==================== token_move_sequencer
==> token_move_sequencer/final_placement.png <==
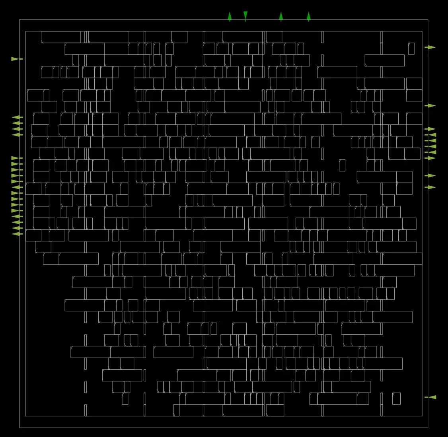

`src/rtl/dice_race_pkg.sv`:
```
// Shared types and constants for the dice race board: tile width, event codes
// and the token move sequencer state encoding.
package dice_race_pkg;

  localparam int unsigned POS_W = 4;
  localparam logic [POS_W-1:0] MAX_POS = 4'd10;

  localparam logic [3:0] EVT_NONE          = 4'd0;
  localparam logic [3:0] EVT_NORMAL        = 4'd1;
  localparam logic [3:0] EVT_BACK_TO_START = 4'd3;
  localparam logic [3:0] EVT_WIN           = 4'd10;

  typedef enum logic [2:0] {
    S_IDLE,
    S_STEP_WAIT,
    S_MOVE_DONE,
    S_EVT_SAMPLE,
    S_EVENT_HOLD,
    S_EVT_DONE
  } seq_state_t;

  function automatic logic [POS_W-1:0] clamp_pos(input logic [POS_W-1:0] pos);
    return (pos > MAX_POS) ? MAX_POS : pos;
  endfunction

  // One tile toward tgt, saturating at 0 and MAX_POS.
  function automatic logic [POS_W-1:0] step_toward(input logic [POS_W-1:0] cur,
                                                   input logic [POS_W-1:0] tgt);
    logic [POS_W-1:0] res;
    res = cur;
    if (cur < tgt && cur != MAX_POS) res = cur + 4'd1;
    else if (cur > tgt && cur != 4'd0) res = cur - 4'd1;
    return res;
  endfunction

endpackage

```
`src/rtl/step_timer.sv`:
```
// Loadable down-counter; tick is high while the count sits at zero.
// Shared by the step, event-hold and event-sample waits of the sequencer.
module step_timer #(
  parameter int unsigned CNT_W = 32
) (
  input  logic             clk,
  input  logic             reset_n,
  input  logic             load,
  input  logic [CNT_W-1:0] load_val,
  output logic             tick
);

  logic [CNT_W-1:0] cnt_reg;

  always_ff @(posedge clk or negedge reset_n) begin
    if (!reset_n)            cnt_reg <= '0;
    else if (load)           cnt_reg <= load_val;
    else if (cnt_reg != '0)  cnt_reg <= cnt_reg - 1'b1;
  end

  assign tick = (cnt_reg == '0);

endmodule

```
`src/rtl/token_move_sequencer.sv`:
```
// Paces displayed token movement one tile per STEP_CYCLES and holds event animations,
// answering the game FSM with a one-cycle turn_done. Optional watchdog: SEQ_WATCHDOG_EN.
module token_move_sequencer
  import dice_race_pkg::*;
#(
  parameter int unsigned STEP_CYCLES    = 25_000_000,
  parameter int unsigned EVENT_CYCLES   = 50_000_000,
  parameter int unsigned EVT_SAMPLE_DLY = 2,
  parameter int unsigned WDOG_CYCLES    = 400_000_000
) (
  input  logic       clk,
  input  logic       reset_n,
  input  logic [3:0] p1_pos,
  input  logic [3:0] p2_pos,
  input  logic       pos_valid,
  input  logic       turn,
  input  logic [3:0] event_flag,
  output logic [3:0] disp_p1_pos,
  output logic [3:0] disp_p2_pos,
  output logic       mover_id,
  output logic       moving,
  output logic       event_active,
  output logic [3:0] event_code,
  output logic       turn_done,
  output logic       busy,
  output logic       wdog_flag
);

  localparam int unsigned CNT_W = 32;
  localparam logic [CNT_W-1:0] STEP_LOAD   = CNT_W'(STEP_CYCLES - 1);
  localparam logic [CNT_W-1:0] EVENT_LOAD  = CNT_W'(EVENT_CYCLES - 1);
  localparam logic [CNT_W-1:0] SAMPLE_LOAD = CNT_W'(EVT_SAMPLE_DLY - 1);

  seq_state_t state_reg, state_next;
  logic             pos_valid_prev_reg;
  logic             mover_reg, mover_next;
  logic [POS_W-1:0] target_reg, target_next;
  logic [3:0]       event_code_reg, event_code_next;
  logic             in_event_reg, in_event_next;

  logic             trigger;
  logic             step_mover;
  logic             snap_mover;
  logic             wdog_trip;
  logic             timer_load;
  logic [CNT_W-1:0] timer_val;
  logic             timer_tick;
  logic [1:0][POS_W-1:0] disp_all;
  logic [POS_W-1:0] cur_disp;
  logic [POS_W-1:0] stepped_pos;
  logic [POS_W-1:0] turn_target;
  logic [POS_W-1:0] mover_target;

  assign trigger      = (state_reg == S_IDLE) && pos_valid && !pos_valid_prev_reg;
  assign turn_target  = clamp_pos(turn ? p2_pos : p1_pos);
  assign mover_target = clamp_pos(mover_reg ? p2_pos : p1_pos);
  assign cur_disp     = disp_all[mover_reg];
  assign stepped_pos  = step_toward(cur_disp, target_reg);

  step_timer #(.CNT_W(CNT_W)) u_timer (
    .clk      (clk),
    .reset_n  (reset_n),
    .load     (timer_load),
    .load_val (timer_val),
    .tick     (timer_tick)
  );

  always_ff @(posedge clk or negedge reset_n) begin
    if (!reset_n) begin
      state_reg          <= S_IDLE;
      pos_valid_prev_reg <= 1'b0;
      mover_reg          <= 1'b0;
      target_reg         <= '0;
      event_code_reg     <= '0;
      in_event_reg       <= 1'b0;
    end else begin
      state_reg          <= state_next;
      pos_valid_prev_reg <= pos_valid;
      mover_reg          <= mover_next;
      target_reg         <= target_next;
      event_code_reg     <= event_code_next;
      in_event_reg       <= in_event_next;
    end
  end

  always_comb begin
    state_next      = state_reg;
    mover_next      = mover_reg;
    target_next     = target_reg;
    event_code_next = event_code_reg;
    in_event_next   = in_event_reg;
    step_mover      = 1'b0;
    snap_mover      = 1'b0;
    timer_load      = 1'b0;
    timer_val       = STEP_LOAD;

    unique case (state_reg)
      S_IDLE: begin
        in_event_next = 1'b0;
        if (trigger) begin
          mover_next  = turn;
          target_next = turn_target;
          timer_load  = 1'b1;
          state_next  = (turn_target == disp_all[turn]) ? S_MOVE_DONE : S_STEP_WAIT;
        end
      end
      S_STEP_WAIT: begin
        if (timer_tick) begin
          step_mover = 1'b1;
          if (stepped_pos == target_reg)
            state_next = in_event_reg ? S_EVT_DONE : S_MOVE_DONE;
          else
            timer_load = 1'b1;
        end
      end
      S_MOVE_DONE: begin
        timer_load = 1'b1;
        timer_val  = SAMPLE_LOAD;
        state_next = S_EVT_SAMPLE;
      end
      S_EVT_SAMPLE: begin
        if (timer_tick) begin
          case (event_flag)
            EVT_NONE, EVT_NORMAL, EVT_WIN: state_next = S_IDLE;
            4'd2, EVT_BACK_TO_START, 4'd4, 4'd6, 4'd8: begin
              event_code_next = event_flag;
              target_next     = mover_target;
              in_event_next   = 1'b1;
              timer_load      = 1'b1;
              timer_val       = EVENT_LOAD;
              state_next      = S_EVENT_HOLD;
            end
            default: state_next = S_IDLE;
          endcase
        end
      end
      S_EVENT_HOLD: begin
        if (timer_tick) begin
          if (target_reg != cur_disp) begin
            timer_load = 1'b1;
            state_next = S_STEP_WAIT;
          end else begin
            state_next = S_EVT_DONE;
          end
        end
      end
      S_EVT_DONE: begin
        event_code_next = '0;
        in_event_next   = 1'b0;
        state_next      = S_IDLE;
      end
      default: state_next = S_IDLE;
    endcase

    // A stuck sequence is closed out through the event-done pulse.
    if (wdog_trip) begin
      step_mover = 1'b0;
      snap_mover = 1'b1;
      timer_load = 1'b0;
      state_next = S_EVT_DONE;
    end
  end

  for (genvar gi = 0; gi < 2; gi++) begin : g_player
    logic [POS_W-1:0] disp_reg, disp_next;
    logic [POS_W-1:0] port_pos;

    assign port_pos = (gi == 0) ? p1_pos : p2_pos;

    // The mover's display is held on the trigger cycle so the walk starts from the old tile.
    always_comb begin
      disp_next = disp_reg;
      if (state_reg == S_IDLE) begin
        if (!(trigger && turn == 1'(gi))) disp_next = port_pos;
      end else if (mover_reg == 1'(gi)) begin
        if (snap_mover)      disp_next = target_reg;
        else if (step_mover) disp_next = stepped_pos;
      end
    end

    always_ff @(posedge clk or negedge reset_n) begin
      if (!reset_n) disp_reg <= '0;
      else          disp_reg <= disp_next;
    end

    assign disp_all[gi] = disp_reg;
  end

`ifdef SEQ_WATCHDOG_EN
  // Trip two counts early so the closing turn_done lands on busy cycle WDOG_CYCLES.
  localparam logic [CNT_W-1:0] WDOG_TRIP = CNT_W'(WDOG_CYCLES - 2);
  logic [CNT_W-1:0] wdog_cnt_reg;
  logic             wdog_flag_reg;

  always_ff @(posedge clk or negedge reset_n) begin
    if (!reset_n) begin
      wdog_cnt_reg  <= '0;
      wdog_flag_reg <= 1'b0;
    end else begin
      if (state_reg == S_IDLE)    wdog_cnt_reg <= '0;
      else if (wdog_cnt_reg != '1) wdog_cnt_reg <= wdog_cnt_reg + 1'b1;
      if (wdog_trip) wdog_flag_reg <= 1'b1;
    end
  end

  assign wdog_trip = (state_reg == S_STEP_WAIT || state_reg == S_EVT_SAMPLE ||
                      state_reg == S_EVENT_HOLD) && (wdog_cnt_reg >= WDOG_TRIP);
  assign wdog_flag = wdog_flag_reg;
`else
  logic [CNT_W-1:0] wdog_limit_unused;
  assign wdog_limit_unused = CNT_W'(WDOG_CYCLES);
  assign wdog_trip = 1'b0;
  assign wdog_flag = 1'b0;
`endif

  assign disp_p1_pos  = disp_all[0];
  assign disp_p2_pos  = disp_all[1];
  assign mover_id     = mover_reg;
  assign moving       = (state_reg == S_STEP_WAIT);
  assign event_active = (state_reg == S_EVENT_HOLD);
  assign event_code   = event_code_reg;
  assign turn_done    = (state_reg == S_MOVE_DONE) || (state_reg == S_EVT_DONE);
  assign busy         = (state_reg != S_IDLE);

endmodule
```
`config.mk`:
```
export PLATFORM = sky130hd
export DESIGN_NAME = token_move_sequencer
export DESIGN_NICKNAME = d
export VERILOG_FILES = /design/src/rtl/dice_race_pkg.sv /design/src/rtl/step_timer.sv /design/src/rtl/token_move_sequencer.sv
export SDC_FILE = /design/constraint.sdc
export NUM_CORES = 1
export LEC_CHECK = 0
export CELL_PAD_IN_SITES_DETAIL_PLACEMENT = 0
export CELL_PAD_IN_SITES_GLOBAL_PLACEMENT = 1
export CORE_MARGIN = 1
export CORE_UTILIZATION = 44
export DETAILED_ROUTE_END_ITERATION = 10
export PLACE_DENSITY = 0.85
export SLEW_MARGIN = 15
export SYNTH_ARGS = -nofsm -noshare
export SYNTH_HDL_FRONTEND = slang
export SYNTH_HIERARCHICAL = 1
export SYNTH_SLANG_ARGS = --single-unit
export TNS_END_PERCENT = 20
```
`constraint.sdc`:
```
create_clock -name clk -period 3.9 [get_ports clk]
set_input_delay 0.78 -clock clk [delete_from_list [all_inputs] [get_ports clk]]
set_output_delay 0.78 -clock clk [all_outputs]
set_load 0.03 [all_outputs]
```
==================== sink_flat
**src/rtl/sink_if.sv**
```systemverilog
// sink_if: symbol-in / bit-out handshake bundle for the sink decoder.
//   sym[1:0], sym_valid, sym_ready : encoded symbol stream (producer -> sink)
//   bit_o, bit_valid, bit_ready    : decoded bit stream (sink -> consumer)
//   pending, err, err_cnt[7:0]     : decoder status
// Modport slave is the decoder side, modport master the environment side.
interface sink_if;
  logic [1:0] sym;
  logic       sym_valid;
  logic       sym_ready;
  logic       bit_o;
  logic       bit_valid;
  logic       bit_ready;
  logic       pending;
  logic       err;
  logic [7:0] err_cnt;

  modport master (
    output sym, sym_valid, bit_ready,
    input  sym_ready, bit_o, bit_valid, pending, err, err_cnt
  );

  modport slave (
    input  sym, sym_valid, bit_ready,
    output sym_ready, bit_o, bit_valid, pending, err, err_cnt
  );
endinterface

```
**src/rtl/sink.sv**
```systemverilog
// sink: decoder for the 2-bit symbol stream of the 3-state Mealy source
// encoder. Tracks the encoder state, holds one bit unresolved (PEND) when
// the symbol 10 is received in S10, flags illegal symbols and delivers
// decoded bits through a FIFO_DEPTH-entry output FIFO.
// Ports:
//   clk        clock, rising edge
//   rst        synchronous, active-high reset
//   bus.slave  sym/sym_valid/sym_ready in, bit_o/bit_valid/bit_ready out,
//              pending, err (one-cycle pulse), err_cnt[7:0]
// Optional feature: define SINK_ERR_CNT_EN for a saturating 8-bit count of
// illegal symbols on err_cnt; otherwise err_cnt is tied to zero.
module sink #(
  parameter int FIFO_DEPTH = 4
) (
  input logic   clk,
  input logic   rst,
  sink_if.slave bus
);

  localparam int AW = (FIFO_DEPTH > 1) ? $clog2(FIFO_DEPTH) : 1;
  localparam int CW = AW + 1;
  // Accepting a symbol can push two bits, so keep two free entries.
  localparam logic [CW-1:0] READY_MAX = CW'(FIFO_DEPTH - 2);

  localparam logic [1:0] S00  = 2'd0;
  localparam logic [1:0] S10  = 2'd1;
  localparam logic [1:0] S11  = 2'd2;
  localparam logic [1:0] PEND = 2'd3;

  logic [1:0]            state_r;
  logic [1:0]            state_nxt_s;
  logic [1:0]            n_emit_s;
  logic                  emit0_s;
  logic                  emit1_s;
  logic                  err_s;
  logic                  accept_s;
  logic                  pop_s;
  logic [FIFO_DEPTH-1:0] mem_r;
  logic [AW-1:0]         wr_ptr_r;
  logic [AW-1:0]         wr_ptr_inc_s;
  logic [AW-1:0]         rd_ptr_r;
  logic [CW-1:0]         count_r;
  logic [CW-1:0]         count_nxt_s;
  logic                  sym_ready_r;
  logic                  bit_valid_r;
  logic                  err_r;

  assign accept_s     = bus.sym_valid & sym_ready_r;
  assign pop_s        = bit_valid_r & bus.bit_ready;
  assign wr_ptr_inc_s = wr_ptr_r + AW'(1'b1);
  assign count_nxt_s  = count_r + CW'(n_emit_s) - CW'(pop_s);

  // Symbol decode: next state, bits emitted (in order) and illegal-symbol flag
  always_comb begin
    state_nxt_s = state_r;
    n_emit_s    = 2'd0;
    emit0_s     = 1'b0;
    emit1_s     = 1'b0;
    err_s       = 1'b0;
    if (accept_s) begin
      case (state_r)
        S00: begin
          case (bus.sym)
            2'b10:   begin n_emit_s = 2'd1; emit0_s = 1'b0; state_nxt_s = S10; end
            2'b11:   begin n_emit_s = 2'd1; emit0_s = 1'b1; state_nxt_s = S00; end
            default: err_s = 1'b1;
          endcase
        end
        S10: begin
          // 10 from S10 is either x=0 (stay S10) or x=1 (go S11): defer.
          case (bus.sym)
            2'b10:   state_nxt_s = PEND;
            default: err_s = 1'b1;
          endcase
        end
        S11: begin
          case (bus.sym)
            2'b11:   begin n_emit_s = 2'd1; emit0_s = 1'b0; state_nxt_s = S10; end
            2'b01:   begin n_emit_s = 2'd1; emit0_s = 1'b1; state_nxt_s = S11; end
            default: err_s = 1'b1;
          endcase
        end
        PEND: begin
          // Encoder is in S10 or S11; only S10 can emit 10, only S11 can
          // emit 11/01, which resolves the held bit.
          case (bus.sym)
            2'b10:   begin n_emit_s = 2'd1; emit0_s = 1'b0; state_nxt_s = PEND; end
            2'b11:   begin n_emit_s = 2'd2; emit0_s = 1'b1; emit1_s = 1'b0; state_nxt_s = S10; end
            2'b01:   begin n_emit_s = 2'd2; emit0_s = 1'b1; emit1_s = 1'b1; state_nxt_s = S11; end
            default: err_s = 1'b1;
          endcase
        end
        default: state_nxt_s = S00;
      endcase
    end else begin
      state_nxt_s = state_r;
    end
  end

  // Decoder state, FIFO occupancy and registered status outputs
  always_ff @(posedge clk) begin
    if (rst) begin
      state_r     <= S00;
      count_r     <= {CW{1'b0}};
      sym_ready_r <= 1'b1;
      bit_valid_r <= 1'b0;
      err_r       <= 1'b0;
    end else begin
      state_r     <= state_nxt_s;
      count_r     <= count_nxt_s;
      sym_ready_r <= (count_nxt_s <= READY_MAX);
      bit_valid_r <= (count_nxt_s != {CW{1'b0}});
      err_r       <= err_s;
    end
  end

  // FIFO storage and pointers: up to two pushes and one pop per cycle
  always_ff @(posedge clk) begin
    if (rst) begin
      mem_r    <= {FIFO_DEPTH{1'b0}};
      wr_ptr_r <= {AW{1'b0}};
      rd_ptr_r <= {AW{1'b0}};
    end else begin
      if (n_emit_s != 2'd0) begin
        mem_r[wr_ptr_r] <= emit0_s;
      end else begin
        mem_r[wr_ptr_r] <= mem_r[wr_ptr_r];
      end
      if (n_emit_s == 2'd2) begin
        mem_r[wr_ptr_inc_s] <= emit1_s;
      end else begin
        mem_r[wr_ptr_inc_s] <= mem_r[wr_ptr_inc_s];
      end
      wr_ptr_r <= wr_ptr_r + AW'(n_emit_s);
      if (pop_s) begin
        rd_ptr_r <= rd_ptr_r + AW'(1'b1);
      end else begin
        rd_ptr_r <= rd_ptr_r;
      end
    end
  end

`ifdef SINK_ERR_CNT_EN
  logic [7:0] err_cnt_r;

  // Saturating illegal-symbol counter, updated together with the err pulse
  always_ff @(posedge clk) begin
    if (rst) begin
      err_cnt_r <= 8'd0;
    end else if (err_s && (err_cnt_r != 8'hFF)) begin
      err_cnt_r <= err_cnt_r + 8'd1;
    end else begin
      err_cnt_r <= err_cnt_r;
    end
  end

  assign bus.err_cnt = err_cnt_r;
`else
  assign bus.err_cnt = 8'd0;
`endif

  assign bus.sym_ready = sym_ready_r;
  assign bus.bit_valid = bit_valid_r;
  assign bus.bit_o     = mem_r[rd_ptr_r];
  assign bus.pending   = (state_r == PEND);
  assign bus.err       = err_r;

endmodule

```
**src/flat_wrapper.sv**
```systemverilog
// flat-port wrapper written by rule: the top's interface ports become plain ports
module sink_flat 
#(
  parameter int FIFO_DEPTH = 4
)
  (clk, rst, bus_sym, bus_sym_valid, bus_bit_ready, bus_sym_ready, bus_bit_o, bus_bit_valid, bus_pending, bus_err, bus_err_cnt);
  sink_if bus_i ();
  input logic clk;
  input logic rst;
  input wire logic [$bits(bus_i.sym)-1:0] bus_sym;
  input wire logic [$bits(bus_i.sym_valid)-1:0] bus_sym_valid;
  input wire logic [$bits(bus_i.bit_ready)-1:0] bus_bit_ready;
  output wire logic [$bits(bus_i.sym_ready)-1:0] bus_sym_ready;
  output wire logic [$bits(bus_i.bit_o)-1:0] bus_bit_o;
  output wire logic [$bits(bus_i.bit_valid)-1:0] bus_bit_valid;
  output wire logic [$bits(bus_i.pending)-1:0] bus_pending;
  output wire logic [$bits(bus_i.err)-1:0] bus_err;
  output wire logic [$bits(bus_i.err_cnt)-1:0] bus_err_cnt;
  assign bus_i.sym = bus_sym;
  assign bus_i.sym_valid = bus_sym_valid;
  assign bus_i.bit_ready = bus_bit_ready;
  assign bus_sym_ready = bus_i.sym_ready;
  assign bus_bit_o = bus_i.bit_o;
  assign bus_bit_valid = bus_i.bit_valid;
  assign bus_pending = bus_i.pending;
  assign bus_err = bus_i.err;
  assign bus_err_cnt = bus_i.err_cnt;
  sink #(.FIFO_DEPTH(FIFO_DEPTH)) u_core (.clk(clk), .rst(rst), .bus(bus_i));
endmodule
```
**config.mk**
```make
export PLATFORM = sky130hd
export DESIGN_NAME = sink_flat
export DESIGN_NICKNAME = d
export VERILOG_FILES = /design/src/rtl/sink_if.sv /design/src/rtl/sink.sv /design/src/flat_wrapper.sv
export SDC_FILE = /design/constraint.sdc
export NUM_CORES = 1
export LEC_CHECK = 0
export CORE_UTILIZATION = 55
export CTS_CLUSTER_DIAMETER = 40
export DETAILED_ROUTE_END_ITERATION = 8
export PLACE_DENSITY = 0.83
export SETUP_SLACK_MARGIN = 0.1
export SLEW_MARGIN = 5
export SYNTH_ARGS = -nofsm -noshare
export SYNTH_HDL_FRONTEND = slang
export SYNTH_SLANG_ARGS = --single-unit
```
**constraint.sdc**
```tcl
create_clock -name clk -period 3.95 [get_ports clk]
set_clock_uncertainty 0.2 [all_clocks]
set_input_delay 0.395 -clock clk [delete_from_list [all_inputs] [get_ports clk]]
set_output_delay 0.395 -clock clk [all_outputs]
set_load 0.005 [all_outputs]
```

==> gallery <==
Cell density map.
(a)
The die is cut into 10 by 10 equal tiles; white is low, dark blue is high, 0 to 100% covered.
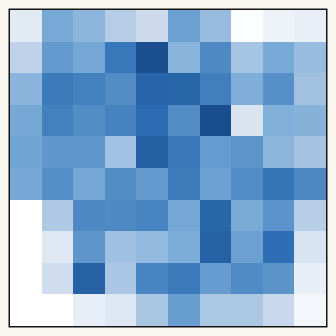
(b)
The die is cut into 9 by 9 equal tiles; white is low, dark blue is high, 0 to 100% covered.
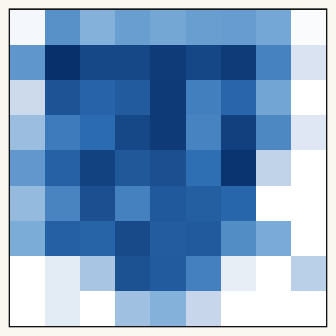
Of these, highest utilization: (b)
- token_move_sequencer = (a)
- sink_flat = (b)

==> sink_flat/cell_classes.png <==
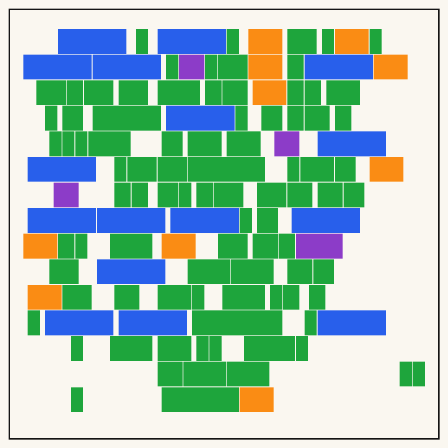
legend:
  green:
    class: all other logic
    cells: 89
  blue:
    class: flip-flops
    cells: 16
  purple:
    class: clock drivers and dummy loads
    cells: 4
  orange:
    class: other buffers and delay cells
    cells: 10
final core occ: 66.09%
Placeable Area: 0.001745 mm^2
Seq area share: 27.77%
row count: 15

==> reports/results.ini, sink_flat <==
[synth]
ys_async_sr_fraction_pct = 0
ys_ff = 16
ys_cells = 110
yosys.area_share.xor_xnor_pct = 6.731
area_leaders = dfxtp_1, ha_1, buf_4

[sta]
hold_slack_ns = 0.3533
setup_viol = 0

[layout]
layout_top_cell = dfxtp_1
comb_cells = 84
syn2layout_area_growth_pct = 10.82

[clocking]
cts_root_buf = clkbuf_4
cts_sinks = 16
cts_tree = built
clockBufferDepth = 2

[flow_run]
max-cap-violations = 0

[pwr]
switching_share_pct = 35.29

[status]
status = complete, no violations

[routing]
wl_per_cell_um = 13.79

[global_routing]
grt_overflow_total = 0

[placed_design]
place_ws_ns = 0.7831
place_congestion = 0.8545

## sink_flat: registers in the layout, indices dropped and copies added (netlist names)
name                  cells
u_core.count_r            3
u_core.wr_ptr_r           2
u_core.mem_r              4
u_core.bus.bit_valid      1
u_core.bus.err            1
u_core.state_r            2
u_core.rd_ptr_r           2
u_core.bus.sym_ready      1
## sink_flat: critical path: stages
cell,delay (ns)
clkdlybuf4s50_1,0.66
mux2i_1,0.16
o21ai_2,0.18
nand3_2,0.14
xor2_1,0.21
ha_1,0.16
inv_1,0.05
fa_1,0.37
xnor2_1,0.19
xnor2_1,0.16
nor2_1,0.08
a21oi_1,0.17
==> token_move_sequencer/registers.png <==
The bar under the picture is 20 um long. Other sequential cells in the stronger grey, the rest of the logic in the fainter grey.
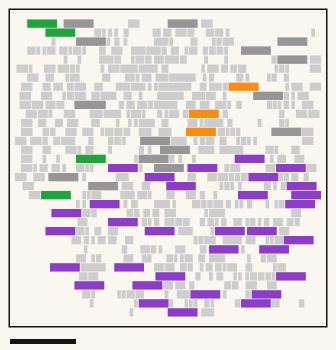
legend:
  purple:
    signal: u_timer/cnt_reg
    flops: 32
  orange:
    signal: state_reg
    flops: 3
  green:
    signal: disp_p1_pos
    flops: 4
Seq area share: 30.44%
sequential power: 0.00105 W
final core occ: 53.54%
FF/Latch Area: 0.001353 mm^2

==> token_move_sequencer/met3.png <==
The bar under the picture is 20 um long.
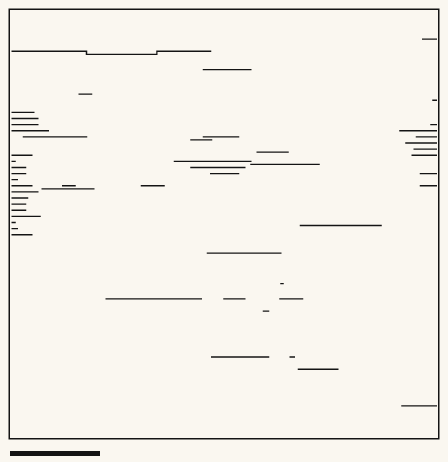
longest straight run: 21.2 um
nets with wire on the layer: 48
wire length on this layer: 368 um
main direction: horizontal
share of all routed wire: 3.8%

## Picture notes: token_move_sequencer/final_placement.png
registers: 54
Post-Layout Cell Count: 592

==> reports/results.ini, token_move_sequencer <==
[worst_setup_path]
critPathMaxStageDelay_ns = 0.49
worst-path-max-fanout = 58
path_depth = 15
rrSetupSlack_ns = 0.22
cp.buffers_inverters = 2

[layout]
drive_gt1_share_pct = 9.651
antennaDiodeCount = 0

[clocking]
clk_pin_slew_ns = 0.11
cts_resized = 1
cts_setup_buffers = 0
cts_root_buf = clkbuf_8
cts_sinks = 54

[pwr]
peakVddDrop_v = 0.0003670
combPwrFrac_pct = 55.9
p_leak_nw = 1.773
switching_share_pct = 44.62

[min_path]
hp-start = event_code[3]
whs_endpoint = event_code[3]
hold_path_class = flip-flop to flip-flop

[floorplanning]
placementRows = 33

[sta]
rsz0062_at_grt = false
slew_violations = 0

[placed_design]
place_ws_ns = 0.01176

[synth]
yosys.area.top_type = dfrtp_1
ys_cells = 442

[status]
status = complete, no violations

[token_move_sequencer: layer usage]
layer	routed length [um]	global-route usage (%)	vias to the layer above	share of wire (%)
met5	0	0	-	0
met4	53	3.788	0	0.55
met3	368	3.270	8	3.8
met2	4356	35.30	73	45
met1	4809	32.95	1599	50
li1	-	-	1666	-
[token_move_sequencer: layout make-up]
cell class                 instances  area [um^2]  area share (%)
inverter                          15        56.30           1.267
clock inverter                     2        17.52          0.3943
clock buffer                       6        82.58           1.859
tap                              105        131.4           2.957
timing repair buffer              45        425.4           9.575
multi-input combinational        365         2377           53.51
sequential                        54         1353           30.44

==================== alu_share_ctrl
==> alu_share_ctrl/cell_classes.png <==
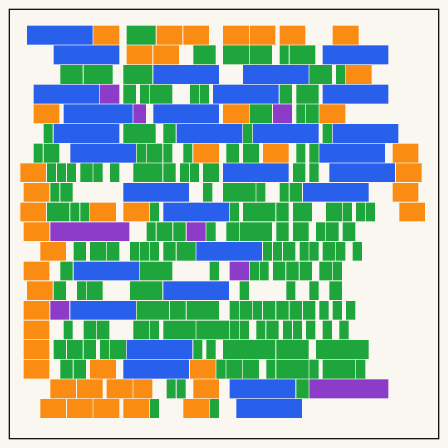

## config.mk

```make
export PLATFORM = sky130hd
export DESIGN_NAME = alu_share_ctrl
export DESIGN_NICKNAME = d
export VERILOG_FILES = /design/src/rtl/alu_share_ctrl.sv
export SDC_FILE = /design/constraint.sdc
export NUM_CORES = 1
export LEC_CHECK = 0
export ABC_AREA = 1
export ABC_CLOCK_PERIOD_IN_PS = 4600
export CORE_UTILIZATION = 52
export DETAILED_ROUTE_END_ITERATION = 12
export GPL_TIMING_DRIVEN = 1
export PLACE_DENSITY = 0.91
export SLEW_MARGIN = 5
export SYNTH_ARGS = -nofsm -noshare
export SYNTH_HDL_FRONTEND = slang
export SYNTH_SLANG_ARGS = --single-unit
```

## constraint.sdc

```tcl
create_clock -name clk -period 4.6 [get_ports clk]
set_input_delay 0.46 -clock clk [delete_from_list [all_inputs] [get_ports clk]]
set_output_delay 0.46 -clock clk [all_outputs]
set_load 0.05 [all_outputs]
```

## src/rtl/alu_share_ctrl.sv

```systemverilog
// Round-robin shared controller for a 4-bit add/sub/and/or ALU.
// Two requesters, one response channel; one operation in flight at a time.
module alu_share_ctrl #(
  parameter int WIDTH = 4,
  parameter int CNT_W = 8
) (
  input  logic             clk,
  input  logic             rst_n,
  input  logic             req0_valid,
  output logic             req0_ready,
  input  logic [1:0]       req0_op,
  input  logic [WIDTH-1:0] req0_a,
  input  logic [WIDTH-1:0] req0_b,
  input  logic             req1_valid,
  output logic             req1_ready,
  input  logic [1:0]       req1_op,
  input  logic [WIDTH-1:0] req1_a,
  input  logic [WIDTH-1:0] req1_b,
  output logic             rsp_valid,
  input  logic             rsp_ready,
  output logic             rsp_id,
  output logic [WIDTH-1:0] rsp_result,
  output logic             rsp_carry,
  output logic             rsp_zero,
  output logic             busy,
  output logic [CNT_W-1:0] op_count
);

  // Handshake rule for every channel here: a transfer happens on the rising
  // edge where valid && ready are both high; valid never waits on ready.
  typedef enum logic [1:0] {
    S_IDLE = 2'd0,
    S_EXEC = 2'd1,
    S_RESP = 2'd2
  } state_e;

  localparam logic [1:0] OP_ADD = 2'd0;
  localparam logic [1:0] OP_SUB = 2'd1;
  localparam logic [1:0] OP_AND = 2'd2;

  state_e           state_q, state_d;
  logic             last_q, last_d;
  logic [1:0]       op_q, op_d;
  logic [WIDTH-1:0] a_q, a_d;
  logic [WIDTH-1:0] b_q, b_d;
  logic             id_q, id_d;
  logic             rsp_id_q, rsp_id_d;
  logic [WIDTH-1:0] rsp_result_q, rsp_result_d;
  logic             rsp_carry_q, rsp_carry_d;
  logic             rsp_zero_q, rsp_zero_d;
  logic [CNT_W-1:0] count_q, count_d;

  logic             grant0, grant1;
  logic             hs0, hs1;
  logic [WIDTH:0]   alu_wide;

  // last_q = 1 means requester 1 was served last, so requester 0 wins a tie.
  always_comb begin
    grant0 = req0_valid && (!req1_valid || last_q);
    grant1 = req1_valid && (!req0_valid || !last_q);
  end

  assign req0_ready = (state_q == S_IDLE) && grant0;
  assign req1_ready = (state_q == S_IDLE) && grant1;
  assign hs0        = req0_valid && req0_ready;
  assign hs1        = req1_valid && req1_ready;

  assign rsp_valid  = (state_q == S_RESP);
  assign busy       = (state_q != S_IDLE);
  assign rsp_id     = rsp_id_q;
  assign rsp_result = rsp_result_q;
  assign rsp_carry  = rsp_carry_q;
  assign rsp_zero   = rsp_zero_q;
  assign op_count   = count_q;

  // Subtract is a + ~b + 1, so carry out high means no borrow.
  always_comb begin
    alu_wide = '0;
    case (op_q)
      OP_ADD:  alu_wide = {1'b0, a_q} + {1'b0, b_q};
      OP_SUB:  alu_wide = {1'b0, a_q} + {1'b0, ~b_q} + {{WIDTH{1'b0}}, 1'b1};
      OP_AND:  alu_wide = {1'b0, a_q & b_q};
      default: alu_wide = {1'b0, a_q | b_q};
    endcase
  end

  always_comb begin
    state_d      = state_q;
    last_d       = last_q;
    op_d         = op_q;
    a_d          = a_q;
    b_d          = b_q;
    id_d         = id_q;
    rsp_id_d     = rsp_id_q;
    rsp_result_d = rsp_result_q;
    rsp_carry_d  = rsp_carry_q;
    rsp_zero_d   = rsp_zero_q;
    count_d      = count_q;
    case (state_q)
      S_IDLE: begin
        if (hs0) begin
          op_d    = req0_op;
          a_d     = req0_a;
          b_d     = req0_b;
          id_d    = 1'b0;
          last_d  = 1'b0;
          state_d = S_EXEC;
        end else if (hs1) begin
          op_d    = req1_op;
          a_d     = req1_a;
          b_d     = req1_b;
          id_d    = 1'b1;
          last_d  = 1'b1;
          state_d = S_EXEC;
        end
      end
      S_EXEC: begin
        rsp_id_d     = id_q;
        rsp_result_d = alu_wide[WIDTH-1:0];
        rsp_carry_d  = (op_q == OP_ADD || op_q == OP_SUB) ? alu_wide[WIDTH] : 1'b0;
        rsp_zero_d   = (alu_wide[WIDTH-1:0] == '0);
        state_d      = S_RESP;
      end
      S_RESP: begin
        if (rsp_ready) begin
          count_d = count_q + 1'b1;
          state_d = S_IDLE;
        end
      end
      default: state_d = S_IDLE;
    endcase
  end

  always_ff @(posedge clk or negedge rst_n) begin
    if (!rst_n) begin
      state_q      <= S_IDLE;
      last_q       <= 1'b1;
      op_q         <= '0;
      a_q          <= '0;
      b_q          <= '0;
      id_q         <= 1'b0;
      rsp_id_q     <= 1'b0;
      rsp_result_q <= '0;
      rsp_carry_q  <= 1'b0;
      rsp_zero_q   <= 1'b0;
      count_q      <= '0;
    end else begin
      state_q      <= state_d;
      last_q       <= last_d;
      op_q         <= op_d;
      a_q          <= a_d;
      b_q          <= b_d;
      id_q         <= id_d;
      rsp_id_q     <= rsp_id_d;
      rsp_result_q <= rsp_result_d;
      rsp_carry_q  <= rsp_carry_d;
      rsp_zero_q   <= rsp_zero_d;
      count_q      <= count_d;
    end
  end

  a_one_ready: assert property (@(posedge clk) disable iff (!rst_n)
    !(req0_ready && req1_ready));

  a_rsp_hold: assert property (@(posedge clk) disable iff (!rst_n)
    (rsp_valid && !rsp_ready) |=> (rsp_valid && $stable(rsp_result) && $stable(rsp_id)));

endmodule

```

==================== alu_pipe
## src/rtl/alu_pipe_pkg.sv

```systemverilog
// rtl/alu_pipe_pkg.sv - opcode and state definitions shared by the alu_pipe files
package alu_pipe_pkg;

  localparam logic [2:0] ALU_AND      = 3'b000;
  localparam logic [2:0] ALU_OR       = 3'b001;
  localparam logic [2:0] ALU_ADD      = 3'b010;
  localparam logic [2:0] ALU_MUL      = 3'b011;
  localparam logic [2:0] ALU_NOT_USED = ALU_MUL;
  localparam logic [2:0] ALU_ANDN     = 3'b100;
  localparam logic [2:0] ALU_ORN      = 3'b101;
  localparam logic [2:0] ALU_SUB      = 3'b110;
  localparam logic [2:0] ALU_SLT      = 3'b111;

  typedef enum logic [1:0] {
    ST_IDLE = 2'd0,
    ST_MUL  = 2'd1,
    ST_DONE = 2'd2
  } alu_state_e;

endpackage

```

## src/rtl/alu_mul_iter.sv

```systemverilog
// rtl/alu_mul_iter.sv - iterative shift-add multiplier, one partial product per cycle
module alu_mul_iter #(
  parameter int WIDTH = 32
) (
  input  logic                 clk,
  input  logic                 rst_n,
  input  logic                 start,
  input  logic [WIDTH-1:0]     a,
  input  logic [WIDTH-1:0]     b,
  output logic                 busy,
  output logic                 done,
  output logic [2*WIDTH-1:0]   product
);

  localparam int CW = $clog2(WIDTH) + 1;
  localparam logic [CW-1:0] LAST = CW'(WIDTH - 1);

  logic [CW-1:0]      cnt;
  logic [2*WIDTH-1:0] mcand;
  logic [2*WIDTH-1:0] acc;
  logic [WIDTH-1:0]   mplier;

  // product already folds in the step taken on this edge, so it is final while done is high
  assign done    = busy && (cnt == LAST);
  assign product = mplier[0] ? (acc + mcand) : acc;

  always_ff @(posedge clk or negedge rst_n) begin
    if (!rst_n) begin
      busy   <= 1'b0;
      cnt    <= '0;
      acc    <= '0;
      mcand  <= '0;
      mplier <= '0;
    end else if (start) begin
      busy   <= 1'b1;
      cnt    <= '0;
      acc    <= '0;
      mcand  <= {{WIDTH{1'b0}}, a};
      mplier <= b;
    end else if (busy) begin
      acc    <= product;
      mcand  <= mcand << 1;
      mplier <= mplier >> 1;
      cnt    <= cnt + CW'(1);
      if (done) busy <= 1'b0;
    end
  end

endmodule

```

## src/rtl/alu_pipe.sv

```systemverilog
// rtl/alu_pipe.sv - registered, handshaked ALU with iterative multiply and zero/ovf/illegal flags
module alu_pipe
  import alu_pipe_pkg::*;
#(
  parameter int WIDTH  = 32,
  parameter bit MUL_EN = 1'b1
) (
  input  logic             clk,
  input  logic             rst_n,
  input  logic             in_valid,
  output logic             in_ready,
  input  logic [WIDTH-1:0] a,
  input  logic [WIDTH-1:0] b,
  input  logic [2:0]       f,
  output logic             out_valid,
  input  logic             out_ready,
  output logic [WIDTH-1:0] y,
  output logic             zero,
  output logic             ovf,
  output logic             illegal
);

  alu_state_e         state;
  logic               accept;
  logic               is_mul;
  logic               mul_busy;
  logic               mul_done;
  logic [2*WIDTH-1:0] mul_prod;
  logic [WIDTH-1:0]   sum;
  logic [WIDTH-1:0]   diff;
  logic [WIDTH-1:0]   res;
  logic               add_ovf;
  logic               sub_ovf;
  logic               res_ovf;
  logic               res_ill;

  assign in_ready = ((state == ST_IDLE) && !mul_busy) || ((state == ST_DONE) && out_ready);
  assign accept   = in_valid && in_ready;
  assign is_mul   = MUL_EN && (f == ALU_MUL);

  assign sum     = a + b;
  assign diff    = a - b;
  assign add_ovf = (a[WIDTH-1] == b[WIDTH-1]) && (sum[WIDTH-1] != a[WIDTH-1]);
  assign sub_ovf = (a[WIDTH-1] != b[WIDTH-1]) && (diff[WIDTH-1] != a[WIDTH-1]);

  always_comb begin
    res     = '0;
    res_ovf = 1'b0;
    res_ill = 1'b0;
    case (f)
      ALU_AND:  res = a & b;
      ALU_OR:   res = a | b;
      ALU_ADD:  begin res = sum;  res_ovf = add_ovf; end
      ALU_MUL:  res_ill = 1'b1;
      ALU_ANDN: res = a & ~b;
      ALU_ORN:  res = a | ~b;
      ALU_SUB:  begin res = diff; res_ovf = sub_ovf; end
      ALU_SLT:  res = {{(WIDTH-1){1'b0}}, diff[WIDTH-1] ^ sub_ovf};
      default:  res = '0;
    endcase
  end

  alu_mul_iter #(.WIDTH(WIDTH)) u_mul (
    .clk     (clk),
    .rst_n   (rst_n),
    .start   (accept && is_mul),
    .a       (a),
    .b       (b),
    .busy    (mul_busy),
    .done    (mul_done),
    .product (mul_prod)
  );

  always_ff @(posedge clk or negedge rst_n) begin
    if (!rst_n) begin
      state     <= ST_IDLE;
      out_valid <= 1'b0;
      y         <= '0;
      zero      <= 1'b0;
      ovf       <= 1'b0;
      illegal   <= 1'b0;
    end else begin
      case (state)
        ST_IDLE, ST_DONE: begin
          if (accept) begin
            if (is_mul) begin
              state     <= ST_MUL;
              out_valid <= 1'b0;
            end else begin
              state     <= ST_DONE;
              out_valid <= 1'b1;
              y         <= res;
              zero      <= (res == '0);
              ovf       <= res_ovf;
              illegal   <= res_ill;
            end
          end else if ((state == ST_DONE) && out_ready) begin
            state     <= ST_IDLE;
            out_valid <= 1'b0;
          end
        end
        ST_MUL: begin
          if (mul_done) begin
            state     <= ST_DONE;
            out_valid <= 1'b1;
            y         <= mul_prod[WIDTH-1:0];
            zero      <= (mul_prod[WIDTH-1:0] == '0);
            ovf       <= |mul_prod[2*WIDTH-1:WIDTH];
            illegal   <= 1'b0;
          end
        end
        default: begin
          state     <= ST_IDLE;
          out_valid <= 1'b0;
        end
      endcase
    end
  end

endmodule

```

## config.mk

```make
export PLATFORM = sky130hd
export DESIGN_NAME = alu_pipe
export DESIGN_NICKNAME = d
export VERILOG_FILES = /design/src/rtl/alu_pipe_pkg.sv /design/src/rtl/alu_mul_iter.sv /design/src/rtl/alu_pipe.sv
export SDC_FILE = /design/constraint.sdc
export NUM_CORES = 1
export LEC_CHECK = 0
export ABC_AREA = 1
export CORE_UTILIZATION = 45
export DETAILED_ROUTE_END_ITERATION = 16
export PLACE_DENSITY_LB_ADDON = 0.25
export SETUP_SLACK_MARGIN = 0.2
export SYNTH_ARGS = -nofsm -noshare
export SYNTH_HDL_FRONTEND = slang
export SYNTH_SLANG_ARGS = --single-unit
```

## constraint.sdc

```tcl
create_clock -name clk -period 3.6 [get_ports clk]
set_clock_uncertainty 0.2 [all_clocks]
set_input_delay 0.72 -clock clk [delete_from_list [all_inputs] [get_ports clk]]
set_output_delay 0.72 -clock clk [all_outputs]
set_load 0.005 [all_outputs]
```

==================== aes_bist_ctrl
**src/rtl/aes_bist_pkg.sv**
```systemverilog
// Shared types and constants for the AES-128 BIST sequencer.
// The RTL and the testbench both import this package.
package aes_bist_pkg;

    typedef enum logic [2:0] {
        IDLE,
        INIT,
        RUN,
        DRAIN,
        COMPARE,
        REPORT
    } bist_state_t;

    localparam logic [7:0] AES_BIST_GOLDEN = 8'hC0;

    typedef struct packed {
        logic       pass;
        logic       timeout;
        logic [7:0] sig;
    } bist_result_t;

endpackage

```
**src/rtl/bist_cycle_cnt.sv**
```systemverilog
// Phase cycle counter shared by the INIT, RUN and DRAIN phases of the BIST sequencer.
// hit_o flags that the current count equals the programmable terminal value.
module bist_cycle_cnt #(
    parameter int W = 10
) (
    input  logic         clk_i,
    input  logic         rst_i,
    input  logic         clr_i,
    input  logic         inc_i,
    input  logic [W-1:0] term_i,
    output logic [W-1:0] cnt_o,
    output logic         hit_o
);

    logic [W-1:0] cnt_q;

    always_ff @(posedge clk_i) begin
        if (rst_i) begin
            cnt_q <= '0;
        end else if (clr_i) begin
            cnt_q <= '0;
        end else if (inc_i) begin
            cnt_q <= cnt_q + 1'b1;
        end
    end

    assign cnt_o = cnt_q;
    assign hit_o = (cnt_q == term_i);

endmodule

```
**src/rtl/aes_bist_ctrl.sv**
```systemverilog
// BIST sequencer for the AES-128 8-bit datapath: resets the wrapper, runs the core on
// LFSR stimulus, waits for DONE, then captures and grades the MISR signature.
module aes_bist_ctrl
    import aes_bist_pkg::*;
#(
    parameter logic [7:0] GOLDEN_SIG   = AES_BIST_GOLDEN,
    parameter int         RST_CYCLES   = 2,
    parameter int         DRAIN_CYCLES = 1,
    parameter int         MAX_CYCLES   = 1023
) (
    input  logic       clk_i,
    input  logic       rst_i,
    input  logic       start_i,
    input  logic       done_i,
    input  logic [7:0] sig_i,
    output logic       core_rst_o,
    output logic       is_bist_o,
    output logic       en_lsfr_misr_o,
    output logic       busy_o,
    output logic       result_vld_o,
    output logic       pass_o,
    output logic       timeout_o,
    output logic [7:0] sig_cap_o
);

    // The counter must also cover the 4-bit INIT/DRAIN ranges when MAX_CYCLES is small.
    localparam int RUN_W = $clog2(MAX_CYCLES + 1);
    localparam int CW    = (RUN_W > 4) ? RUN_W : 4;

    localparam logic [CW-1:0] INIT_TERM  = CW'(RST_CYCLES - 1);
    localparam logic [CW-1:0] RUN_TERM   = CW'(MAX_CYCLES - 1);
    localparam logic [CW-1:0] DRAIN_TERM = CW'((DRAIN_CYCLES > 0) ? DRAIN_CYCLES - 1 : 0);

    bist_state_t  state_q, state_d;
    logic         run_tmo_q, run_tmo_d;
    bist_result_t res_q;
    logic         core_rst_q, is_bist_q, en_q, busy_q, vld_q;

    logic [CW-1:0] phase_term;
    logic [CW-1:0] phase_cnt;
    logic          phase_hit;
    logic          phase_clr;
    logic          phase_inc;

    // The counter restarts on every state change and saturates while parked in IDLE/REPORT.
    assign phase_clr = (state_d != state_q);
    assign phase_inc = (phase_cnt != '1);

    bist_cycle_cnt #(
        .W (CW)
    ) u_cnt (
        .clk_i  (clk_i),
        .rst_i  (rst_i),
        .clr_i  (phase_clr),
        .inc_i  (phase_inc),
        .term_i (phase_term),
        .cnt_o  (phase_cnt),
        .hit_o  (phase_hit)
    );

    always_comb begin
        state_d    = state_q;
        run_tmo_d  = run_tmo_q;
        phase_term = '0;
        case (state_q)
            IDLE: begin
                if (start_i) begin
                    state_d   = INIT;
                    run_tmo_d = 1'b0;
                end
            end
            INIT: begin
                phase_term = INIT_TERM;
                if (phase_hit) begin
                    state_d = RUN;
                end
            end
            RUN: begin
                // DONE takes priority over the watchdog when both land in the same cycle.
                phase_term = RUN_TERM;
                if (done_i) begin
                    state_d = (DRAIN_CYCLES == 0) ? COMPARE : DRAIN;
                end else if (phase_hit) begin
                    state_d   = COMPARE;
                    run_tmo_d = 1'b1;
                end
            end
            DRAIN: begin
                phase_term = DRAIN_TERM;
                if (phase_hit) begin
                    state_d = COMPARE;
                end
            end
            COMPARE: begin
                state_d = REPORT;
            end
            REPORT: begin
                if (start_i) begin
                    state_d   = INIT;
                    run_tmo_d = 1'b0;
                end
            end
            default: begin
                state_d = IDLE;
            end
        endcase
    end

    // Outputs are decoded from the next state so they line up with the state register.
    always_ff @(posedge clk_i) begin
        if (rst_i) begin
            state_q    <= IDLE;
            run_tmo_q  <= 1'b0;
            res_q      <= '0;
            core_rst_q <= 1'b0;
            is_bist_q  <= 1'b0;
            en_q       <= 1'b0;
            busy_q     <= 1'b0;
            vld_q      <= 1'b0;
        end else begin
            state_q   <= state_d;
            run_tmo_q <= run_tmo_d;

            if (state_q == COMPARE) begin
                res_q.sig     <= sig_i;
                res_q.pass    <= (sig_i == GOLDEN_SIG) && !run_tmo_q;
                res_q.timeout <= run_tmo_q;
            end else if (state_d == INIT) begin
                res_q.pass    <= 1'b0;
                res_q.timeout <= 1'b0;
            end

            core_rst_q <= (state_d == INIT);
            is_bist_q  <= (state_d != IDLE);
            en_q       <= (state_d == RUN) || (state_d == DRAIN);
            busy_q     <= (state_d == INIT) || (state_d == RUN) ||
                          (state_d == DRAIN) || (state_d == COMPARE);
            vld_q      <= (state_d == REPORT);
        end
    end

    assign core_rst_o     = core_rst_q;
    assign is_bist_o      = is_bist_q;
    assign en_lsfr_misr_o = en_q;
    assign busy_o         = busy_q;
    assign result_vld_o   = vld_q;
    assign pass_o         = res_q.pass;
    assign timeout_o      = res_q.timeout;
    assign sig_cap_o      = res_q.sig;

endmodule

```
**config.mk**
```make
export PLATFORM = sky130hd
export DESIGN_NAME = aes_bist_ctrl
export DESIGN_NICKNAME = d
export VERILOG_FILES = /design/src/rtl/aes_bist_pkg.sv /design/src/rtl/bist_cycle_cnt.sv /design/src/rtl/aes_bist_ctrl.sv
export SDC_FILE = /design/constraint.sdc
export NUM_CORES = 1
export LEC_CHECK = 0
export ABC_AREA = 1
export CORE_ASPECT_RATIO = 1.2
export CORE_MARGIN = 5
export CORE_UTILIZATION = 45
export CTS_CLUSTER_SIZE = 12
export DETAILED_ROUTE_END_ITERATION = 12
export HOLD_SLACK_MARGIN = 0.08
export PLACE_DENSITY = 0.81
export SYNTH_ARGS = -nofsm -noshare
export SYNTH_HDL_FRONTEND = slang
export SYNTH_HIERARCHICAL = 1
export SYNTH_SLANG_ARGS = --single-unit
```
**constraint.sdc**
```tcl
create_clock -name clk_i -period 3.2 [get_ports clk_i]
set_input_delay 0.96 -clock clk_i [delete_from_list [all_inputs] [get_ports clk_i]]
set_output_delay 0.96 -clock clk_i [all_outputs]
set_load 0.03 [all_outputs]
```
==================== mac_vec_seq_flat
--- config.mk ---
export PLATFORM = sky130hd
export DESIGN_NAME = mac_vec_seq_flat
export DESIGN_NICKNAME = d
export VERILOG_FILES = /design/src/rtl/mac_vec_seq_if.sv /design/src/rtl/mac_vec_seq.sv /design/src/flat_wrapper.sv
export SDC_FILE = /design/constraint.sdc
export NUM_CORES = 1
export LEC_CHECK = 0
export CELL_PAD_IN_SITES_DETAIL_PLACEMENT = 1
export CELL_PAD_IN_SITES_GLOBAL_PLACEMENT = 2
export CORE_ASPECT_RATIO = 0.5
export CORE_UTILIZATION = 26
export CTS_CLUSTER_DIAMETER = 60
export DETAILED_ROUTE_END_ITERATION = 10
export GPL_ROUTABILITY_DRIVEN = 0
export PLACE_DENSITY_LB_ADDON = 0.2
export SLEW_MARGIN = 0
export SYNTH_ARGS = -nofsm -noshare
export SYNTH_HDL_FRONTEND = slang
export SYNTH_SLANG_ARGS = --single-unit
--- constraint.sdc ---
create_clock -name CLK -period 2.44 [get_ports CLK]
set_input_delay 0.488 -clock CLK [delete_from_list [all_inputs] [get_ports CLK]]
set_output_delay 0.488 -clock CLK [all_outputs]
set_load 0.01 [all_outputs]
--- src/rtl/mac_vec_seq_if.sv ---
// Handshake bundle for the MAC sequencing stage: operand stream in,
// datapath drive/result, and dot-product result stream out.
//   in_*   : operand pair stream (valid/ready)
//   mac_*  : multiplicand, multiplier, addend out; result in
//   out_*  : final sum, count, wrap flag (valid/ready)
interface mac_vec_seq_if #(
   parameter int WIDTH = 16,
   parameter int CNT_W = 8
);
   logic                 in_valid;
   logic                 in_ready;
   logic [WIDTH-1:0]     in_x;
   logic [WIDTH-1:0]     in_y;
   logic                 in_last;
   logic [WIDTH-1:0]     mac_mx;
   logic [WIDTH-1:0]     mac_my;
   logic [2*WIDTH-1:0]   mac_az;
   logic [2*WIDTH-1:0]   mac_res;
   logic                 out_valid;
   logic                 out_ready;
   logic [2*WIDTH-1:0]   out_acc;
   logic [CNT_W-1:0]     out_cnt;
   logic                 out_ovf;

   // environment side: operand source, datapath and result consumer
   modport master (
      output in_valid, in_x, in_y, in_last, mac_res, out_ready,
      input  in_ready, mac_mx, mac_my, mac_az,
      input  out_valid, out_acc, out_cnt, out_ovf
   );

   // sequencing stage side
   modport slave (
      input  in_valid, in_x, in_y, in_last, mac_res, out_ready,
      output in_ready, mac_mx, mac_my, mac_az,
      output out_valid, out_acc, out_cnt, out_ovf
   );
endinterface

--- src/rtl/mac_vec_seq.sv ---
// Sequencing stage around a combinational MAC datapath: accepts operand
// pairs, feeds the running sum back as addend, and emits the dot product.
//   CLK, RST : clock, synchronous active-high reset
//   bus      : mac_vec_seq_if.slave (operand in, datapath, result out)
module mac_vec_seq #(
   parameter int WIDTH = 16,
   parameter int CNT_W = 8
) (
   input logic         CLK,
   input logic         RST,
   mac_vec_seq_if.slave bus
);
   localparam int AW = 2 * WIDTH;
   localparam logic [CNT_W-1:0] CNT_ONE = 1;
   localparam logic [CNT_W-1:0] CNT_MAX = '1;

   typedef enum logic [1:0] {
      RUN  = 2'd0,
      MUL  = 2'd1,
      HOLD = 2'd2
   } state_t;

   state_t           state;
   logic [AW-1:0]    acc;
   logic [CNT_W-1:0] cnt;
   logic             ovf;
   logic             last_q;
   logic [WIDTH-1:0] mx;
   logic [WIDTH-1:0] my;
   logic             out_valid;
   logic [AW-1:0]    out_acc;
   logic [CNT_W-1:0] out_cnt;
   logic             out_ovf;

   logic [CNT_W-1:0] cnt_nxt;
   logic             ovf_nxt;

   // saturating count; a result below the old sum means the add wrapped
   always_comb begin
      cnt_nxt = (cnt == CNT_MAX) ? cnt : cnt + CNT_ONE;
      ovf_nxt = ovf | (bus.mac_res < acc);
   end

   always_ff @(posedge CLK) begin
      if (RST) begin
         state     <= RUN;
         acc       <= '0;
         cnt       <= '0;
         ovf       <= 1'b0;
         last_q    <= 1'b0;
         mx        <= '0;
         my        <= '0;
         out_valid <= 1'b0;
         out_acc   <= '0;
         out_cnt   <= '0;
         out_ovf   <= 1'b0;
      end else begin
         case (state)
            RUN: begin
               if (bus.in_valid) begin
                  mx     <= bus.in_x;
                  my     <= bus.in_y;
                  last_q <= bus.in_last;
                  state  <= MUL;
               end
            end
            MUL: begin
               if (last_q) begin
                  // publish and clear in one step for the next vector
                  out_acc   <= bus.mac_res;
                  out_cnt   <= cnt_nxt;
                  out_ovf   <= ovf_nxt;
                  out_valid <= 1'b1;
                  acc       <= '0;
                  cnt       <= '0;
                  ovf       <= 1'b0;
                  state     <= HOLD;
               end else begin
                  acc   <= bus.mac_res;
                  cnt   <= cnt_nxt;
                  ovf   <= ovf_nxt;
                  state <= RUN;
               end
            end
            HOLD: begin
               if (bus.out_ready) begin
                  out_valid <= 1'b0;
                  state     <= RUN;
               end
            end
            default: state <= RUN;
         endcase
      end
   end

   assign bus.in_ready  = (state == RUN);
   assign bus.mac_mx    = mx;
   assign bus.mac_my    = my;
   assign bus.mac_az    = acc;
   assign bus.out_valid = out_valid;
   assign bus.out_acc   = out_acc;
   assign bus.out_cnt   = out_cnt;
   assign bus.out_ovf   = out_ovf;
endmodule

--- src/flat_wrapper.sv ---
// flat-port wrapper written by rule: the top's interface ports become plain ports
module mac_vec_seq_flat 
#(
   parameter int WIDTH = 16,
   parameter int CNT_W = 8
)
  (CLK, RST, bus_in_valid, bus_in_x, bus_in_y, bus_in_last, bus_mac_res, bus_out_ready, bus_in_ready, bus_mac_mx, bus_mac_my, bus_mac_az, bus_out_valid, bus_out_acc, bus_out_cnt, bus_out_ovf);
  mac_vec_seq_if #(.WIDTH(WIDTH), .CNT_W(CNT_W)) bus_i ();
  input logic CLK;
  input logic RST;
  input wire logic [$bits(bus_i.in_valid)-1:0] bus_in_valid;
  input wire logic [$bits(bus_i.in_x)-1:0] bus_in_x;
  input wire logic [$bits(bus_i.in_y)-1:0] bus_in_y;
  input wire logic [$bits(bus_i.in_last)-1:0] bus_in_last;
  input wire logic [$bits(bus_i.mac_res)-1:0] bus_mac_res;
  input wire logic [$bits(bus_i.out_ready)-1:0] bus_out_ready;
  output wire logic [$bits(bus_i.in_ready)-1:0] bus_in_ready;
  output wire logic [$bits(bus_i.mac_mx)-1:0] bus_mac_mx;
  output wire logic [$bits(bus_i.mac_my)-1:0] bus_mac_my;
  output wire logic [$bits(bus_i.mac_az)-1:0] bus_mac_az;
  output wire logic [$bits(bus_i.out_valid)-1:0] bus_out_valid;
  output wire logic [$bits(bus_i.out_acc)-1:0] bus_out_acc;
  output wire logic [$bits(bus_i.out_cnt)-1:0] bus_out_cnt;
  output wire logic [$bits(bus_i.out_ovf)-1:0] bus_out_ovf;
  assign bus_i.in_valid = bus_in_valid;
  assign bus_i.in_x = bus_in_x;
  assign bus_i.in_y = bus_in_y;
  assign bus_i.in_last = bus_in_last;
  assign bus_i.mac_res = bus_mac_res;
  assign bus_i.out_ready = bus_out_ready;
  assign bus_in_ready = bus_i.in_ready;
  assign bus_mac_mx = bus_i.mac_mx;
  assign bus_mac_my = bus_i.mac_my;
  assign bus_mac_az = bus_i.mac_az;
  assign bus_out_valid = bus_i.out_valid;
  assign bus_out_acc = bus_i.out_acc;
  assign bus_out_cnt = bus_i.out_cnt;
  assign bus_out_ovf = bus_i.out_ovf;
  mac_vec_seq #(.WIDTH(WIDTH), .CNT_W(CNT_W)) u_core (.CLK(CLK), .RST(RST), .bus(bus_i));
endmodule
==> alu_pipe/density.png <==
The die is cut into 22 by 22 equal tiles; white is low, dark blue is high, 0 to 100% covered.
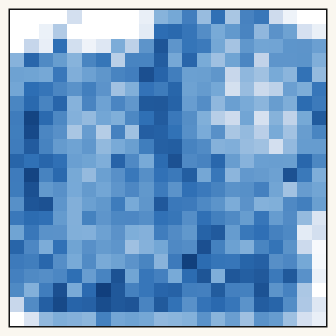
emptiest ninth of the die: upper left
nearly empty tiles: 4.1%
tiles over 75% full: 16%
fullest tile: 94%
initial cell density of the core: 45.69%
Placeable Area: 0.04656 mm^2
final core occ: 59.56%

==> alu_pipe/cell_classes.png <==
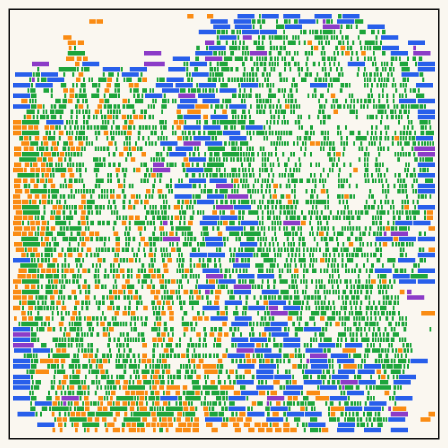
legend:
  green:
    class: all other logic
    cells: 3322
  blue:
    class: flip-flops
    cells: 203
  purple:
    class: clock drivers and dummy loads
    cells: 47
  orange:
    class: other buffers and delay cells
    cells: 536
Seq area share: 18.32%
row count: 79
post-route cell area: 0.02773 mm^2

==> reports/results.ini, alu_pipe <==
[layout]
reg_top3 = u_mul.acc (64), u_mul.mcand (64)
syn2layout_area_growth_pct = 30.36
regArea_mm2 = 0.005081

[synth]
aoi_share_pct = 13.20
synth_top_cell_by_count = nand2_1
netlist.area_leader.share_pct = 23.88
yosysWarnings = 0
yosys-top-cells-count = nand2_1, inv_1, nor2_1
ys_seq_share_pct = 23.88
ys_cells = 3629

[pwr]
finalPower_w = 0.01668
power_frac_clock_pct = 16.8
p_int_w = 0.008598
clk-power_w = 0.00280
p_seq_w = 0.00393

[floorplanning]
die_w_um = 219.4
n_tap_cell = 607
fp.dieH_um = 219.4

[worst_setup_path]
cp-end-kind = flip-flop
endpoint = zero
path_depth = 26
rrSetupSlack_ns = 0.35

[status]
status = complete, no violations

[clocking]
cts_resized = 108
cts_tree = built
clock.latency.late_pin_ns = 0.58

[sta]
fin_crit_ns = 3.273
slew_violations = 0

[routing]
drt-met1-wl_mm = 37.07
dr_wl_met3_mm = 6.592

[global_routing]
antenna_found_initial = 3

alu_pipe: placed cells by master (no fill, tap or decap), drive strengths merged, types with 31 or more instances in the layout:
| cell | synthesis | final |
|---|---|---|
| o21ai | 141 | 141 |
| nor2 | 300 | 300 |
| nor3 | 31 | 31 |
| nand2 | 1362 | 1362 |
| o221ai | 39 | 39 |
| inv | 697 | 697 |
| dfrtp | 203 | 203 |
| clkbuf | 50 | 51 |
| o22ai | 70 | 70 |
| buf | 54 | 445 |
| a21oi | 133 | 133 |
| nand3 | 256 | 256 |
| ha | 126 | 126 |
| clkdlybuf4s50 | 0 | 47 |
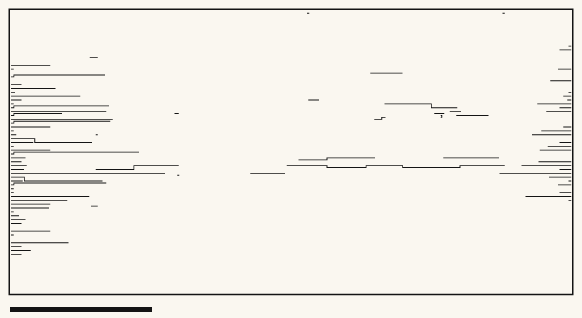
(mac_vec_seq_flat/met3.png)
The bar under the picture is 50 um long.
share of all routed wire: 6.6%
wire length on this layer: 1070 um
main direction: horizontal
via count: 4713
final wirelength: 16.12 mm
met3 Use GR: 6.519%

==> reports/results.ini, mac_vec_seq_flat <==
[status]
status = complete, no violations

[sta]
slew_violations = 0
worstMarginPinSlew_ns = 0.5645
fin_skew_ns = 0.007326
fin_crit_ns = 2.200
hold_slack_ns = 0.4548
worst_slack_ns = 0.2402

[placed_design]
numPortBuffers = 175

[layout]
syn2layout_area_growth_pct = 55.44
antennaDiodeCount = 0

[routing]
first_iter_violations = 78
ant_nets = 0

[pwr]
p_seq_share_pct = 36.6
switching_share_pct = 23.99
combPwrFrac_pct = 11.6

[clocking]
clk_pin_slew_ns = 0.06
cts_max_level = 4
postCtsHoldBufs = 0
clock.latency.late_pin_ns = 0.42

[worst_setup_path]
reg2regPathDepth = 8
cp_common_cell = o311a_1
timing.rr.start = u_core.bus.mac_az[2]
path_depth = 8
worst-path-max-fanout = 2
crit_chain = clkdlybuf4s50_1, ha_1, a211o_1, a31oi_1, o311a_1, nor3_1, o311a_1, o31ai_1

[synth]
ys_async_sr_fraction_pct = 0
netlist_instances = 576
yosysWarnings = 0
synth_cell_types = 43
yosys.area.top_type = dfxtp_1

[min_path]
hold_path_class = flip-flop to flip-flop

[global_routing]
grt_max_degree = 48
groute.layer.met1.usage_pct = 21.35

## mac_vec_seq_flat: metal layers
metal	vias to the layer above	wire, um
met2	103	7042
met1	2262	7852
met3	11	1067
met5	-	0
met4	0	158
li1	2337	-
## mac_vec_seq_flat: area by class of cell
class	instances	area share, %
multi-input cells	390	30.84
flip-flops and latches	118	30.39
repair buffers	193	24.39
clock buffers	17	5.470
well taps	259	4.167
clock inverters	15	3.250
inverters	31	1.496
## mac_vec_seq_flat: worst min-delay path: cells and delay by family (launching register included)
kind            cells  cell delay (ns)
compound gates      1             0.05
simple gates        1             0.05
flops               1             0.31
==> alu_share_ctrl/final_placement.png <==
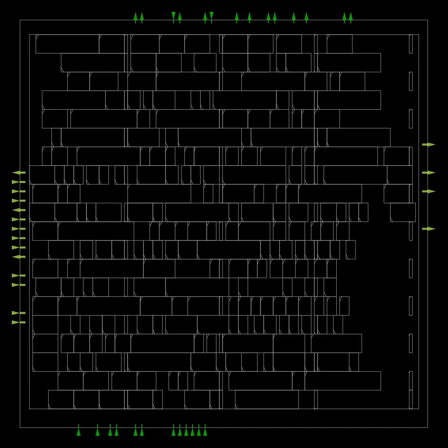
registers: 29
final core occ: 73.90%
row count: 20

==> alu_share_ctrl/registers.png <==
The bar under the picture is 20 um long. Other sequential cells in the stronger grey, the rest of the logic in the fainter grey.
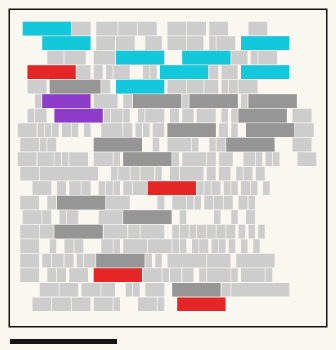
legend:
  purple:
    signal: state_q
    flops: 2
  red:
    signal: b_q
    flops: 4
  cyan:
    signal: op_count
    flops: 8
sequential power: 0.000481 W
Seq area share: 31.96%
FF/Latch Area: 726.9 um^2

Notes on alu_share_ctrl/cell_classes.png above:
legend:
  purple:
    class: clock drivers and dummy loads
    cells: 8
  orange:
    class: other buffers and delay cells
    cells: 44
  blue:
    class: flip-flops
    cells: 29
  green:
    class: all other logic
    cells: 167

==> reports/results.ini, alu_share_ctrl <==
[sta]
fin_skew_ns = 0.008952
tns_ns = 0
worst_slack_ns = 1.802

[layout]
largest_reg_flops = 8
drive_gt1_share_pct = 9.677
layout_top_cell = clkdlybuf4s50_1
final_area_mm2 = 0.002275
antennaDiodeCount = 0

[global_routing]
grt_pass1_wl_mm = 6.423
grt_max_degree = 30
groute.layer.met1.usage_pct = 31.81
track_usage_pct = 25.43
antenna_found_initial = 0
grt_pass1_vias = 1488

[placed_design]
dp_cells = 284
place_ws_ns = 1.814

[flow_run]
max-cap-violations = 0

[pwr]
combPwrFrac_pct = 59.6
clk-power_w = 0.000266

[synth]
yosys.area_share.simple_pct = 19.97
synth_area_mm2 = 0.001704
ys_async_sr_fraction_pct = 100.0
yosys.area.top_type = dfrtp_1

[routing]
wl_per_cell_um = 13.07
highest-signal-layer = met4

[clocking]
postCtsHoldBufs = 0
cts_buffers = 5

[worst_setup_path]
crit_family = buffers and inverters
cpMaxStageDelayCell = clkdlybuf4s50_1
required_ns = 4.14
critical_path_class = input port to output port
crit_path_start_kind = input port

[floorplanning]
n_tap_cell = 44
io_pins = 44

[status]
status = complete, no violations

[alu_share_ctrl: worst paths after layout]
kind | startpoint | endpoint | slack [ns] | cells past startpoint
setup reg to reg | last_q | b_q[0] | 2.67 | 5
min in group clk | rsp_result[3] | rsp_result[3] | 0.49 | 2
hold reg to reg | rsp_result[3] | rsp_result[3] | 0.49 | 2
hold / removal | rst_n | b_q[1] | 0.48 | 2
max in group asynchronous | rst_n | last_q | 3.80 | 2
setup / recovery | req0_valid | req0_ready | 1.80 | 4
==> aes_bist_ctrl/cell_classes.png <==
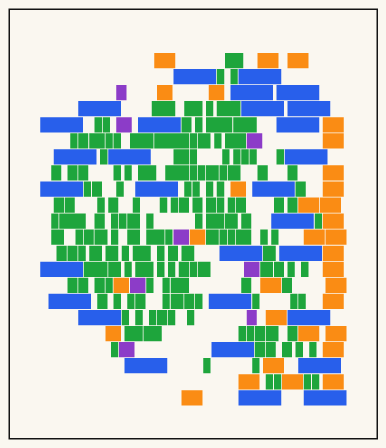
legend:
  orange:
    class: other buffers and delay cells
    cells: 32
  purple:
    class: clock drivers and dummy loads
    cells: 8
  green:
    class: all other logic
    cells: 164
  blue:
    class: flip-flops
    cells: 29

==> reports/results.ini, aes_bist_ctrl <==
[layout]
antennaDiodeCount = 0
comb_cells = 140
comb_share_pct = 41.50
clk_share_pct = 2.993
signal_buffers = 32
nNonClkInverters = 24
seq-cell-share_pct = 31.56

[sta]
maxSlewHeadroom_pct = 74.45
fmax_mhz = 358.2
period_used_pct = 87.23
tns_ns = 0
setup_viol = 0
fin_skew_ns = 0.008123
fin_crit_ns = 2.791

[synth]
ff_type = dfxtp_1
area_leaders = dfxtp_1, nor2_1, nand2_1
aoi_share_pct = 13.76
ys_async_sr_fraction_pct = 0
ys_chip_area_mm2 = 0.001464
edf_count = 0
yosysWarnings = 6
yosys.area_share.xor_xnor_pct = 4.188
netlist.area_leader.share_pct = 39.66

[worst_setup_path]
timing.rr.start = state_q[1]
cp_common_cell = a21oi_1
path_depth = 18
rrSetupSlack_ns = 0.41
crit_start = state_q[1]
worst-path-max-fanout = 13
critical_path_class = flip-flop to flip-flop
r2r_end = u_cnt/cnt_o[4]
cp.buffers_inverters = 5

[pwr]
combPwrFrac_pct = 49.0
p_seq_w = 0.000443
clk-power_w = 0.000219

[routing]
first_iter_violations = 56

[clocking]
cts_setup_buffers = 0
cts_tree = built
postCtsHoldBufs = 0
clockBufferDepth = 2

[global_routing]
grt_pass1_wl_mm = 5.030

[placed_design]
place_congestion = 0.8801

[status]
status = complete, no violations

[min_path]
whs_endpoint = sig_cap_o[7]

[floorplanning]
fp.dieH_um = 72.48

-- aes_bist_ctrl: through the flow --
step	utilization (%)	power (W)	worst slack (ns)	cells	cell area, um^2
after floorplan	-	0.0009067	0.02815	197	1464
after global placement	56.80	0.001047	0.3353	259	1767
after detailed placement	56.80	0.001057	0.3204	259	1767
after CTS	58.57	0.001278	0.2837	267	1822
after global routing	59.13	0.001397	0.001666	269	1839
final	59.13	0.001297	0.4085	269	1839
-- aes_bist_ctrl: tightest hold or removal path, cell delays in order (launching register included) --
cell and delay (ns):
dfxtp_1 0.32, nand2_1 0.06, a21oi_1 0.06

==================== dep_issue_scheduler_flat
==> dep_issue_scheduler_flat/density.png <==
The die is cut into 14 by 21 equal tiles; white is low, dark blue is high, 0 to 100% covered.
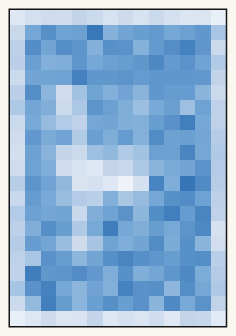

[config.mk]
export PLATFORM = sky130hd
export DESIGN_NAME = dep_issue_scheduler_flat
export DESIGN_NICKNAME = d
export VERILOG_FILES = /design/src/rtl/dep_issue_scheduler_if.sv /design/src/rtl/dep_issue_scheduler.sv /design/src/flat_wrapper.sv
export SDC_FILE = /design/constraint.sdc
export NUM_CORES = 2
export LEC_CHECK = 0
export CAP_MARGIN = 30
export CELL_PAD_IN_SITES_DETAIL_PLACEMENT = 0
export CELL_PAD_IN_SITES_GLOBAL_PLACEMENT = 1
export CORE_ASPECT_RATIO = 1.5
export CORE_MARGIN = 10
export CORE_UTILIZATION = 45
export DETAILED_ROUTE_END_ITERATION = 12
export GPL_TIMING_DRIVEN = 0
export PLACE_DENSITY_LB_ADDON = 0.05
export SLEW_MARGIN = 20
export SYNTH_ARGS = -nofsm -noshare
export SYNTH_HDL_FRONTEND = slang
export SYNTH_SLANG_ARGS = --single-unit
[constraint.sdc]
create_clock -name clk -period 6.6 [get_ports clk]
set_input_delay 1.32 -clock clk [delete_from_list [all_inputs] [get_ports clk]]
set_output_delay 1.32 -clock clk [all_outputs]
set_load 0.02 [all_outputs]
[src/rtl/dep_issue_scheduler_if.sv]
// ============================================================================
// Module  : dep_issue_scheduler_if
// Brief   : Allocation, completion and issue handshake bundle for the scheduler.
// Revision: 1.0
// ============================================================================
`default_nettype none
`timescale 1ns/1ps

interface dep_issue_scheduler_if #(
    parameter int BS = 32,
    parameter int IW = $clog2(BS)
);
    logic            alloc_valid;
    logic [IW-1:0]   alloc_index;
    logic [0:BS-1]   alloc_dept;
    logic            complete_valid;
    logic [IW-1:0]   complete_index;
    logic            issue_ready;
    logic            issue_valid;
    logic [IW-1:0]   issue_index;
    logic [0:BS-1]   slot_busy;
    logic            full;
    logic            proto_err;

    modport master (
        output alloc_valid, alloc_index, alloc_dept,
        output complete_valid, complete_index,
        output issue_ready,
        input  issue_valid, issue_index, slot_busy, full, proto_err
    );

    modport slave (
        input  alloc_valid, alloc_index, alloc_dept,
        input  complete_valid, complete_index,
        input  issue_ready,
        output issue_valid, issue_index, slot_busy, full, proto_err
    );
endinterface

`default_nettype wire

[src/rtl/dep_issue_scheduler.sv]
// ============================================================================
// Module  : dep_issue_scheduler
// Brief   : Per-slot dependency tracker presenting one dependency-free slot
//           at a time over a valid/ready issue handshake.
// Revision: 1.0
// ============================================================================
`default_nettype none
`timescale 1ns/1ps

module dep_issue_scheduler #(
    parameter int BS = 32,
    parameter int IW = $clog2(BS)
) (
    input  logic                  clk,
    input  logic                  rst,
    dep_issue_scheduler_if.slave  bus
);

    localparam logic [1:0] c_free = 2'd0;
    localparam logic [1:0] c_wait = 2'd1;
    localparam logic [1:0] c_pick = 2'd2;
    localparam logic [1:0] c_iss  = 2'd3;

    logic            r_issue_valid;
    logic [IW-1:0]   r_issue_index;
    logic            r_proto_err;

    logic [0:BS-1]   w_busy;
    logic [0:BS-1]   w_iss;
    logic [0:BS-1]   w_ready;
    logic [0:BS-1]   w_cmp_mask;
    logic [0:BS-1]   w_alloc_mask;
    logic [0:BS-1]   w_hs_mask;
    logic [0:BS-1]   w_pick_mask;
    logic [0:BS-1]   w_busy_pc;
    logic [0:BS-1]   w_alloc_row;

    logic            w_cmp_ok;
    logic            w_cmp_err;
    logic            w_alloc_ok;
    logic            w_alloc_err;
    logic            w_hs;
    logic            w_load;
    logic            w_pick;
    logic            w_pick_found;
    logic [IW-1:0]   w_pick_index;

    // Only an issued slot may complete; a PICK slot is still owned by the output register.
    assign w_cmp_ok  = bus.complete_valid && w_iss[bus.complete_index];
    assign w_cmp_err = bus.complete_valid && !w_cmp_ok;

    // Occupancy after completion, so a slot may be freed and reallocated on the same edge.
    assign w_busy_pc   = w_busy & ~w_cmp_mask;
    assign w_alloc_ok  = bus.alloc_valid && !w_busy_pc[bus.alloc_index];
    assign w_alloc_err = bus.alloc_valid && !w_alloc_ok;
    assign w_alloc_row = bus.alloc_dept & w_busy_pc & ~w_alloc_mask;

    assign w_hs   = r_issue_valid && bus.issue_ready;
    assign w_load = !r_issue_valid || w_hs;
    assign w_pick = w_load && w_pick_found;

    // Ready set is taken from registered state: allocations and column clears
    // made on this edge become visible to the picker one edge later.
    always_comb begin
        w_pick_found = 1'b0;
        w_pick_index = '0;
        for (int j = BS - 1; j >= 0; j--) begin
            if (w_ready[j]) begin
                w_pick_found = 1'b1;
                w_pick_index = IW'(j);
            end
        end
    end

    for (genvar j = 0; j < BS; j++) begin : g_slot
        logic [1:0]    r_state;
        logic [0:BS-1] r_dep;

        assign w_cmp_mask[j]   = w_cmp_ok   && (bus.complete_index == IW'(j));
        assign w_alloc_mask[j] = w_alloc_ok && (bus.alloc_index    == IW'(j));
        assign w_hs_mask[j]    = w_hs       && (r_issue_index      == IW'(j));
        assign w_pick_mask[j]  = w_pick     && (w_pick_index       == IW'(j));

        assign w_busy[j]  = (r_state != c_free);
        assign w_iss[j]   = (r_state == c_iss);
        assign w_ready[j] = (r_state == c_wait) && (r_dep == '0);

        always_ff @(posedge clk or negedge rst) begin
            if (!rst) begin
                r_state <= c_free;
                r_dep   <= '0;
            end else begin
                r_dep <= r_dep & ~w_cmp_mask;
                if (w_cmp_mask[j]) begin
                    r_state <= c_free;
                end
                if (w_alloc_mask[j]) begin
                    r_state <= c_wait;
                    r_dep   <= w_alloc_row;
                end
                if (w_hs_mask[j]) begin
                    r_state <= c_iss;
                end
                if (w_pick_mask[j]) begin
                    r_state <= c_pick;
                end
            end
        end
    end

    always_ff @(posedge clk or negedge rst) begin
        if (!rst) begin
            r_issue_valid <= 1'b0;
            r_issue_index <= '0;
            r_proto_err   <= 1'b0;
        end else begin
            r_proto_err <= r_proto_err | w_cmp_err | w_alloc_err;
            if (w_load) begin
                r_issue_valid <= w_pick_found;
                if (w_pick_found) begin
                    r_issue_index <= w_pick_index;
                end
            end
        end
    end

    assign bus.issue_valid = r_issue_valid;
    assign bus.issue_index = r_issue_index;
    assign bus.slot_busy   = w_busy;
    assign bus.full        = &w_busy;
    assign bus.proto_err   = r_proto_err;

endmodule

`default_nettype wire

[src/flat_wrapper.sv]
// flat-port wrapper written by rule: the top's interface ports become plain ports
module dep_issue_scheduler_flat 
#(
    parameter int BS = 32,
    parameter int IW = $clog2(BS)
)
  (clk, rst, bus_alloc_valid, bus_alloc_index, bus_alloc_dept, bus_complete_valid, bus_complete_index, bus_issue_ready, bus_issue_valid, bus_issue_index, bus_slot_busy, bus_full, bus_proto_err);
  dep_issue_scheduler_if #(.BS(BS), .IW(IW)) bus_i ();
  input  logic clk;
  input  logic rst;
  input wire logic [$bits(bus_i.alloc_valid)-1:0] bus_alloc_valid;
  input wire logic [$bits(bus_i.alloc_index)-1:0] bus_alloc_index;
  input wire logic [$bits(bus_i.alloc_dept)-1:0] bus_alloc_dept;
  input wire logic [$bits(bus_i.complete_valid)-1:0] bus_complete_valid;
  input wire logic [$bits(bus_i.complete_index)-1:0] bus_complete_index;
  input wire logic [$bits(bus_i.issue_ready)-1:0] bus_issue_ready;
  output wire logic [$bits(bus_i.issue_valid)-1:0] bus_issue_valid;
  output wire logic [$bits(bus_i.issue_index)-1:0] bus_issue_index;
  output wire logic [$bits(bus_i.slot_busy)-1:0] bus_slot_busy;
  output wire logic [$bits(bus_i.full)-1:0] bus_full;
  output wire logic [$bits(bus_i.proto_err)-1:0] bus_proto_err;
  assign bus_i.alloc_valid = bus_alloc_valid;
  assign bus_i.alloc_index = bus_alloc_index;
  assign bus_i.alloc_dept = bus_alloc_dept;
  assign bus_i.complete_valid = bus_complete_valid;
  assign bus_i.complete_index = bus_complete_index;
  assign bus_i.issue_ready = bus_issue_ready;
  assign bus_issue_valid = bus_i.issue_valid;
  assign bus_issue_index = bus_i.issue_index;
  assign bus_slot_busy = bus_i.slot_busy;
  assign bus_full = bus_i.full;
  assign bus_proto_err = bus_i.proto_err;
  dep_issue_scheduler #(.BS(BS), .IW(IW)) u_core (.clk(clk), .rst(rst), .bus(bus_i));
endmodule
==================== cpu_core_param
==> config.mk <==
export PLATFORM = sky130hd
export DESIGN_NAME = cpu_core_param
export DESIGN_NICKNAME = d
export VERILOG_FILES = /design/src/rtl/cpu_core_param.sv
export SDC_FILE = /design/constraint.sdc
export NUM_CORES = 1
export LEC_CHECK = 0
export CORE_MARGIN = 1
export CORE_UTILIZATION = 54
export CTS_BUF_LIST = sky130_fd_sc_hd__clkbuf_4
export CTS_CLUSTER_DIAMETER = 50
export DETAILED_ROUTE_END_ITERATION = 8
export PLACE_DENSITY = 0.74
export SLEW_MARGIN = 25
export SYNTH_ARGS = -nofsm -noshare
export SYNTH_HDL_FRONTEND = slang
export SYNTH_SLANG_ARGS = --single-unit
==> constraint.sdc <==
create_clock -name CLK -period 7.12 [get_ports CLK]
set_input_delay 0.712 -clock CLK [delete_from_list [all_inputs] [get_ports CLK]]
set_output_delay 0.712 -clock CLK [all_outputs]
set_load 0.005 [all_outputs]
==> src/rtl/cpu_core_param.sv <==
// Parametrised single-issue CPU core: loadi/ALU/branch in one cycle, loads/stores through a
// two-state EXEC/MEM_WAIT handshake with registered data-memory requests.
module cpu_core_param #(
    parameter int unsigned DATA_W = 8,
    parameter int unsigned NREG   = 8,
    parameter int unsigned PC_W   = 32
) (
    input  logic              CLK,
    input  logic              RESET,
    output logic [PC_W-1:0]   PC,
    input  logic [31:0]       INSTRUCTION,
    input  logic              INSTR_BUSYWAIT,
    output logic              MEMREAD,
    output logic              MEMWRITE,
    output logic [DATA_W-1:0] MEM_ADDR,
    output logic [DATA_W-1:0] WRITEDATA,
    input  logic [DATA_W-1:0] READDATA,
    input  logic              DATA_BUSYWAIT,
    output logic              ILLEGAL
);
    localparam int unsigned IDX_W = (NREG > 1) ? $clog2(NREG) : 1;

    localparam logic [7:0] OP_LOADI = 8'd0;
    localparam logic [7:0] OP_MOV   = 8'd1;
    localparam logic [7:0] OP_ADD   = 8'd2;
    localparam logic [7:0] OP_SUB   = 8'd3;
    localparam logic [7:0] OP_AND   = 8'd4;
    localparam logic [7:0] OP_OR    = 8'd5;
    localparam logic [7:0] OP_J     = 8'd6;
    localparam logic [7:0] OP_BEQ   = 8'd7;
    localparam logic [7:0] OP_LWD   = 8'd8;
    localparam logic [7:0] OP_LWI   = 8'd9;
    localparam logic [7:0] OP_SWD   = 8'd10;
    localparam logic [7:0] OP_SWI   = 8'd11;
    localparam logic [7:0] OP_BNE   = 8'd12;

    typedef enum logic {S_EXEC, S_MEM_WAIT} state_t;

    state_t            state, state_nxt;
    logic [DATA_W-1:0] regs [NREG];
    logic [IDX_W-1:0]  pend_rd, pend_rd_nxt;

    logic [PC_W-1:0]   pc_nxt;
    logic              memread_nxt, memwrite_nxt, illegal_nxt;
    logic [DATA_W-1:0] mem_addr_nxt, writedata_nxt;

    logic              reg_we;
    logic [IDX_W-1:0]  reg_wa;
    logic [DATA_W-1:0] reg_wd;

    logic [7:0]        opcode;
    logic [IDX_W-1:0]  rd_idx, rs1_idx, rs2_idx;
    logic [DATA_W-1:0] rs1_val, rs2_val, imm;
    logic [PC_W-1:0]   pc_plus4, br_target;
    logic              unused_instr;

    // Instruction field decode and asynchronous register reads
    assign opcode       = INSTRUCTION[31:24];
    assign rd_idx       = INSTRUCTION[16 +: IDX_W];
    assign rs1_idx      = INSTRUCTION[8 +: IDX_W];
    assign rs2_idx      = INSTRUCTION[0 +: IDX_W];
    assign imm          = DATA_W'(INSTRUCTION[7:0]);
    assign rs1_val      = regs[rs1_idx];
    assign rs2_val      = regs[rs2_idx];
    assign pc_plus4     = PC + PC_W'(4);
    assign br_target    = pc_plus4 + (PC_W'($signed(INSTRUCTION[23:16])) << 2);
    assign unused_instr = ^INSTRUCTION;

    always_ff @(posedge CLK or posedge RESET) begin
        if (RESET) begin
            state     <= S_EXEC;
            PC        <= '0;
            MEMREAD   <= 1'b0;
            MEMWRITE  <= 1'b0;
            MEM_ADDR  <= '0;
            WRITEDATA <= '0;
            ILLEGAL   <= 1'b0;
            pend_rd   <= '0;
        end else begin
            state     <= state_nxt;
            PC        <= pc_nxt;
            MEMREAD   <= memread_nxt;
            MEMWRITE  <= memwrite_nxt;
            MEM_ADDR  <= mem_addr_nxt;
            WRITEDATA <= writedata_nxt;
            ILLEGAL   <= illegal_nxt;
            pend_rd   <= pend_rd_nxt;
        end
    end

    // Register file: single write port, written only on the retiring edge
    always_ff @(posedge CLK or posedge RESET) begin
        if (RESET) begin
            for (int i = 0; i < int'(NREG); i++) begin
                regs[i] <= '0;
            end
        end else if (reg_we) begin
            regs[reg_wa] <= reg_wd;
        end
    end

    always_comb begin
        state_nxt     = state;
        pc_nxt        = PC;
        memread_nxt   = MEMREAD;
        memwrite_nxt  = MEMWRITE;
        mem_addr_nxt  = MEM_ADDR;
        writedata_nxt = WRITEDATA;
        illegal_nxt   = ILLEGAL;
        pend_rd_nxt   = pend_rd;
        reg_we        = 1'b0;
        reg_wa        = rd_idx;
        reg_wd        = '0;

        case (state)
            S_EXEC: begin
                if (!INSTR_BUSYWAIT) begin
                    pc_nxt = pc_plus4;
                    case (opcode)
                        OP_LOADI: begin reg_we = 1'b1; reg_wd = imm;               end
                        OP_MOV:   begin reg_we = 1'b1; reg_wd = rs2_val;           end
                        OP_ADD:   begin reg_we = 1'b1; reg_wd = rs1_val + rs2_val; end
                        OP_SUB:   begin reg_we = 1'b1; reg_wd = rs1_val + (~rs2_val + DATA_W'(1)); end
                        OP_AND:   begin reg_we = 1'b1; reg_wd = rs1_val & rs2_val; end
                        OP_OR:    begin reg_we = 1'b1; reg_wd = rs1_val | rs2_val; end
                        OP_J:     pc_nxt = br_target;
                        OP_BEQ:   if (rs1_val == rs2_val) pc_nxt = br_target;
                        OP_BNE:   if (rs1_val != rs2_val) pc_nxt = br_target;
                        OP_LWD, OP_LWI, OP_SWD, OP_SWI: begin
                            // PC holds until the access completes in MEM_WAIT
                            pc_nxt        = PC;
                            state_nxt     = S_MEM_WAIT;
                            mem_addr_nxt  = (opcode == OP_LWD || opcode == OP_SWD) ? rs2_val : imm;
                            writedata_nxt = rs1_val;
                            memread_nxt   = (opcode == OP_LWD || opcode == OP_LWI);
                            memwrite_nxt  = (opcode == OP_SWD || opcode == OP_SWI);
                            pend_rd_nxt   = rd_idx;
                        end
                        default:  illegal_nxt = 1'b1;
                    endcase
                end
            end
            S_MEM_WAIT: begin
                if (!DATA_BUSYWAIT) begin
                    reg_we       = MEMREAD;
                    reg_wa       = pend_rd;
                    reg_wd       = READDATA;
                    memread_nxt  = 1'b0;
                    memwrite_nxt = 1'b0;
                    pc_nxt       = pc_plus4;
                    state_nxt    = S_EXEC;
                end
            end
            default: state_nxt = S_EXEC;
        endcase
    end
endmodule

==================== pixel_read_control
## config.mk

```make
export PLATFORM = sky130hd
export DESIGN_NAME = pixel_read_control
export DESIGN_NICKNAME = d
export VERILOG_FILES = /design/src/rtl/pixel_mem_pkg.sv /design/src/rtl/byte_lane_select.sv /design/src/rtl/pixel_read_control.sv
export SDC_FILE = /design/constraint.sdc
export NUM_CORES = 1
export LEC_CHECK = 0
export CORE_UTILIZATION = 33
export CTS_CLUSTER_DIAMETER = 50
export DETAILED_ROUTE_END_ITERATION = 6
export GPL_ROUTABILITY_DRIVEN = 1
export SYNTH_ARGS = -nofsm -noshare
export SYNTH_HDL_FRONTEND = slang
export SYNTH_SLANG_ARGS = --single-unit
```

## constraint.sdc

```tcl
create_clock -name clk -period 2.1 [get_ports clk]
set_clock_uncertainty 0.1 [all_clocks]
set_input_delay 0.42 -clock clk [delete_from_list [all_inputs] [get_ports clk]]
set_output_delay 0.42 -clock clk [all_outputs]
set_load 0.01 [all_outputs]
```

## src/rtl/pixel_mem_pkg.sv

```systemverilog
// Shared types and widths for the packed pixel memory read/write paths.
// Word address = byte address [17:2]; byte lane = byte address [1:0].
package pixel_mem_pkg;

   localparam int PIX_ADDR_W     = 18;
   localparam int WORD_ADDR_W    = 16;
   localparam int WORD_W         = 32;
   localparam int PIX_W          = 8;
   localparam int RD_LATENCY_DEF = 2;

   typedef enum logic [1:0] {
      IDLE,
      WAIT,
      CAPTURE,
      DONE
   } rd_state_e;

endpackage

```

## src/rtl/byte_lane_select.sv

```systemverilog
// Picks one byte out of a 32-bit pixel word by offset and lane order.
// swap=1 reverses lanes, so offset 0 maps to the top byte.
module byte_lane_select
   import pixel_mem_pkg::*;
(
   input  logic [WORD_W-1:0] word,
   input  logic [1:0]        offset,
   input  logic              swap,
   output logic [PIX_W-1:0]  sel_byte
);

   logic [1:0] lane;

   assign lane     = swap ? ~offset : offset;
   assign sel_byte = word[{lane, 3'b000} +: PIX_W];

endmodule

```

## src/rtl/pixel_read_control.sv

```systemverilog
// Byte read from packed pixel RAM with level request/done handshake.
// Optional one-word read cache: define PIXEL_READ_CACHE_EN.
module pixel_read_control
   import pixel_mem_pkg::*;
#(
   parameter int RD_LATENCY = RD_LATENCY_DEF
) (
   input  logic                   clk,
   input  logic                   rst_n,
   input  logic                   read_request,
   input  logic [PIX_ADDR_W-1:0]  address,
   input  logic                   byte_swap,
   input  logic                   invalidate,
   input  logic [WORD_W-1:0]      ram_data,
   output logic [WORD_ADDR_W-1:0] addr,
   output logic [PIX_W-1:0]       pixel_out,
   output logic                   done
);

   localparam logic [2:0] LAST = 3'(RD_LATENCY - 1);

   rd_state_e              state_q, state_n;
   logic [2:0]             cnt_q, cnt_n;
   logic [1:0]             off_q, off_n;
   logic                   swap_q, swap_n;
   logic [WORD_W-1:0]      word_q, word_n;
   logic [WORD_ADDR_W-1:0] addr_n;
   logic [PIX_W-1:0]       pix_n;
   logic                   done_n;
   logic                   hit;
   logic [PIX_W-1:0]       lane_byte;
   logic [WORD_ADDR_W-1:0] req_word;

   assign req_word = address[PIX_ADDR_W-1:2];

   // The word buffer doubles as the cached word; done/pixel_out
   // are registered from the DONE state one edge after entry.
   byte_lane_select u_sel (
      .word     (word_q),
      .offset   (off_q),
      .swap     (swap_q),
      .sel_byte (lane_byte)
   );

   always_comb begin
      state_n = state_q;
      cnt_n   = cnt_q;
      off_n   = off_q;
      swap_n  = swap_q;
      word_n  = word_q;
      addr_n  = addr;
      pix_n   = pixel_out;
      done_n  = done;
      unique case (state_q)
         IDLE: begin
            cnt_n = 3'd0;
            if (read_request) begin
               addr_n  = req_word;
               off_n   = address[1:0];
               swap_n  = byte_swap;
               state_n = hit ? DONE : WAIT;
            end
         end
         WAIT: begin
            if (!read_request) begin
               cnt_n   = 3'd0;
               state_n = IDLE;
            end else if (cnt_q == LAST) begin
               cnt_n   = 3'd0;
               state_n = CAPTURE;
            end else begin
               cnt_n = cnt_q + 3'd1;
            end
         end
         CAPTURE: begin
            if (!read_request) begin
               state_n = IDLE;
            end else begin
               word_n  = ram_data;
               state_n = DONE;
            end
         end
         DONE: begin
            if (read_request) begin
               done_n = 1'b1;
               pix_n  = lane_byte;
            end else begin
               done_n  = 1'b0;
               state_n = IDLE;
            end
         end
         default: state_n = IDLE;
      endcase
   end

   always_ff @(posedge clk or negedge rst_n) begin
      if (!rst_n) begin
         state_q   <= IDLE;
         cnt_q     <= 3'd0;
         off_q     <= 2'd0;
         swap_q    <= 1'b0;
         word_q    <= '0;
         addr      <= '0;
         pixel_out <= '0;
         done      <= 1'b0;
      end else begin
         state_q   <= state_n;
         cnt_q     <= cnt_n;
         off_q     <= off_n;
         swap_q    <= swap_n;
         word_q    <= word_n;
         addr      <= addr_n;
         pixel_out <= pix_n;
         done      <= done_n;
      end
   end

`ifdef PIXEL_READ_CACHE_EN
   logic                   valid_q, valid_n;
   logic                   poison_q, poison_n;
   logic [WORD_ADDR_W-1:0] tag_q, tag_n;

   assign hit = valid_q && !invalidate && (tag_q == req_word);

   // A write landing mid-read may leave stale data in flight.
   always_comb begin
      valid_n  = valid_q;
      tag_n    = tag_q;
      poison_n = poison_q;
      if (state_q == CAPTURE && read_request
          && !poison_q && !invalidate) begin
         valid_n = 1'b1;
         tag_n   = addr;
      end
      if (invalidate) begin
         valid_n = 1'b0;
         if (state_q == WAIT || state_q == CAPTURE)
            poison_n = 1'b1;
      end
      if (state_n == IDLE)
         poison_n = 1'b0;
   end

   always_ff @(posedge clk or negedge rst_n) begin
      if (!rst_n) begin
         valid_q  <= 1'b0;
         poison_q <= 1'b0;
         tag_q    <= '0;
      end else begin
         valid_q  <= valid_n;
         poison_q <= poison_n;
         tag_q    <= tag_n;
      end
   end
`else
   logic unused_inv;

   assign hit        = 1'b0;
   assign unused_inv = invalidate;
`endif

endmodule

```

==> dep_issue_scheduler_flat/met3.png <==
The bar under the picture is 100 um long.
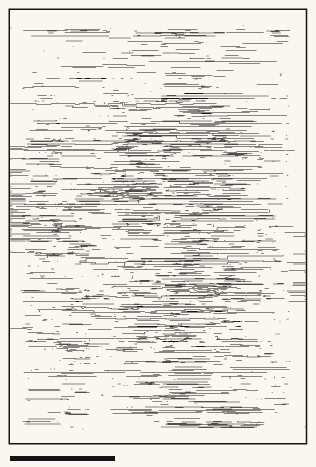
share of all routed wire: 10%
longest straight run: 130 um
via count: 42590
met3 Use GR: 10.10%
final wirelength: 236.7 mm

==> dep_issue_scheduler_flat/cell_classes.png <==
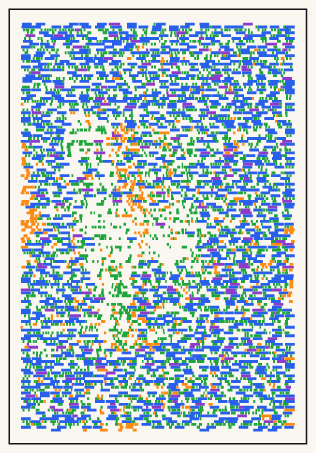
legend:
  orange:
    class: other buffers and delay cells
    cells: 606
  blue:
    class: flip-flops
    cells: 1095
  purple:
    class: clock drivers and dummy loads
    cells: 188
  green:
    class: all other logic
    cells: 3072
Seq area share: 51.20%
final core occ: 52.75%
post-route cell area: 0.05352 mm^2

About dep_issue_scheduler_flat/density.png:
fullest tile: 72%
mean over tiles: 45%
Placeable Area: 0.1014 mm^2
initial cell density of the core: 45.43%

==> reports/results.ini, dep_issue_scheduler_flat <==
[synth]
ys_seq_share_pct = 59.45
fp_nets = 4650
synth_area_per_cell_um2 = 10.01
yosys.area_share.xor_xnor_pct = 0
synth_top_cell_by_count = dfrtp_1
ys_async_sr_fraction_pct = 100.0
ys_cells = 4603
yosys-top-cells-count = dfrtp_1, nand3_1, o21ai_0
synth_area_mm2 = 0.04609
synth-adder-area-share_pct = 0

[sta]
finalHoldViolCount = 0
period_used_pct = 105.5
setup_viol = 141
rsz0062_at_grt = true
fin_skew_ns = 0.04166
worst_slack_ns = -0.3624
fin_crit_ns = 6.962
hold_slack_ns = 0.4535
slew_violations = 0

[worst_setup_path]
reg2regPathDepth = 9
crit_start = bus_complete_index[0]
critical_path_arrival_ns = 7.52
crit_path_start_kind = input port
required_ns = 7.16
r2r_end = u_core.g_slot[24].r_state[0]

[layout]
signal_buffers = 606
largest_reg_flops = 1024
layout_top_cell = dfrtp_1
nNonClkInverters = 15
top_register = u_core.g_slot.r_dep
syn2layout_area_growth_pct = 16.12
antennaDiodeCount = 10

[status]
status = finished, violations left
violations = negative setup slack

[routing]
dr.pass1.iters = 7

[global_routing]
antenna_found_initial = 14
grt_max_degree = 141
grt_pass1_vias = 40580

[clocking]
clock.latency.late_pin_ns = 0.75
cts_max_level = 3

[floorplanning]
n_tap_cell = 1305
io_pins = 87

[dep_issue_scheduler_flat: report_power, final]
| group | internal [W] | switching, W | leakage (nW) | total, W |
|---|---|---|---|---|
| combinational | 0.00194 | 0.00477 | 7.11 | 0.00671 |
| sequential | 0.00805 | 0.00105 | 14.8 | 0.00910 |
| clock | 0.00359 | 0.00283 | 1.76 | 0.00641 |
[dep_issue_scheduler_flat: per-layer routing]
metal	wire, um	GRT usage, %	part of all wire, %
met1	85380	49.23	36
met4	23910	33.80	10
met5	41	0	0.017
met2	103700	60.65	44
met3	23600	10.10	10
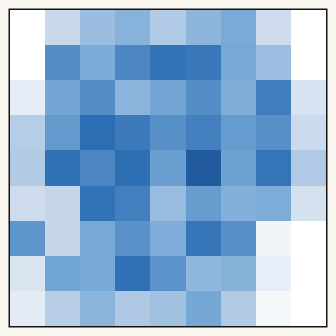
(pixel_read_control/density.png)
The die is cut into 9 by 9 equal tiles; white is low, dark blue is high, 0 to 100% covered.
emptiest ninth of the die: lower right
mean over tiles: 43%
densest ninth of the die: centre
nearly empty tiles: 8.6%
tiles over 75% full: 2.5%
Placeable Area: 0.007848 mm^2
initial cell density of the core: 34.76%

==> reports/results.ini, pixel_read_control <==
[synth]
yosys-top-cells-count = dfrtp_1, mux2_2, a22oi_1
netlist_instances = 197
top_logic_kind = multiplexers
synth_top_cell_by_count = dfrtp_1
fp_nets = 252
yosys.area_share.xor_xnor_pct = 0
ys_seq_share_pct = 59.63
ys_ff = 65
synth_area_per_cell_um2 = 13.85

[global_routing]
use_met2_pct = 21.75
grt_max_degree = 66
use_met3_pct = 2.545
grt_busiest_layer = met2
grt_pass1_vias = 1908
grt_overflow_total = 0

[status]
status = complete, no violations

[sta]
worstMarginPinSlew_ns = 0.3674
fin_crit_ns = 1.761
period_used_pct = 83.85
rsz0062_at_grt = false

[worst_setup_path]
crit_family = buffers and inverters
crit_start = addr[6]
reg2regPathDepth = 4
timing.rr.start = off_q[0]

[layout]
clk_share_pct = 5.574
signal_buffers = 84
layout_top_cell = clkdlybuf4s50_1
nNonClkInverters = 3
finalNetCount = 337
antennaDiodeCount = 0
comb_share_pct = 26.73
layout.filler_cells = 751
regArea_mm2 = 0.001627
comb_cells = 119

[pwr]
clk-power_w = 0.00112
p_int_w = 0.002961
p_seq_w = 0.00186
p_sw_w = 0.001102

[clocking]
clock.latency.late_pin_ns = 0.34
cts_sinks = 65
cts_resized = 0
clockBufferDepth = 2
postCtsHoldBufs = 1

-- pixel_read_control: state kept, by name (all words and copies together) (netlist names) --
signal,flops
off_q,2
swap_q,1
word_q,32
addr,16
pixel_out,8
cnt_q,3
done,1
state_q,2
-- pixel_read_control: stage by stage --
stage / instances / power, W
5_1_grt: 389 / 0.004300
3_3_place_gp: 372 / 0.002954
3_5_place_dp: 372 / 0.002988
4_1_cts: 389 / 0.004113
2_1_floorplan: 197 / 0.002435
6_report: 389 / 0.004063
==> cpu_core_param/met3.png <==
The bar under the picture is 50 um long.
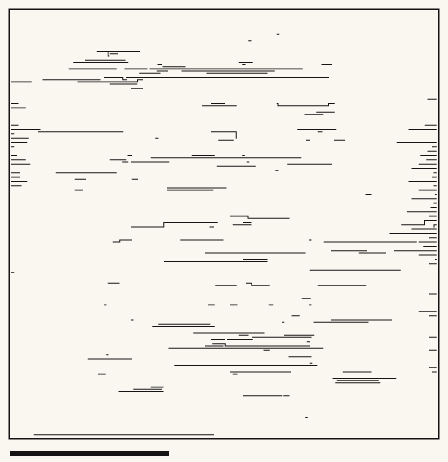
longest straight run: 63.5 um
main direction: horizontal
met3 Use GR: 4.762%
final wirelength: 24.01 mm
via count: 7873

==> reports/results.ini, cpu_core_param <==
[status]
status = complete, no violations

[synth]
netlist_instances = 977
synthMuxAreaShare_pct = 18.96
synth_area_per_cell_um2 = 9.695

[layout]
bufAreaShareNonClock_pct = 8.796
final_cell_mix = dfrtp_1, clkdlybuf4s50_1, a21oi_1
largest_reg_flops = 64
reg_top3 = regs (64), PC (30)
clk_share_pct = 2.146
regArea_mm2 = 0.002928
largestClassByArea = logic gates
top_register = regs
comb_cells = 770

[placed_design]
place_congestion = 0.9180
dpl_cell_area_mm2 = 0.01044
numPortBuffers = 87

[sta]
fin_skew_ns = 0.03617
rsz0062_at_grt = false
maxSlewHeadroom_pct = 37.67

[worst_setup_path]
cp-end-kind = flip-flop
path_depth = 15

[global_routing]
grt_max_degree = 62
grt_pass1_wl_mm = 39.63

[min_path]
hold_path_class = flip-flop to flip-flop
hp-start = PC[31]

[floorplanning]
placementRows = 48
dieArea_mm2 = 0.01807
fp.dieH_um = 134.4
die_w_um = 134.4

[routing]
dr.pass1.iters = 5
wl_per_cell_um = 18.74

[pwr]
cellPowerDensity_mw_per_mm2 = 205.4

==> cpu_core_param: per-layer routing <==
layer / vias up / GRT usage (%) / share of wire [%]
li1: 3743 / - / -
met5: - / 0 / 0
met3: 48 / 4.762 / 6.4
met1: 3821 / 39.92 / 45
met4: 0 / 11.17 / 2.5
met2: 261 / 43.06 / 46
==> cpu_core_param: where the power goes <==
part / switching, W / internal (W)
sequential: 0.0000940 / 0.000719
clock: 0.000276 / 0.000143
combinational: 0.000509 / 0.000450
total: 0.000879 / 0.00131

==================== fft_control_unit_flat
==> fft_control_unit_flat/met3.png <==
The bar under the picture is 20 um long.
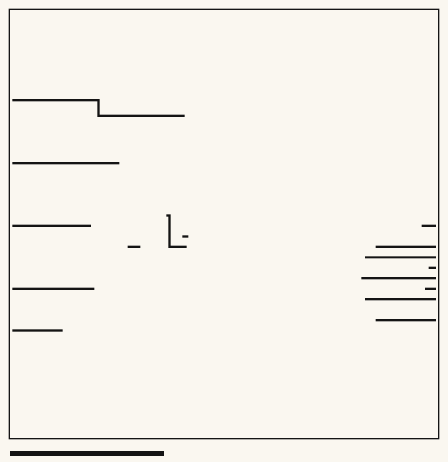

<file path="src/rtl/fft_control_if.sv">
// Handshake and sequencing bundle between the FFT control unit and its datapath/stimulus side.
// The slave modport is the controller's view; the master modport drives start/hold.
interface fft_control_if #(
  parameter int AWL = 5,
  parameter int LWL = 3
);
  logic           start;
  logic           hold;
  logic           bf_valid;
  logic [AWL-2:0] bf_idx;
  logic [LWL-1:0] lay_idx;
  logic           w_en;
  logic           w_lay_en;
  logic           busy;
  logic           done;

  modport master (
    output start, hold,
    input  bf_valid, bf_idx, lay_idx, w_en, w_lay_en, busy, done
  );

  modport slave (
    input  start, hold,
    output bf_valid, bf_idx, lay_idx, w_en, w_lay_en, busy, done
  );
endinterface

</file>
<file path="src/rtl/fft_control_unit.sv">
// Sequencer for an in-place radix-2 FFT: walks AWL layers of 2^(AWL-1) butterflies,
// with a pipeline-flush gap after each layer, and drives the twiddle-address generator strobes.
module fft_control_unit #(
  parameter int AWL     = 5,
  parameter int LWL     = 3,
  parameter int GAP_CYC = 4
) (
  input  logic          clk,
  input  logic          rst,
  fft_control_if.slave  bus
);

  localparam int BWL = AWL - 1;
  localparam int GCW = (GAP_CYC > 1) ? $clog2(GAP_CYC) : 1;
  localparam logic [BWL-1:0] BF_LAST  = {BWL{1'b1}};
  localparam logic [LWL-1:0] LAY_LAST = LWL'(AWL - 1);
  localparam logic [GCW-1:0] GAP_LOAD = GCW'(GAP_CYC - 1);

  typedef enum logic [1:0] {IDLE, RUN, GAP, FIN} state_t;

  state_t         state;
  logic [BWL-1:0] bf_idx;
  logic [LWL-1:0] lay_idx;
  logic [GCW-1:0] gap_cnt;
  logic           busy;
  logic           done;
  logic           issue;

  // Issue strobes stay combinational so a stall suppresses the butterfly in the same cycle.
  assign issue        = (state == RUN) && !bus.hold;
  assign bus.bf_valid = issue;
  assign bus.w_en     = issue;
  assign bus.w_lay_en = issue && (bf_idx == BF_LAST);
  assign bus.bf_idx   = bf_idx;
  assign bus.lay_idx  = lay_idx;
  assign bus.busy     = busy;
  assign bus.done     = done;

  always_ff @(posedge clk or posedge rst) begin
    if (rst) begin
      state   <= IDLE;
      bf_idx  <= '0;
      lay_idx <= '0;
      gap_cnt <= '0;
      busy    <= 1'b0;
      done    <= 1'b0;
    end else begin
      case (state)
        IDLE: begin
          done <= 1'b0;
          if (bus.start) begin
            state   <= RUN;
            busy    <= 1'b1;
            bf_idx  <= '0;
            lay_idx <= '0;
          end
        end
        RUN: begin
          if (!bus.hold) begin
            if (bf_idx == BF_LAST) begin
              bf_idx  <= '0;
              gap_cnt <= GAP_LOAD;
              state   <= GAP;
            end else begin
              bf_idx <= bf_idx + BWL'(1);
            end
          end
        end
        // The gap counter runs regardless of hold so the butterfly pipeline always drains.
        GAP: begin
          if (gap_cnt == '0) begin
            if (lay_idx < LAY_LAST) begin
              lay_idx <= lay_idx + LWL'(1);
              state   <= RUN;
            end else begin
              state <= FIN;
              busy  <= 1'b0;
              done  <= 1'b1;
            end
          end else begin
            gap_cnt <= gap_cnt - GCW'(1);
          end
        end
        FIN: begin
          state   <= IDLE;
          done    <= 1'b0;
          lay_idx <= '0;
        end
        default: begin
          state <= IDLE;
          busy  <= 1'b0;
          done  <= 1'b0;
        end
      endcase
    end
  end

endmodule
</file>
<file path="src/flat_wrapper.sv">
// flat-port wrapper written by rule: the top's interface ports become plain ports
module fft_control_unit_flat 
#(
  parameter int AWL     = 5,
  parameter int LWL     = 3,
  parameter int GAP_CYC = 4
)
  (clk, rst, bus_start, bus_hold, bus_bf_valid, bus_bf_idx, bus_lay_idx, bus_w_en, bus_w_lay_en, bus_busy, bus_done);
  fft_control_if #(.AWL(AWL), .LWL(LWL)) bus_i ();
  input  logic clk;
  input  logic rst;
  input wire logic [$bits(bus_i.start)-1:0] bus_start;
  input wire logic [$bits(bus_i.hold)-1:0] bus_hold;
  output wire logic [$bits(bus_i.bf_valid)-1:0] bus_bf_valid;
  output wire logic [$bits(bus_i.bf_idx)-1:0] bus_bf_idx;
  output wire logic [$bits(bus_i.lay_idx)-1:0] bus_lay_idx;
  output wire logic [$bits(bus_i.w_en)-1:0] bus_w_en;
  output wire logic [$bits(bus_i.w_lay_en)-1:0] bus_w_lay_en;
  output wire logic [$bits(bus_i.busy)-1:0] bus_busy;
  output wire logic [$bits(bus_i.done)-1:0] bus_done;
  assign bus_i.start = bus_start;
  assign bus_i.hold = bus_hold;
  assign bus_bf_valid = bus_i.bf_valid;
  assign bus_bf_idx = bus_i.bf_idx;
  assign bus_lay_idx = bus_i.lay_idx;
  assign bus_w_en = bus_i.w_en;
  assign bus_w_lay_en = bus_i.w_lay_en;
  assign bus_busy = bus_i.busy;
  assign bus_done = bus_i.done;
  fft_control_unit #(.AWL(AWL), .LWL(LWL), .GAP_CYC(GAP_CYC)) u_core (.clk(clk), .rst(rst), .bus(bus_i));
endmodule
</file>
<file path="config.mk">
export PLATFORM = sky130hd
export DESIGN_NAME = fft_control_unit_flat
export DESIGN_NICKNAME = d
export VERILOG_FILES = /design/src/rtl/fft_control_if.sv /design/src/rtl/fft_control_unit.sv /design/src/flat_wrapper.sv
export SDC_FILE = /design/constraint.sdc
export NUM_CORES = 1
export LEC_CHECK = 0
export ABC_CLOCK_PERIOD_IN_PS = 1900
export CORE_MARGIN = 5
export CORE_UTILIZATION = 40
export CTS_CLUSTER_DIAMETER = 30
export DETAILED_ROUTE_END_ITERATION = 8
export PLACE_DENSITY = 0.66
export SLEW_MARGIN = 0
export SYNTH_ARGS = -nofsm -noshare
export SYNTH_HDL_FRONTEND = slang
export SYNTH_SLANG_ARGS = --single-unit
</file>
<file path="constraint.sdc">
create_clock -name clk -period 1.9 [get_ports clk]
set_input_delay 0.19 -clock clk [delete_from_list [all_inputs] [get_ports clk]]
set_output_delay 0.19 -clock clk [all_outputs]
set_load 0.005 [all_outputs]
</file>
==================== cache_line_fill_assembler
==> config.mk <==
export PLATFORM = sky130hd
export DESIGN_NAME = cache_line_fill_assembler
export DESIGN_NICKNAME = d
export VERILOG_FILES = /design/src/rtl/cache_line_fill_assembler.sv
export SDC_FILE = /design/constraint.sdc
export NUM_CORES = 1
export LEC_CHECK = 0
export ABC_AREA = 1
export CORE_UTILIZATION = 40
export CTS_BUF_LIST = sky130_fd_sc_hd__clkbuf_16
export DETAILED_ROUTE_END_ITERATION = 6
export PLACE_DENSITY_LB_ADDON = 0.3
export SYNTH_ARGS = -nofsm -noshare
export SYNTH_HDL_FRONTEND = slang
export SYNTH_SLANG_ARGS = --single-unit
==> constraint.sdc <==
create_clock -name clk -period 3.2 [get_ports clk]
set_clock_uncertainty 0.1 [all_clocks]
set_input_delay 0.64 -clock clk [delete_from_list [all_inputs] [get_ports clk]]
set_output_delay 0.64 -clock clk [all_outputs]
set_load 0.02 [all_outputs]
==> src/rtl/cache_line_fill_assembler.sv <==
// Assembles a cache refill line from critical-word-first memory beats and
// forwards the critical word to the CPU before the line is complete.
module cache_line_fill_assembler #(
  parameter int CACHE_LINE_WIDTH = 128,
  parameter int ADDR_WIDTH       = 32,
  parameter int DATA_WIDTH       = 32
) (
  input  logic                        clk,
  input  logic                        rst_n,
  input  logic                        fill_req,
  input  logic [ADDR_WIDTH-1:0]       fill_addr,
  output logic                        fill_busy,
  input  logic [DATA_WIDTH-1:0]       mem_data,
  input  logic                        mem_valid,
  output logic                        mem_ready,
  output logic [DATA_WIDTH-1:0]       crit_data,
  output logic                        crit_valid,
  output logic [CACHE_LINE_WIDTH-1:0] line_data,
  output logic [ADDR_WIDTH-1:0]       line_addr,
  output logic                        line_valid,
  input  logic                        line_ready
);

  localparam int WORDS = CACHE_LINE_WIDTH / DATA_WIDTH;

  typedef enum logic [1:0] {IDLE, FILL, DONE} state_t;

  state_t                state, state_next;
  logic [1:0]            ptr;
  logic [1:0]            cnt;
  logic [DATA_WIDTH-1:0] words [WORDS];
  logic                  accept;
  logic                  beat;

  always_comb begin
    state_next = state;
    mem_ready  = 1'b0;
    fill_busy  = 1'b0;
    line_valid = 1'b0;
    accept     = 1'b0;
    beat       = 1'b0;
    case (state)
      IDLE: begin
        accept = fill_req;
        if (fill_req) state_next = FILL;
      end
      FILL: begin
        mem_ready = 1'b1;
        fill_busy = 1'b1;
        beat      = mem_valid;
        if (mem_valid && cnt == 2'd3) state_next = DONE;
      end
      DONE: begin
        fill_busy  = 1'b1;
        line_valid = 1'b1;
        // A fill_req coinciding with the handshake is dropped on purpose.
        if (line_ready) state_next = IDLE;
      end
      default: state_next = IDLE;
    endcase
  end

  always_ff @(posedge clk or negedge rst_n) begin
    if (!rst_n) begin
      state      <= IDLE;
      ptr        <= 2'd0;
      cnt        <= 2'd0;
      line_addr  <= '0;
      crit_data  <= '0;
      crit_valid <= 1'b0;
    end else begin
      state      <= state_next;
      crit_valid <= beat && (cnt == 2'd0);
      if (accept) begin
        ptr       <= fill_addr[1:0];
        cnt       <= 2'd0;
        line_addr <= {fill_addr[ADDR_WIDTH-1:2], 2'b00};
      end else if (beat) begin
        ptr <= ptr + 2'd1;
        cnt <= cnt + 2'd1;
        if (cnt == 2'd0) crit_data <= mem_data;
      end
    end
  end

  // Each word slot is cleared at fill start so a previous line never leaks in.
  generate
    for (genvar gi = 0; gi < WORDS; gi++) begin : g_word
      always_ff @(posedge clk or negedge rst_n) begin
        if (!rst_n) begin
          words[gi] <= '0;
        end else if (accept) begin
          words[gi] <= '0;
        end else if (beat && ptr == 2'(gi)) begin
          words[gi] <= mem_data;
        end
      end
      assign line_data[gi*DATA_WIDTH +: DATA_WIDTH] = words[gi];
    end
  endgenerate

endmodule

==================== shift_writeback
==> src/rtl/shift_writeback.sv <==
// +-----------------------------------------------------------------------------+
// | shift_writeback : bit-serial shift stage feeding the register file write    |
// | port (one bit per cycle, start/busy/done handshake).                        |
// | Revision: 1.0                                                                |
// +-----------------------------------------------------------------------------+
`default_nettype none

module shift_writeback #(
  parameter int W = 8,
  parameter int D = 4
) (
  input  logic         CLK,
  input  logic         RST_N,
  input  logic         Start,
  input  logic         ShiftRight,
  input  logic         Arith,
  input  logic         Quad,
  input  logic [W-1:0] OperandA,
  input  logic [W-1:0] Amount,
  input  logic [D-1:0] DestReg,
  output logic         Busy,
  output logic         Done,
  output logic         RegWrite,
  output logic [D-1:0] writeReg,
  output logic [W-1:0] writeValue
);

  localparam int          c_CW      = $clog2(W) + 1;
  localparam logic [1:0]  c_S_IDLE  = 2'd0;
  localparam logic [1:0]  c_S_SHIFT = 2'd1;
  localparam logic [1:0]  c_S_WRITE = 2'd2;
  localparam logic [D-1:0]    c_ZERO_REG = '1;
  localparam logic [W-1:0]    c_W_VAL    = W'(W);
  localparam logic [c_CW-1:0] c_CNT_QUAD = c_CW'(4);
  localparam logic [c_CW-1:0] c_CNT_SAT  = c_CW'(W);

  logic [1:0]      r_state;
  logic [1:0]      w_nextState;
  logic [W-1:0]    r_value;
  logic [W-1:0]    r_heldValue;
  logic [c_CW-1:0] r_count;
  logic [c_CW-1:0] w_loadCount;
  logic [D-1:0]    r_dest;
  logic            r_right;
  logic            r_arith;
  logic [W-1:0]    w_shifted;

  // Quad overrides the amount; anything at or above W saturates to W.
  always_comb begin
    w_loadCount = Amount[c_CW-1:0];
    if (Quad) begin
      w_loadCount = c_CNT_QUAD;
    end else if (Amount >= c_W_VAL) begin
      w_loadCount = c_CNT_SAT;
    end
  end

  always_comb begin
    if (r_right) begin
      w_shifted = {r_arith & r_value[W-1], r_value[W-1:1]};
    end else begin
      w_shifted = {r_value[W-2:0], 1'b0};
    end
  end

  always_ff @(posedge CLK or negedge RST_N) begin
    if (!RST_N) begin
      r_state <= c_S_IDLE;
    end else begin
      r_state <= w_nextState;
    end
  end

  always_comb begin
    w_nextState = r_state;
    case (r_state)
      c_S_IDLE: begin
        if (Start) begin
          w_nextState = (w_loadCount != '0) ? c_S_SHIFT : c_S_WRITE;
        end
      end
      c_S_SHIFT: begin
        if (r_count == c_CW'(1)) begin
          w_nextState = c_S_WRITE;
        end
      end
      c_S_WRITE: w_nextState = c_S_IDLE;
      default:   w_nextState = c_S_IDLE;
    endcase
  end

  always_ff @(posedge CLK or negedge RST_N) begin
    if (!RST_N) begin
      r_value     <= '0;
      r_heldValue <= '0;
      r_count     <= '0;
      r_dest      <= '0;
      r_right     <= 1'b0;
      r_arith     <= 1'b0;
    end else begin
      case (r_state)
        c_S_IDLE: begin
          if (Start) begin
            r_value <= OperandA;
            r_count <= w_loadCount;
            r_dest  <= DestReg;
            r_right <= ShiftRight;
            r_arith <= Arith;
          end
        end
        c_S_SHIFT: begin
          r_value <= w_shifted;
          r_count <= r_count - c_CW'(1);
        end
        c_S_WRITE: r_heldValue <= r_value;
        default: ;
      endcase
    end
  end

  // Outputs decode purely from flops; writeValue holds the last result outside WRITE.
  always_comb begin
    Busy       = (r_state != c_S_IDLE);
    Done       = (r_state == c_S_WRITE);
    RegWrite   = (r_state == c_S_WRITE) && (r_dest != c_ZERO_REG);
    writeReg   = (r_state == c_S_WRITE) ? r_dest : '0;
    writeValue = (r_state == c_S_WRITE) ? r_value : r_heldValue;
  end

endmodule

`default_nettype wire

==> config.mk <==
export PLATFORM = sky130hd
export DESIGN_NAME = shift_writeback
export DESIGN_NICKNAME = d
export VERILOG_FILES = /design/src/rtl/shift_writeback.sv
export SDC_FILE = /design/constraint.sdc
export NUM_CORES = 1
export LEC_CHECK = 0
export CAP_MARGIN = 20
export CELL_PAD_IN_SITES_DETAIL_PLACEMENT = 1
export CELL_PAD_IN_SITES_GLOBAL_PLACEMENT = 1
export CORE_UTILIZATION = 37
export CTS_CLUSTER_DIAMETER = 150
export DETAILED_ROUTE_END_ITERATION = 10
export GPL_TIMING_DRIVEN = 0
export PLACE_DENSITY_LB_ADDON = 0.1
export SYNTH_ARGS = -nofsm -noshare
export SYNTH_HDL_FRONTEND = slang
export SYNTH_SLANG_ARGS = --single-unit
export TNS_END_PERCENT = 100
==> constraint.sdc <==
create_clock -name CLK -period 1.45 [get_ports CLK]
set_input_delay 0.2175 -clock CLK [delete_from_list [all_inputs] [get_ports CLK]]
set_output_delay 0.2175 -clock CLK [all_outputs]
set_load 0.03 [all_outputs]
==> cache_line_fill_assembler/registers.png <==
The bar under the picture is 50 um long. Other sequential cells in the stronger grey, the rest of the logic in the fainter grey.
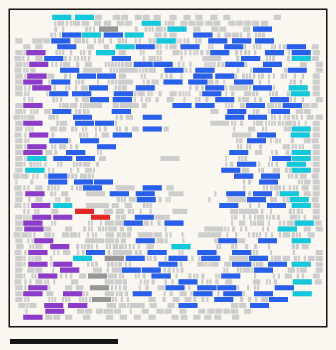
legend:
  purple:
    signal: line_addr
    flops: 30
    where: a vertical strip on the left
  cyan:
    signal: crit_data
    flops: 32
    where: all over the die
  blue:
    signal: line_data
    flops: 128
    where: all over the die
  red:
    signal: ptr
    flops: 2
not coloured: 5
sequential power: 0.00428 W
final core occ: 57.58%
Seq area share: 42.18%
FF/Latch Area: 0.004930 mm^2

==> reports/results.ini, cache_line_fill_assembler <==
[status]
status = complete, no violations

[global_routing]
use_met3_pct = 7.156

[worst_setup_path]
cp-end-kind = output port
required_ns = 2.46
cpMaxStageDelayCell = clkdlybuf4s50_1
rrSetupSlack_ns = 1.01

[sta]
period_used_pct = 79.82
slew_violations = 0
hold_slack_ns = 0.08358

[pwr]
power_frac_clock_pct = 16.7
p_seq_share_pct = 33.5

[synth]
yosys-top-cells-count = nand2_1, dfrtp_1, nand3_1

[clocking]
postCtsHoldBufs = 0
cts_sinks = 197

[layout]
n_clock_buffer = 17

[placed_design]
dpl_cell_area_mm2 = 0.01110

[min_path]
hold_path_class = input port to async pin

[routing]
routed_wl_mm = 24.34

[flow_run]
stage_log_warnings = 34

cache_line_fill_assembler: critical path, delay by kind of cell, from the launching register on:
| kind | cells | cell delay [ns] |
|---|---|---|
| fa+ha+maj | 1 | 0.23 |
| buf+inv | 2 | 0.75 |
| flops | 1 | 0.39 |
cache_line_fill_assembler: logic make-up after synthesis:
group                      Yosys count  share of synthesized area, %
DFF                                197                         59.27
buffers and inverters              104                         6.468
AOI/OAI and AO/OA                    2                        0.1203
and+or+nand+nor                    638                         32.45
other                                1                       0.04508
adders and majority gates           11                         1.655
==> shift_writeback/met3.png <==
The bar under the picture is 20 um long.
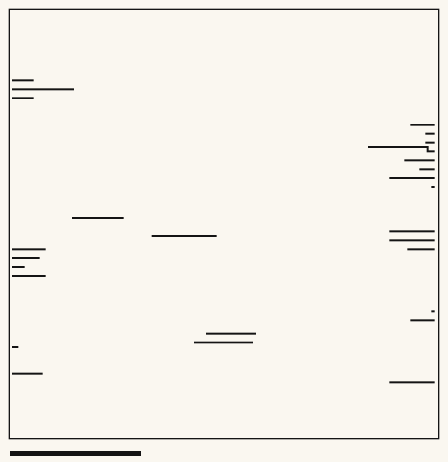
longest straight run: 9.70 um
wire length on this layer: 126 um
nets with wire on the layer: 26
main direction: horizontal

==> reports/results.ini, shift_writeback <==
[sta]
slew_violations = 0
fmax_mhz = 595.5
fin_skew_ns = 0.003083
period_used_pct = 115.8
worst_slack_ns = -0.2293
setup_viol = 21
tns_ns = -2.693

[pwr]
power_frac_clock_pct = 9.9
p_sw_w = 0.001915
p_seq_w = 0.00152

[placed_design]
place_ws_ns = -0.5512
dpl_cell_area_mm2 = 0.002001

[layout]
finalNetCount = 217
layout.filler_cells = 381
fin_util_pct = 61.51
drive_gt1_share_pct = 40.43

[routing]
vias = 1295
dr.pass1.iters = 4

[worst_setup_path]
reg2regPathDepth = 4
crit_path_start_kind = flip-flop
path_depth = 4
cpMaxStageDelayCell = dfrtp_1

[synth]
yosysWarnings = 0
top_logic_kind = AND-OR/OR-AND gates
area_leaders = dfrtp_1, mux2_2, nor3b_1
ys_async_sr_fraction_pct = 100.0

[status]
violations = negative setup slack
status = finished, violations left

[global_routing]
use_met2_pct = 34.28

-- shift_writeback: layout make-up --
type	instances	area [um^2]	area share, %
buffer	6	52.55	2.265
inverter	8	33.78	1.456
tap	48	60.06	2.589
clock buffer	4	55.05	2.373
multi-input combinational	90	849.6	36.62
timing repair buffer	52	565.5	24.38
sequential	28	703.2	30.31
-- shift_writeback: repair_timing --
item	in CTS	in global routing
pin swaps	7	6
cloned	1	1
buffers inserted	6	4
resized	124	28
setup endpoints to repair	27	33
==> fft_control_unit_flat/registers.png <==
The bar under the picture is 20 um long. Other sequential cells in the stronger grey, the rest of the logic in the fainter grey.
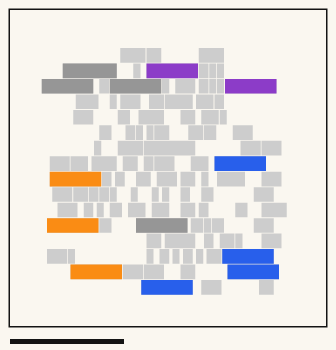
legend:
  purple:
    signal: u_core.gap_cnt
    flops: 2
  orange:
    signal: u_core.bus.lay_idx
    flops: 3
  blue:
    signal: u_core.bus.bf_idx
    flops: 4
    where: lower right

Notes on fft_control_unit_flat/met3.png above:
main direction: horizontal
share of all routed wire: 6.5%
wire length on this layer: 118 um
final wirelength: 1.814 mm
met3 Use GR: 4.872%
via count: 724

==> reports/results.ini, fft_control_unit_flat <==
[pwr]
clk-power_w = 0.000178
p_sw_w = 0.0005886
peakVddDrop_v = 0.0006537
p_seq_w = 0.000457
p_int_w = 0.0009170
power_frac_clock_pct = 11.8
combPwrFrac_pct = 57.8

[clocking]
clk_pin_slew_ns = 0.10
cts_max_level = 1
cts_resized = 5

[global_routing]
use_met2_pct = 22.30
antenna_found_initial = 0
grt_pass1_wl_mm = 3.332

[sta]
fin_crit_ns = 1.736
finalHoldViolCount = 0
maxSlewHeadroom_pct = 65.77
tns_ns = 0

[layout]
comb_area_um2 = 474.2
largestClassByArea = logic gates
layout.filler_cells = 205
final_area_mm2 = 0.001092
antennaDiodeCount = 0
top_register = u_core.bus.bf_idx

[status]
status = complete, no violations

[routing]
drc = 0
ant_nets = 0
dr.pass1.iters = 4

[worst_setup_path]
timing.rr.start = u_core.state[1]
crit_start = u_core.state[1]
crit_path_start_kind = flip-flop

[placed_design]
numPortBuffers = 15
dp_cells = 130
place_ws_ns = 0.1294

[floorplanning]
n_tap_cell = 27

[synth]
ys_async_sr_fraction_pct = 100.0
yosysWarnings = 0
synth_area_um2 = 830.8
ff_type = dfrtp_1
synthMuxAreaShare_pct = 2.560
aoi_share_pct = 21.54
top_logic_kind = AND-OR/OR-AND gates
yosys-top-cells-count = dfrtp_1, nand2_1, a21oi_1, ha_1, inv_1
yosys.area_share.simple_pct = 19.73

==> fft_control_unit_flat: critical path: cells and delay by family, from the launching register on <==
kind | cells | cell delay [ns]
adder cells (fa/ha/maj) | 1 | 0.13
buffers and inverters | 2 | 0.59
flip-flops | 1 | 0.40
AND/OR/NAND/NOR | 1 | 0.14
==> fft_control_unit_flat: routing by layer <==
metal / share of wire (%) / wire (um)
met5: 0 / 0
met4: 0.83 / 15
met3: 6.4 / 117
met2: 45 / 822
met1: 47 / 858


==> notes/layouts.md <==
Pictures saved along the way, in no particular order.

Cell density map.
picture 1
The die is cut into 12 by 12 equal tiles; white is low, dark blue is high, 0 to 100% covered.
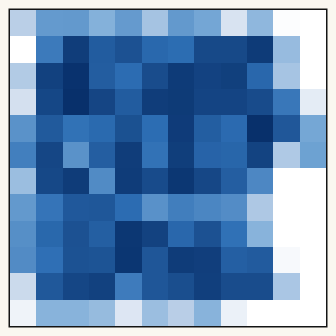
picture 2
The die is cut into 11 by 11 equal tiles; white is low, dark blue is high, 0 to 100% covered.
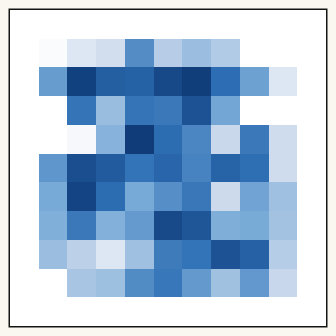
picture 3
The die is cut into 15 by 15 equal tiles; white is low, dark blue is high, 0 to 100% covered.
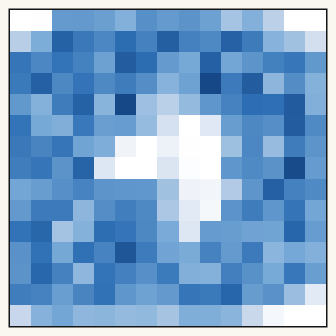
picture 4
The die is cut into 20 by 10 equal tiles; white is low, dark blue is high, 0 to 100% covered.
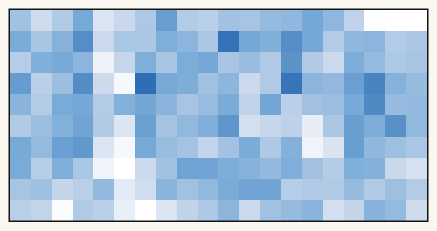
picture 5
The die is cut into 13 by 13 equal tiles; white is low, dark blue is high, 0 to 100% covered.
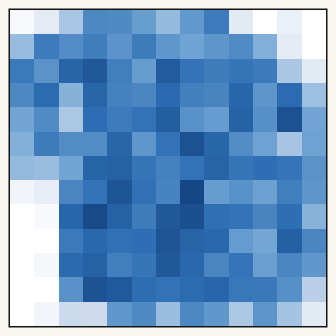
picture 6
The die is cut into 6 by 7 equal tiles; white is low, dark blue is high, 0 to 100% covered.
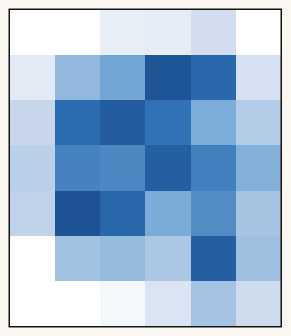
fft_control_unit_flat -> picture 2
cpu_core_param -> picture 5
mac_vec_seq_flat -> picture 4
cache_line_fill_assembler -> picture 3
aes_bist_ctrl -> picture 6
alu_share_ctrl -> picture 1
The one with the highest utilization is picture 1.
The one with the lowest utilization is picture 4.

Key to picture 6:
nearly empty tiles: 14%
tiles over 75% full: 19%
densest ninth of the die: centre
emptiest ninth of the die: lower left
fullest tile: 86%


==> notes/layouts.md <==
Pictures saved along the way, in no particular order.

Placement view.
panel A
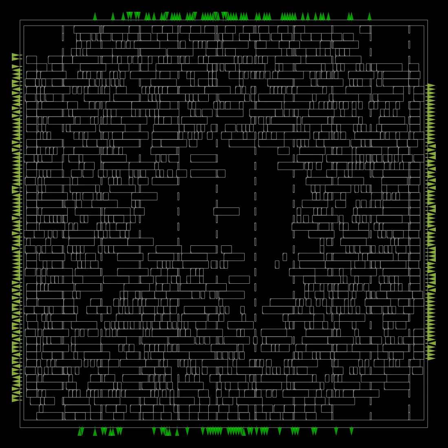
panel B
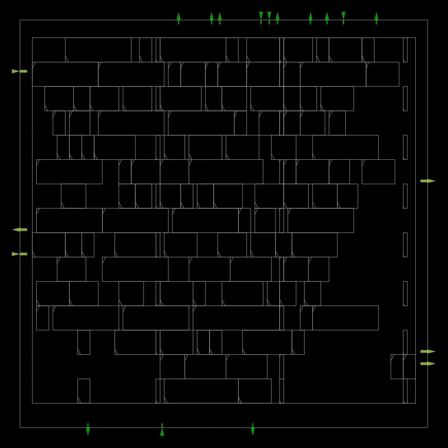
panel C
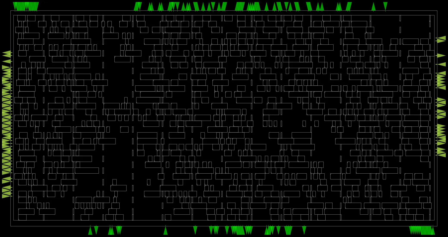
panel D
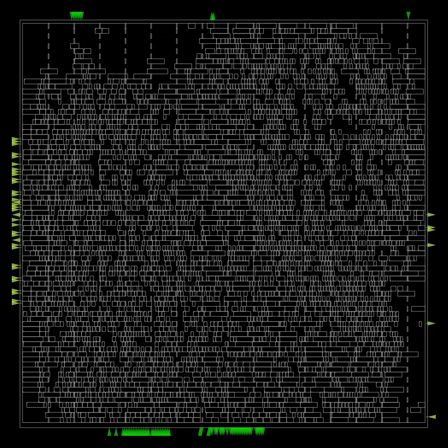
panel E
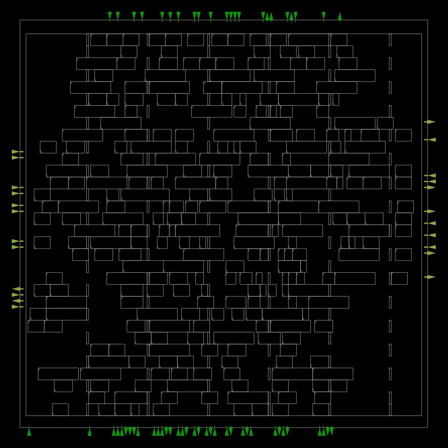
panel F
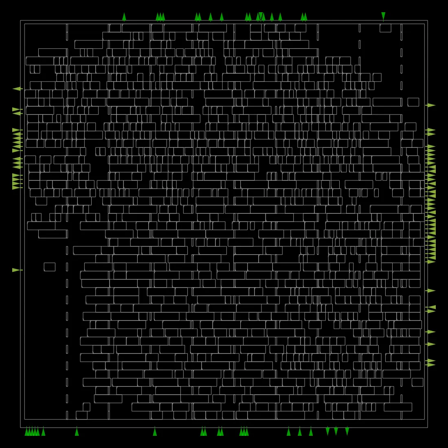
panel D -> alu_pipe
panel F -> cpu_core_param
panel A -> cache_line_fill_assembler
panel B -> sink_flat
panel E -> pixel_read_control
panel C -> mac_vec_seq_flat
Of these, fewest cells: panel B
Of these, lowest utilization: panel C

Power figures rest on the tool's default switching activity, not on a simulated workload.
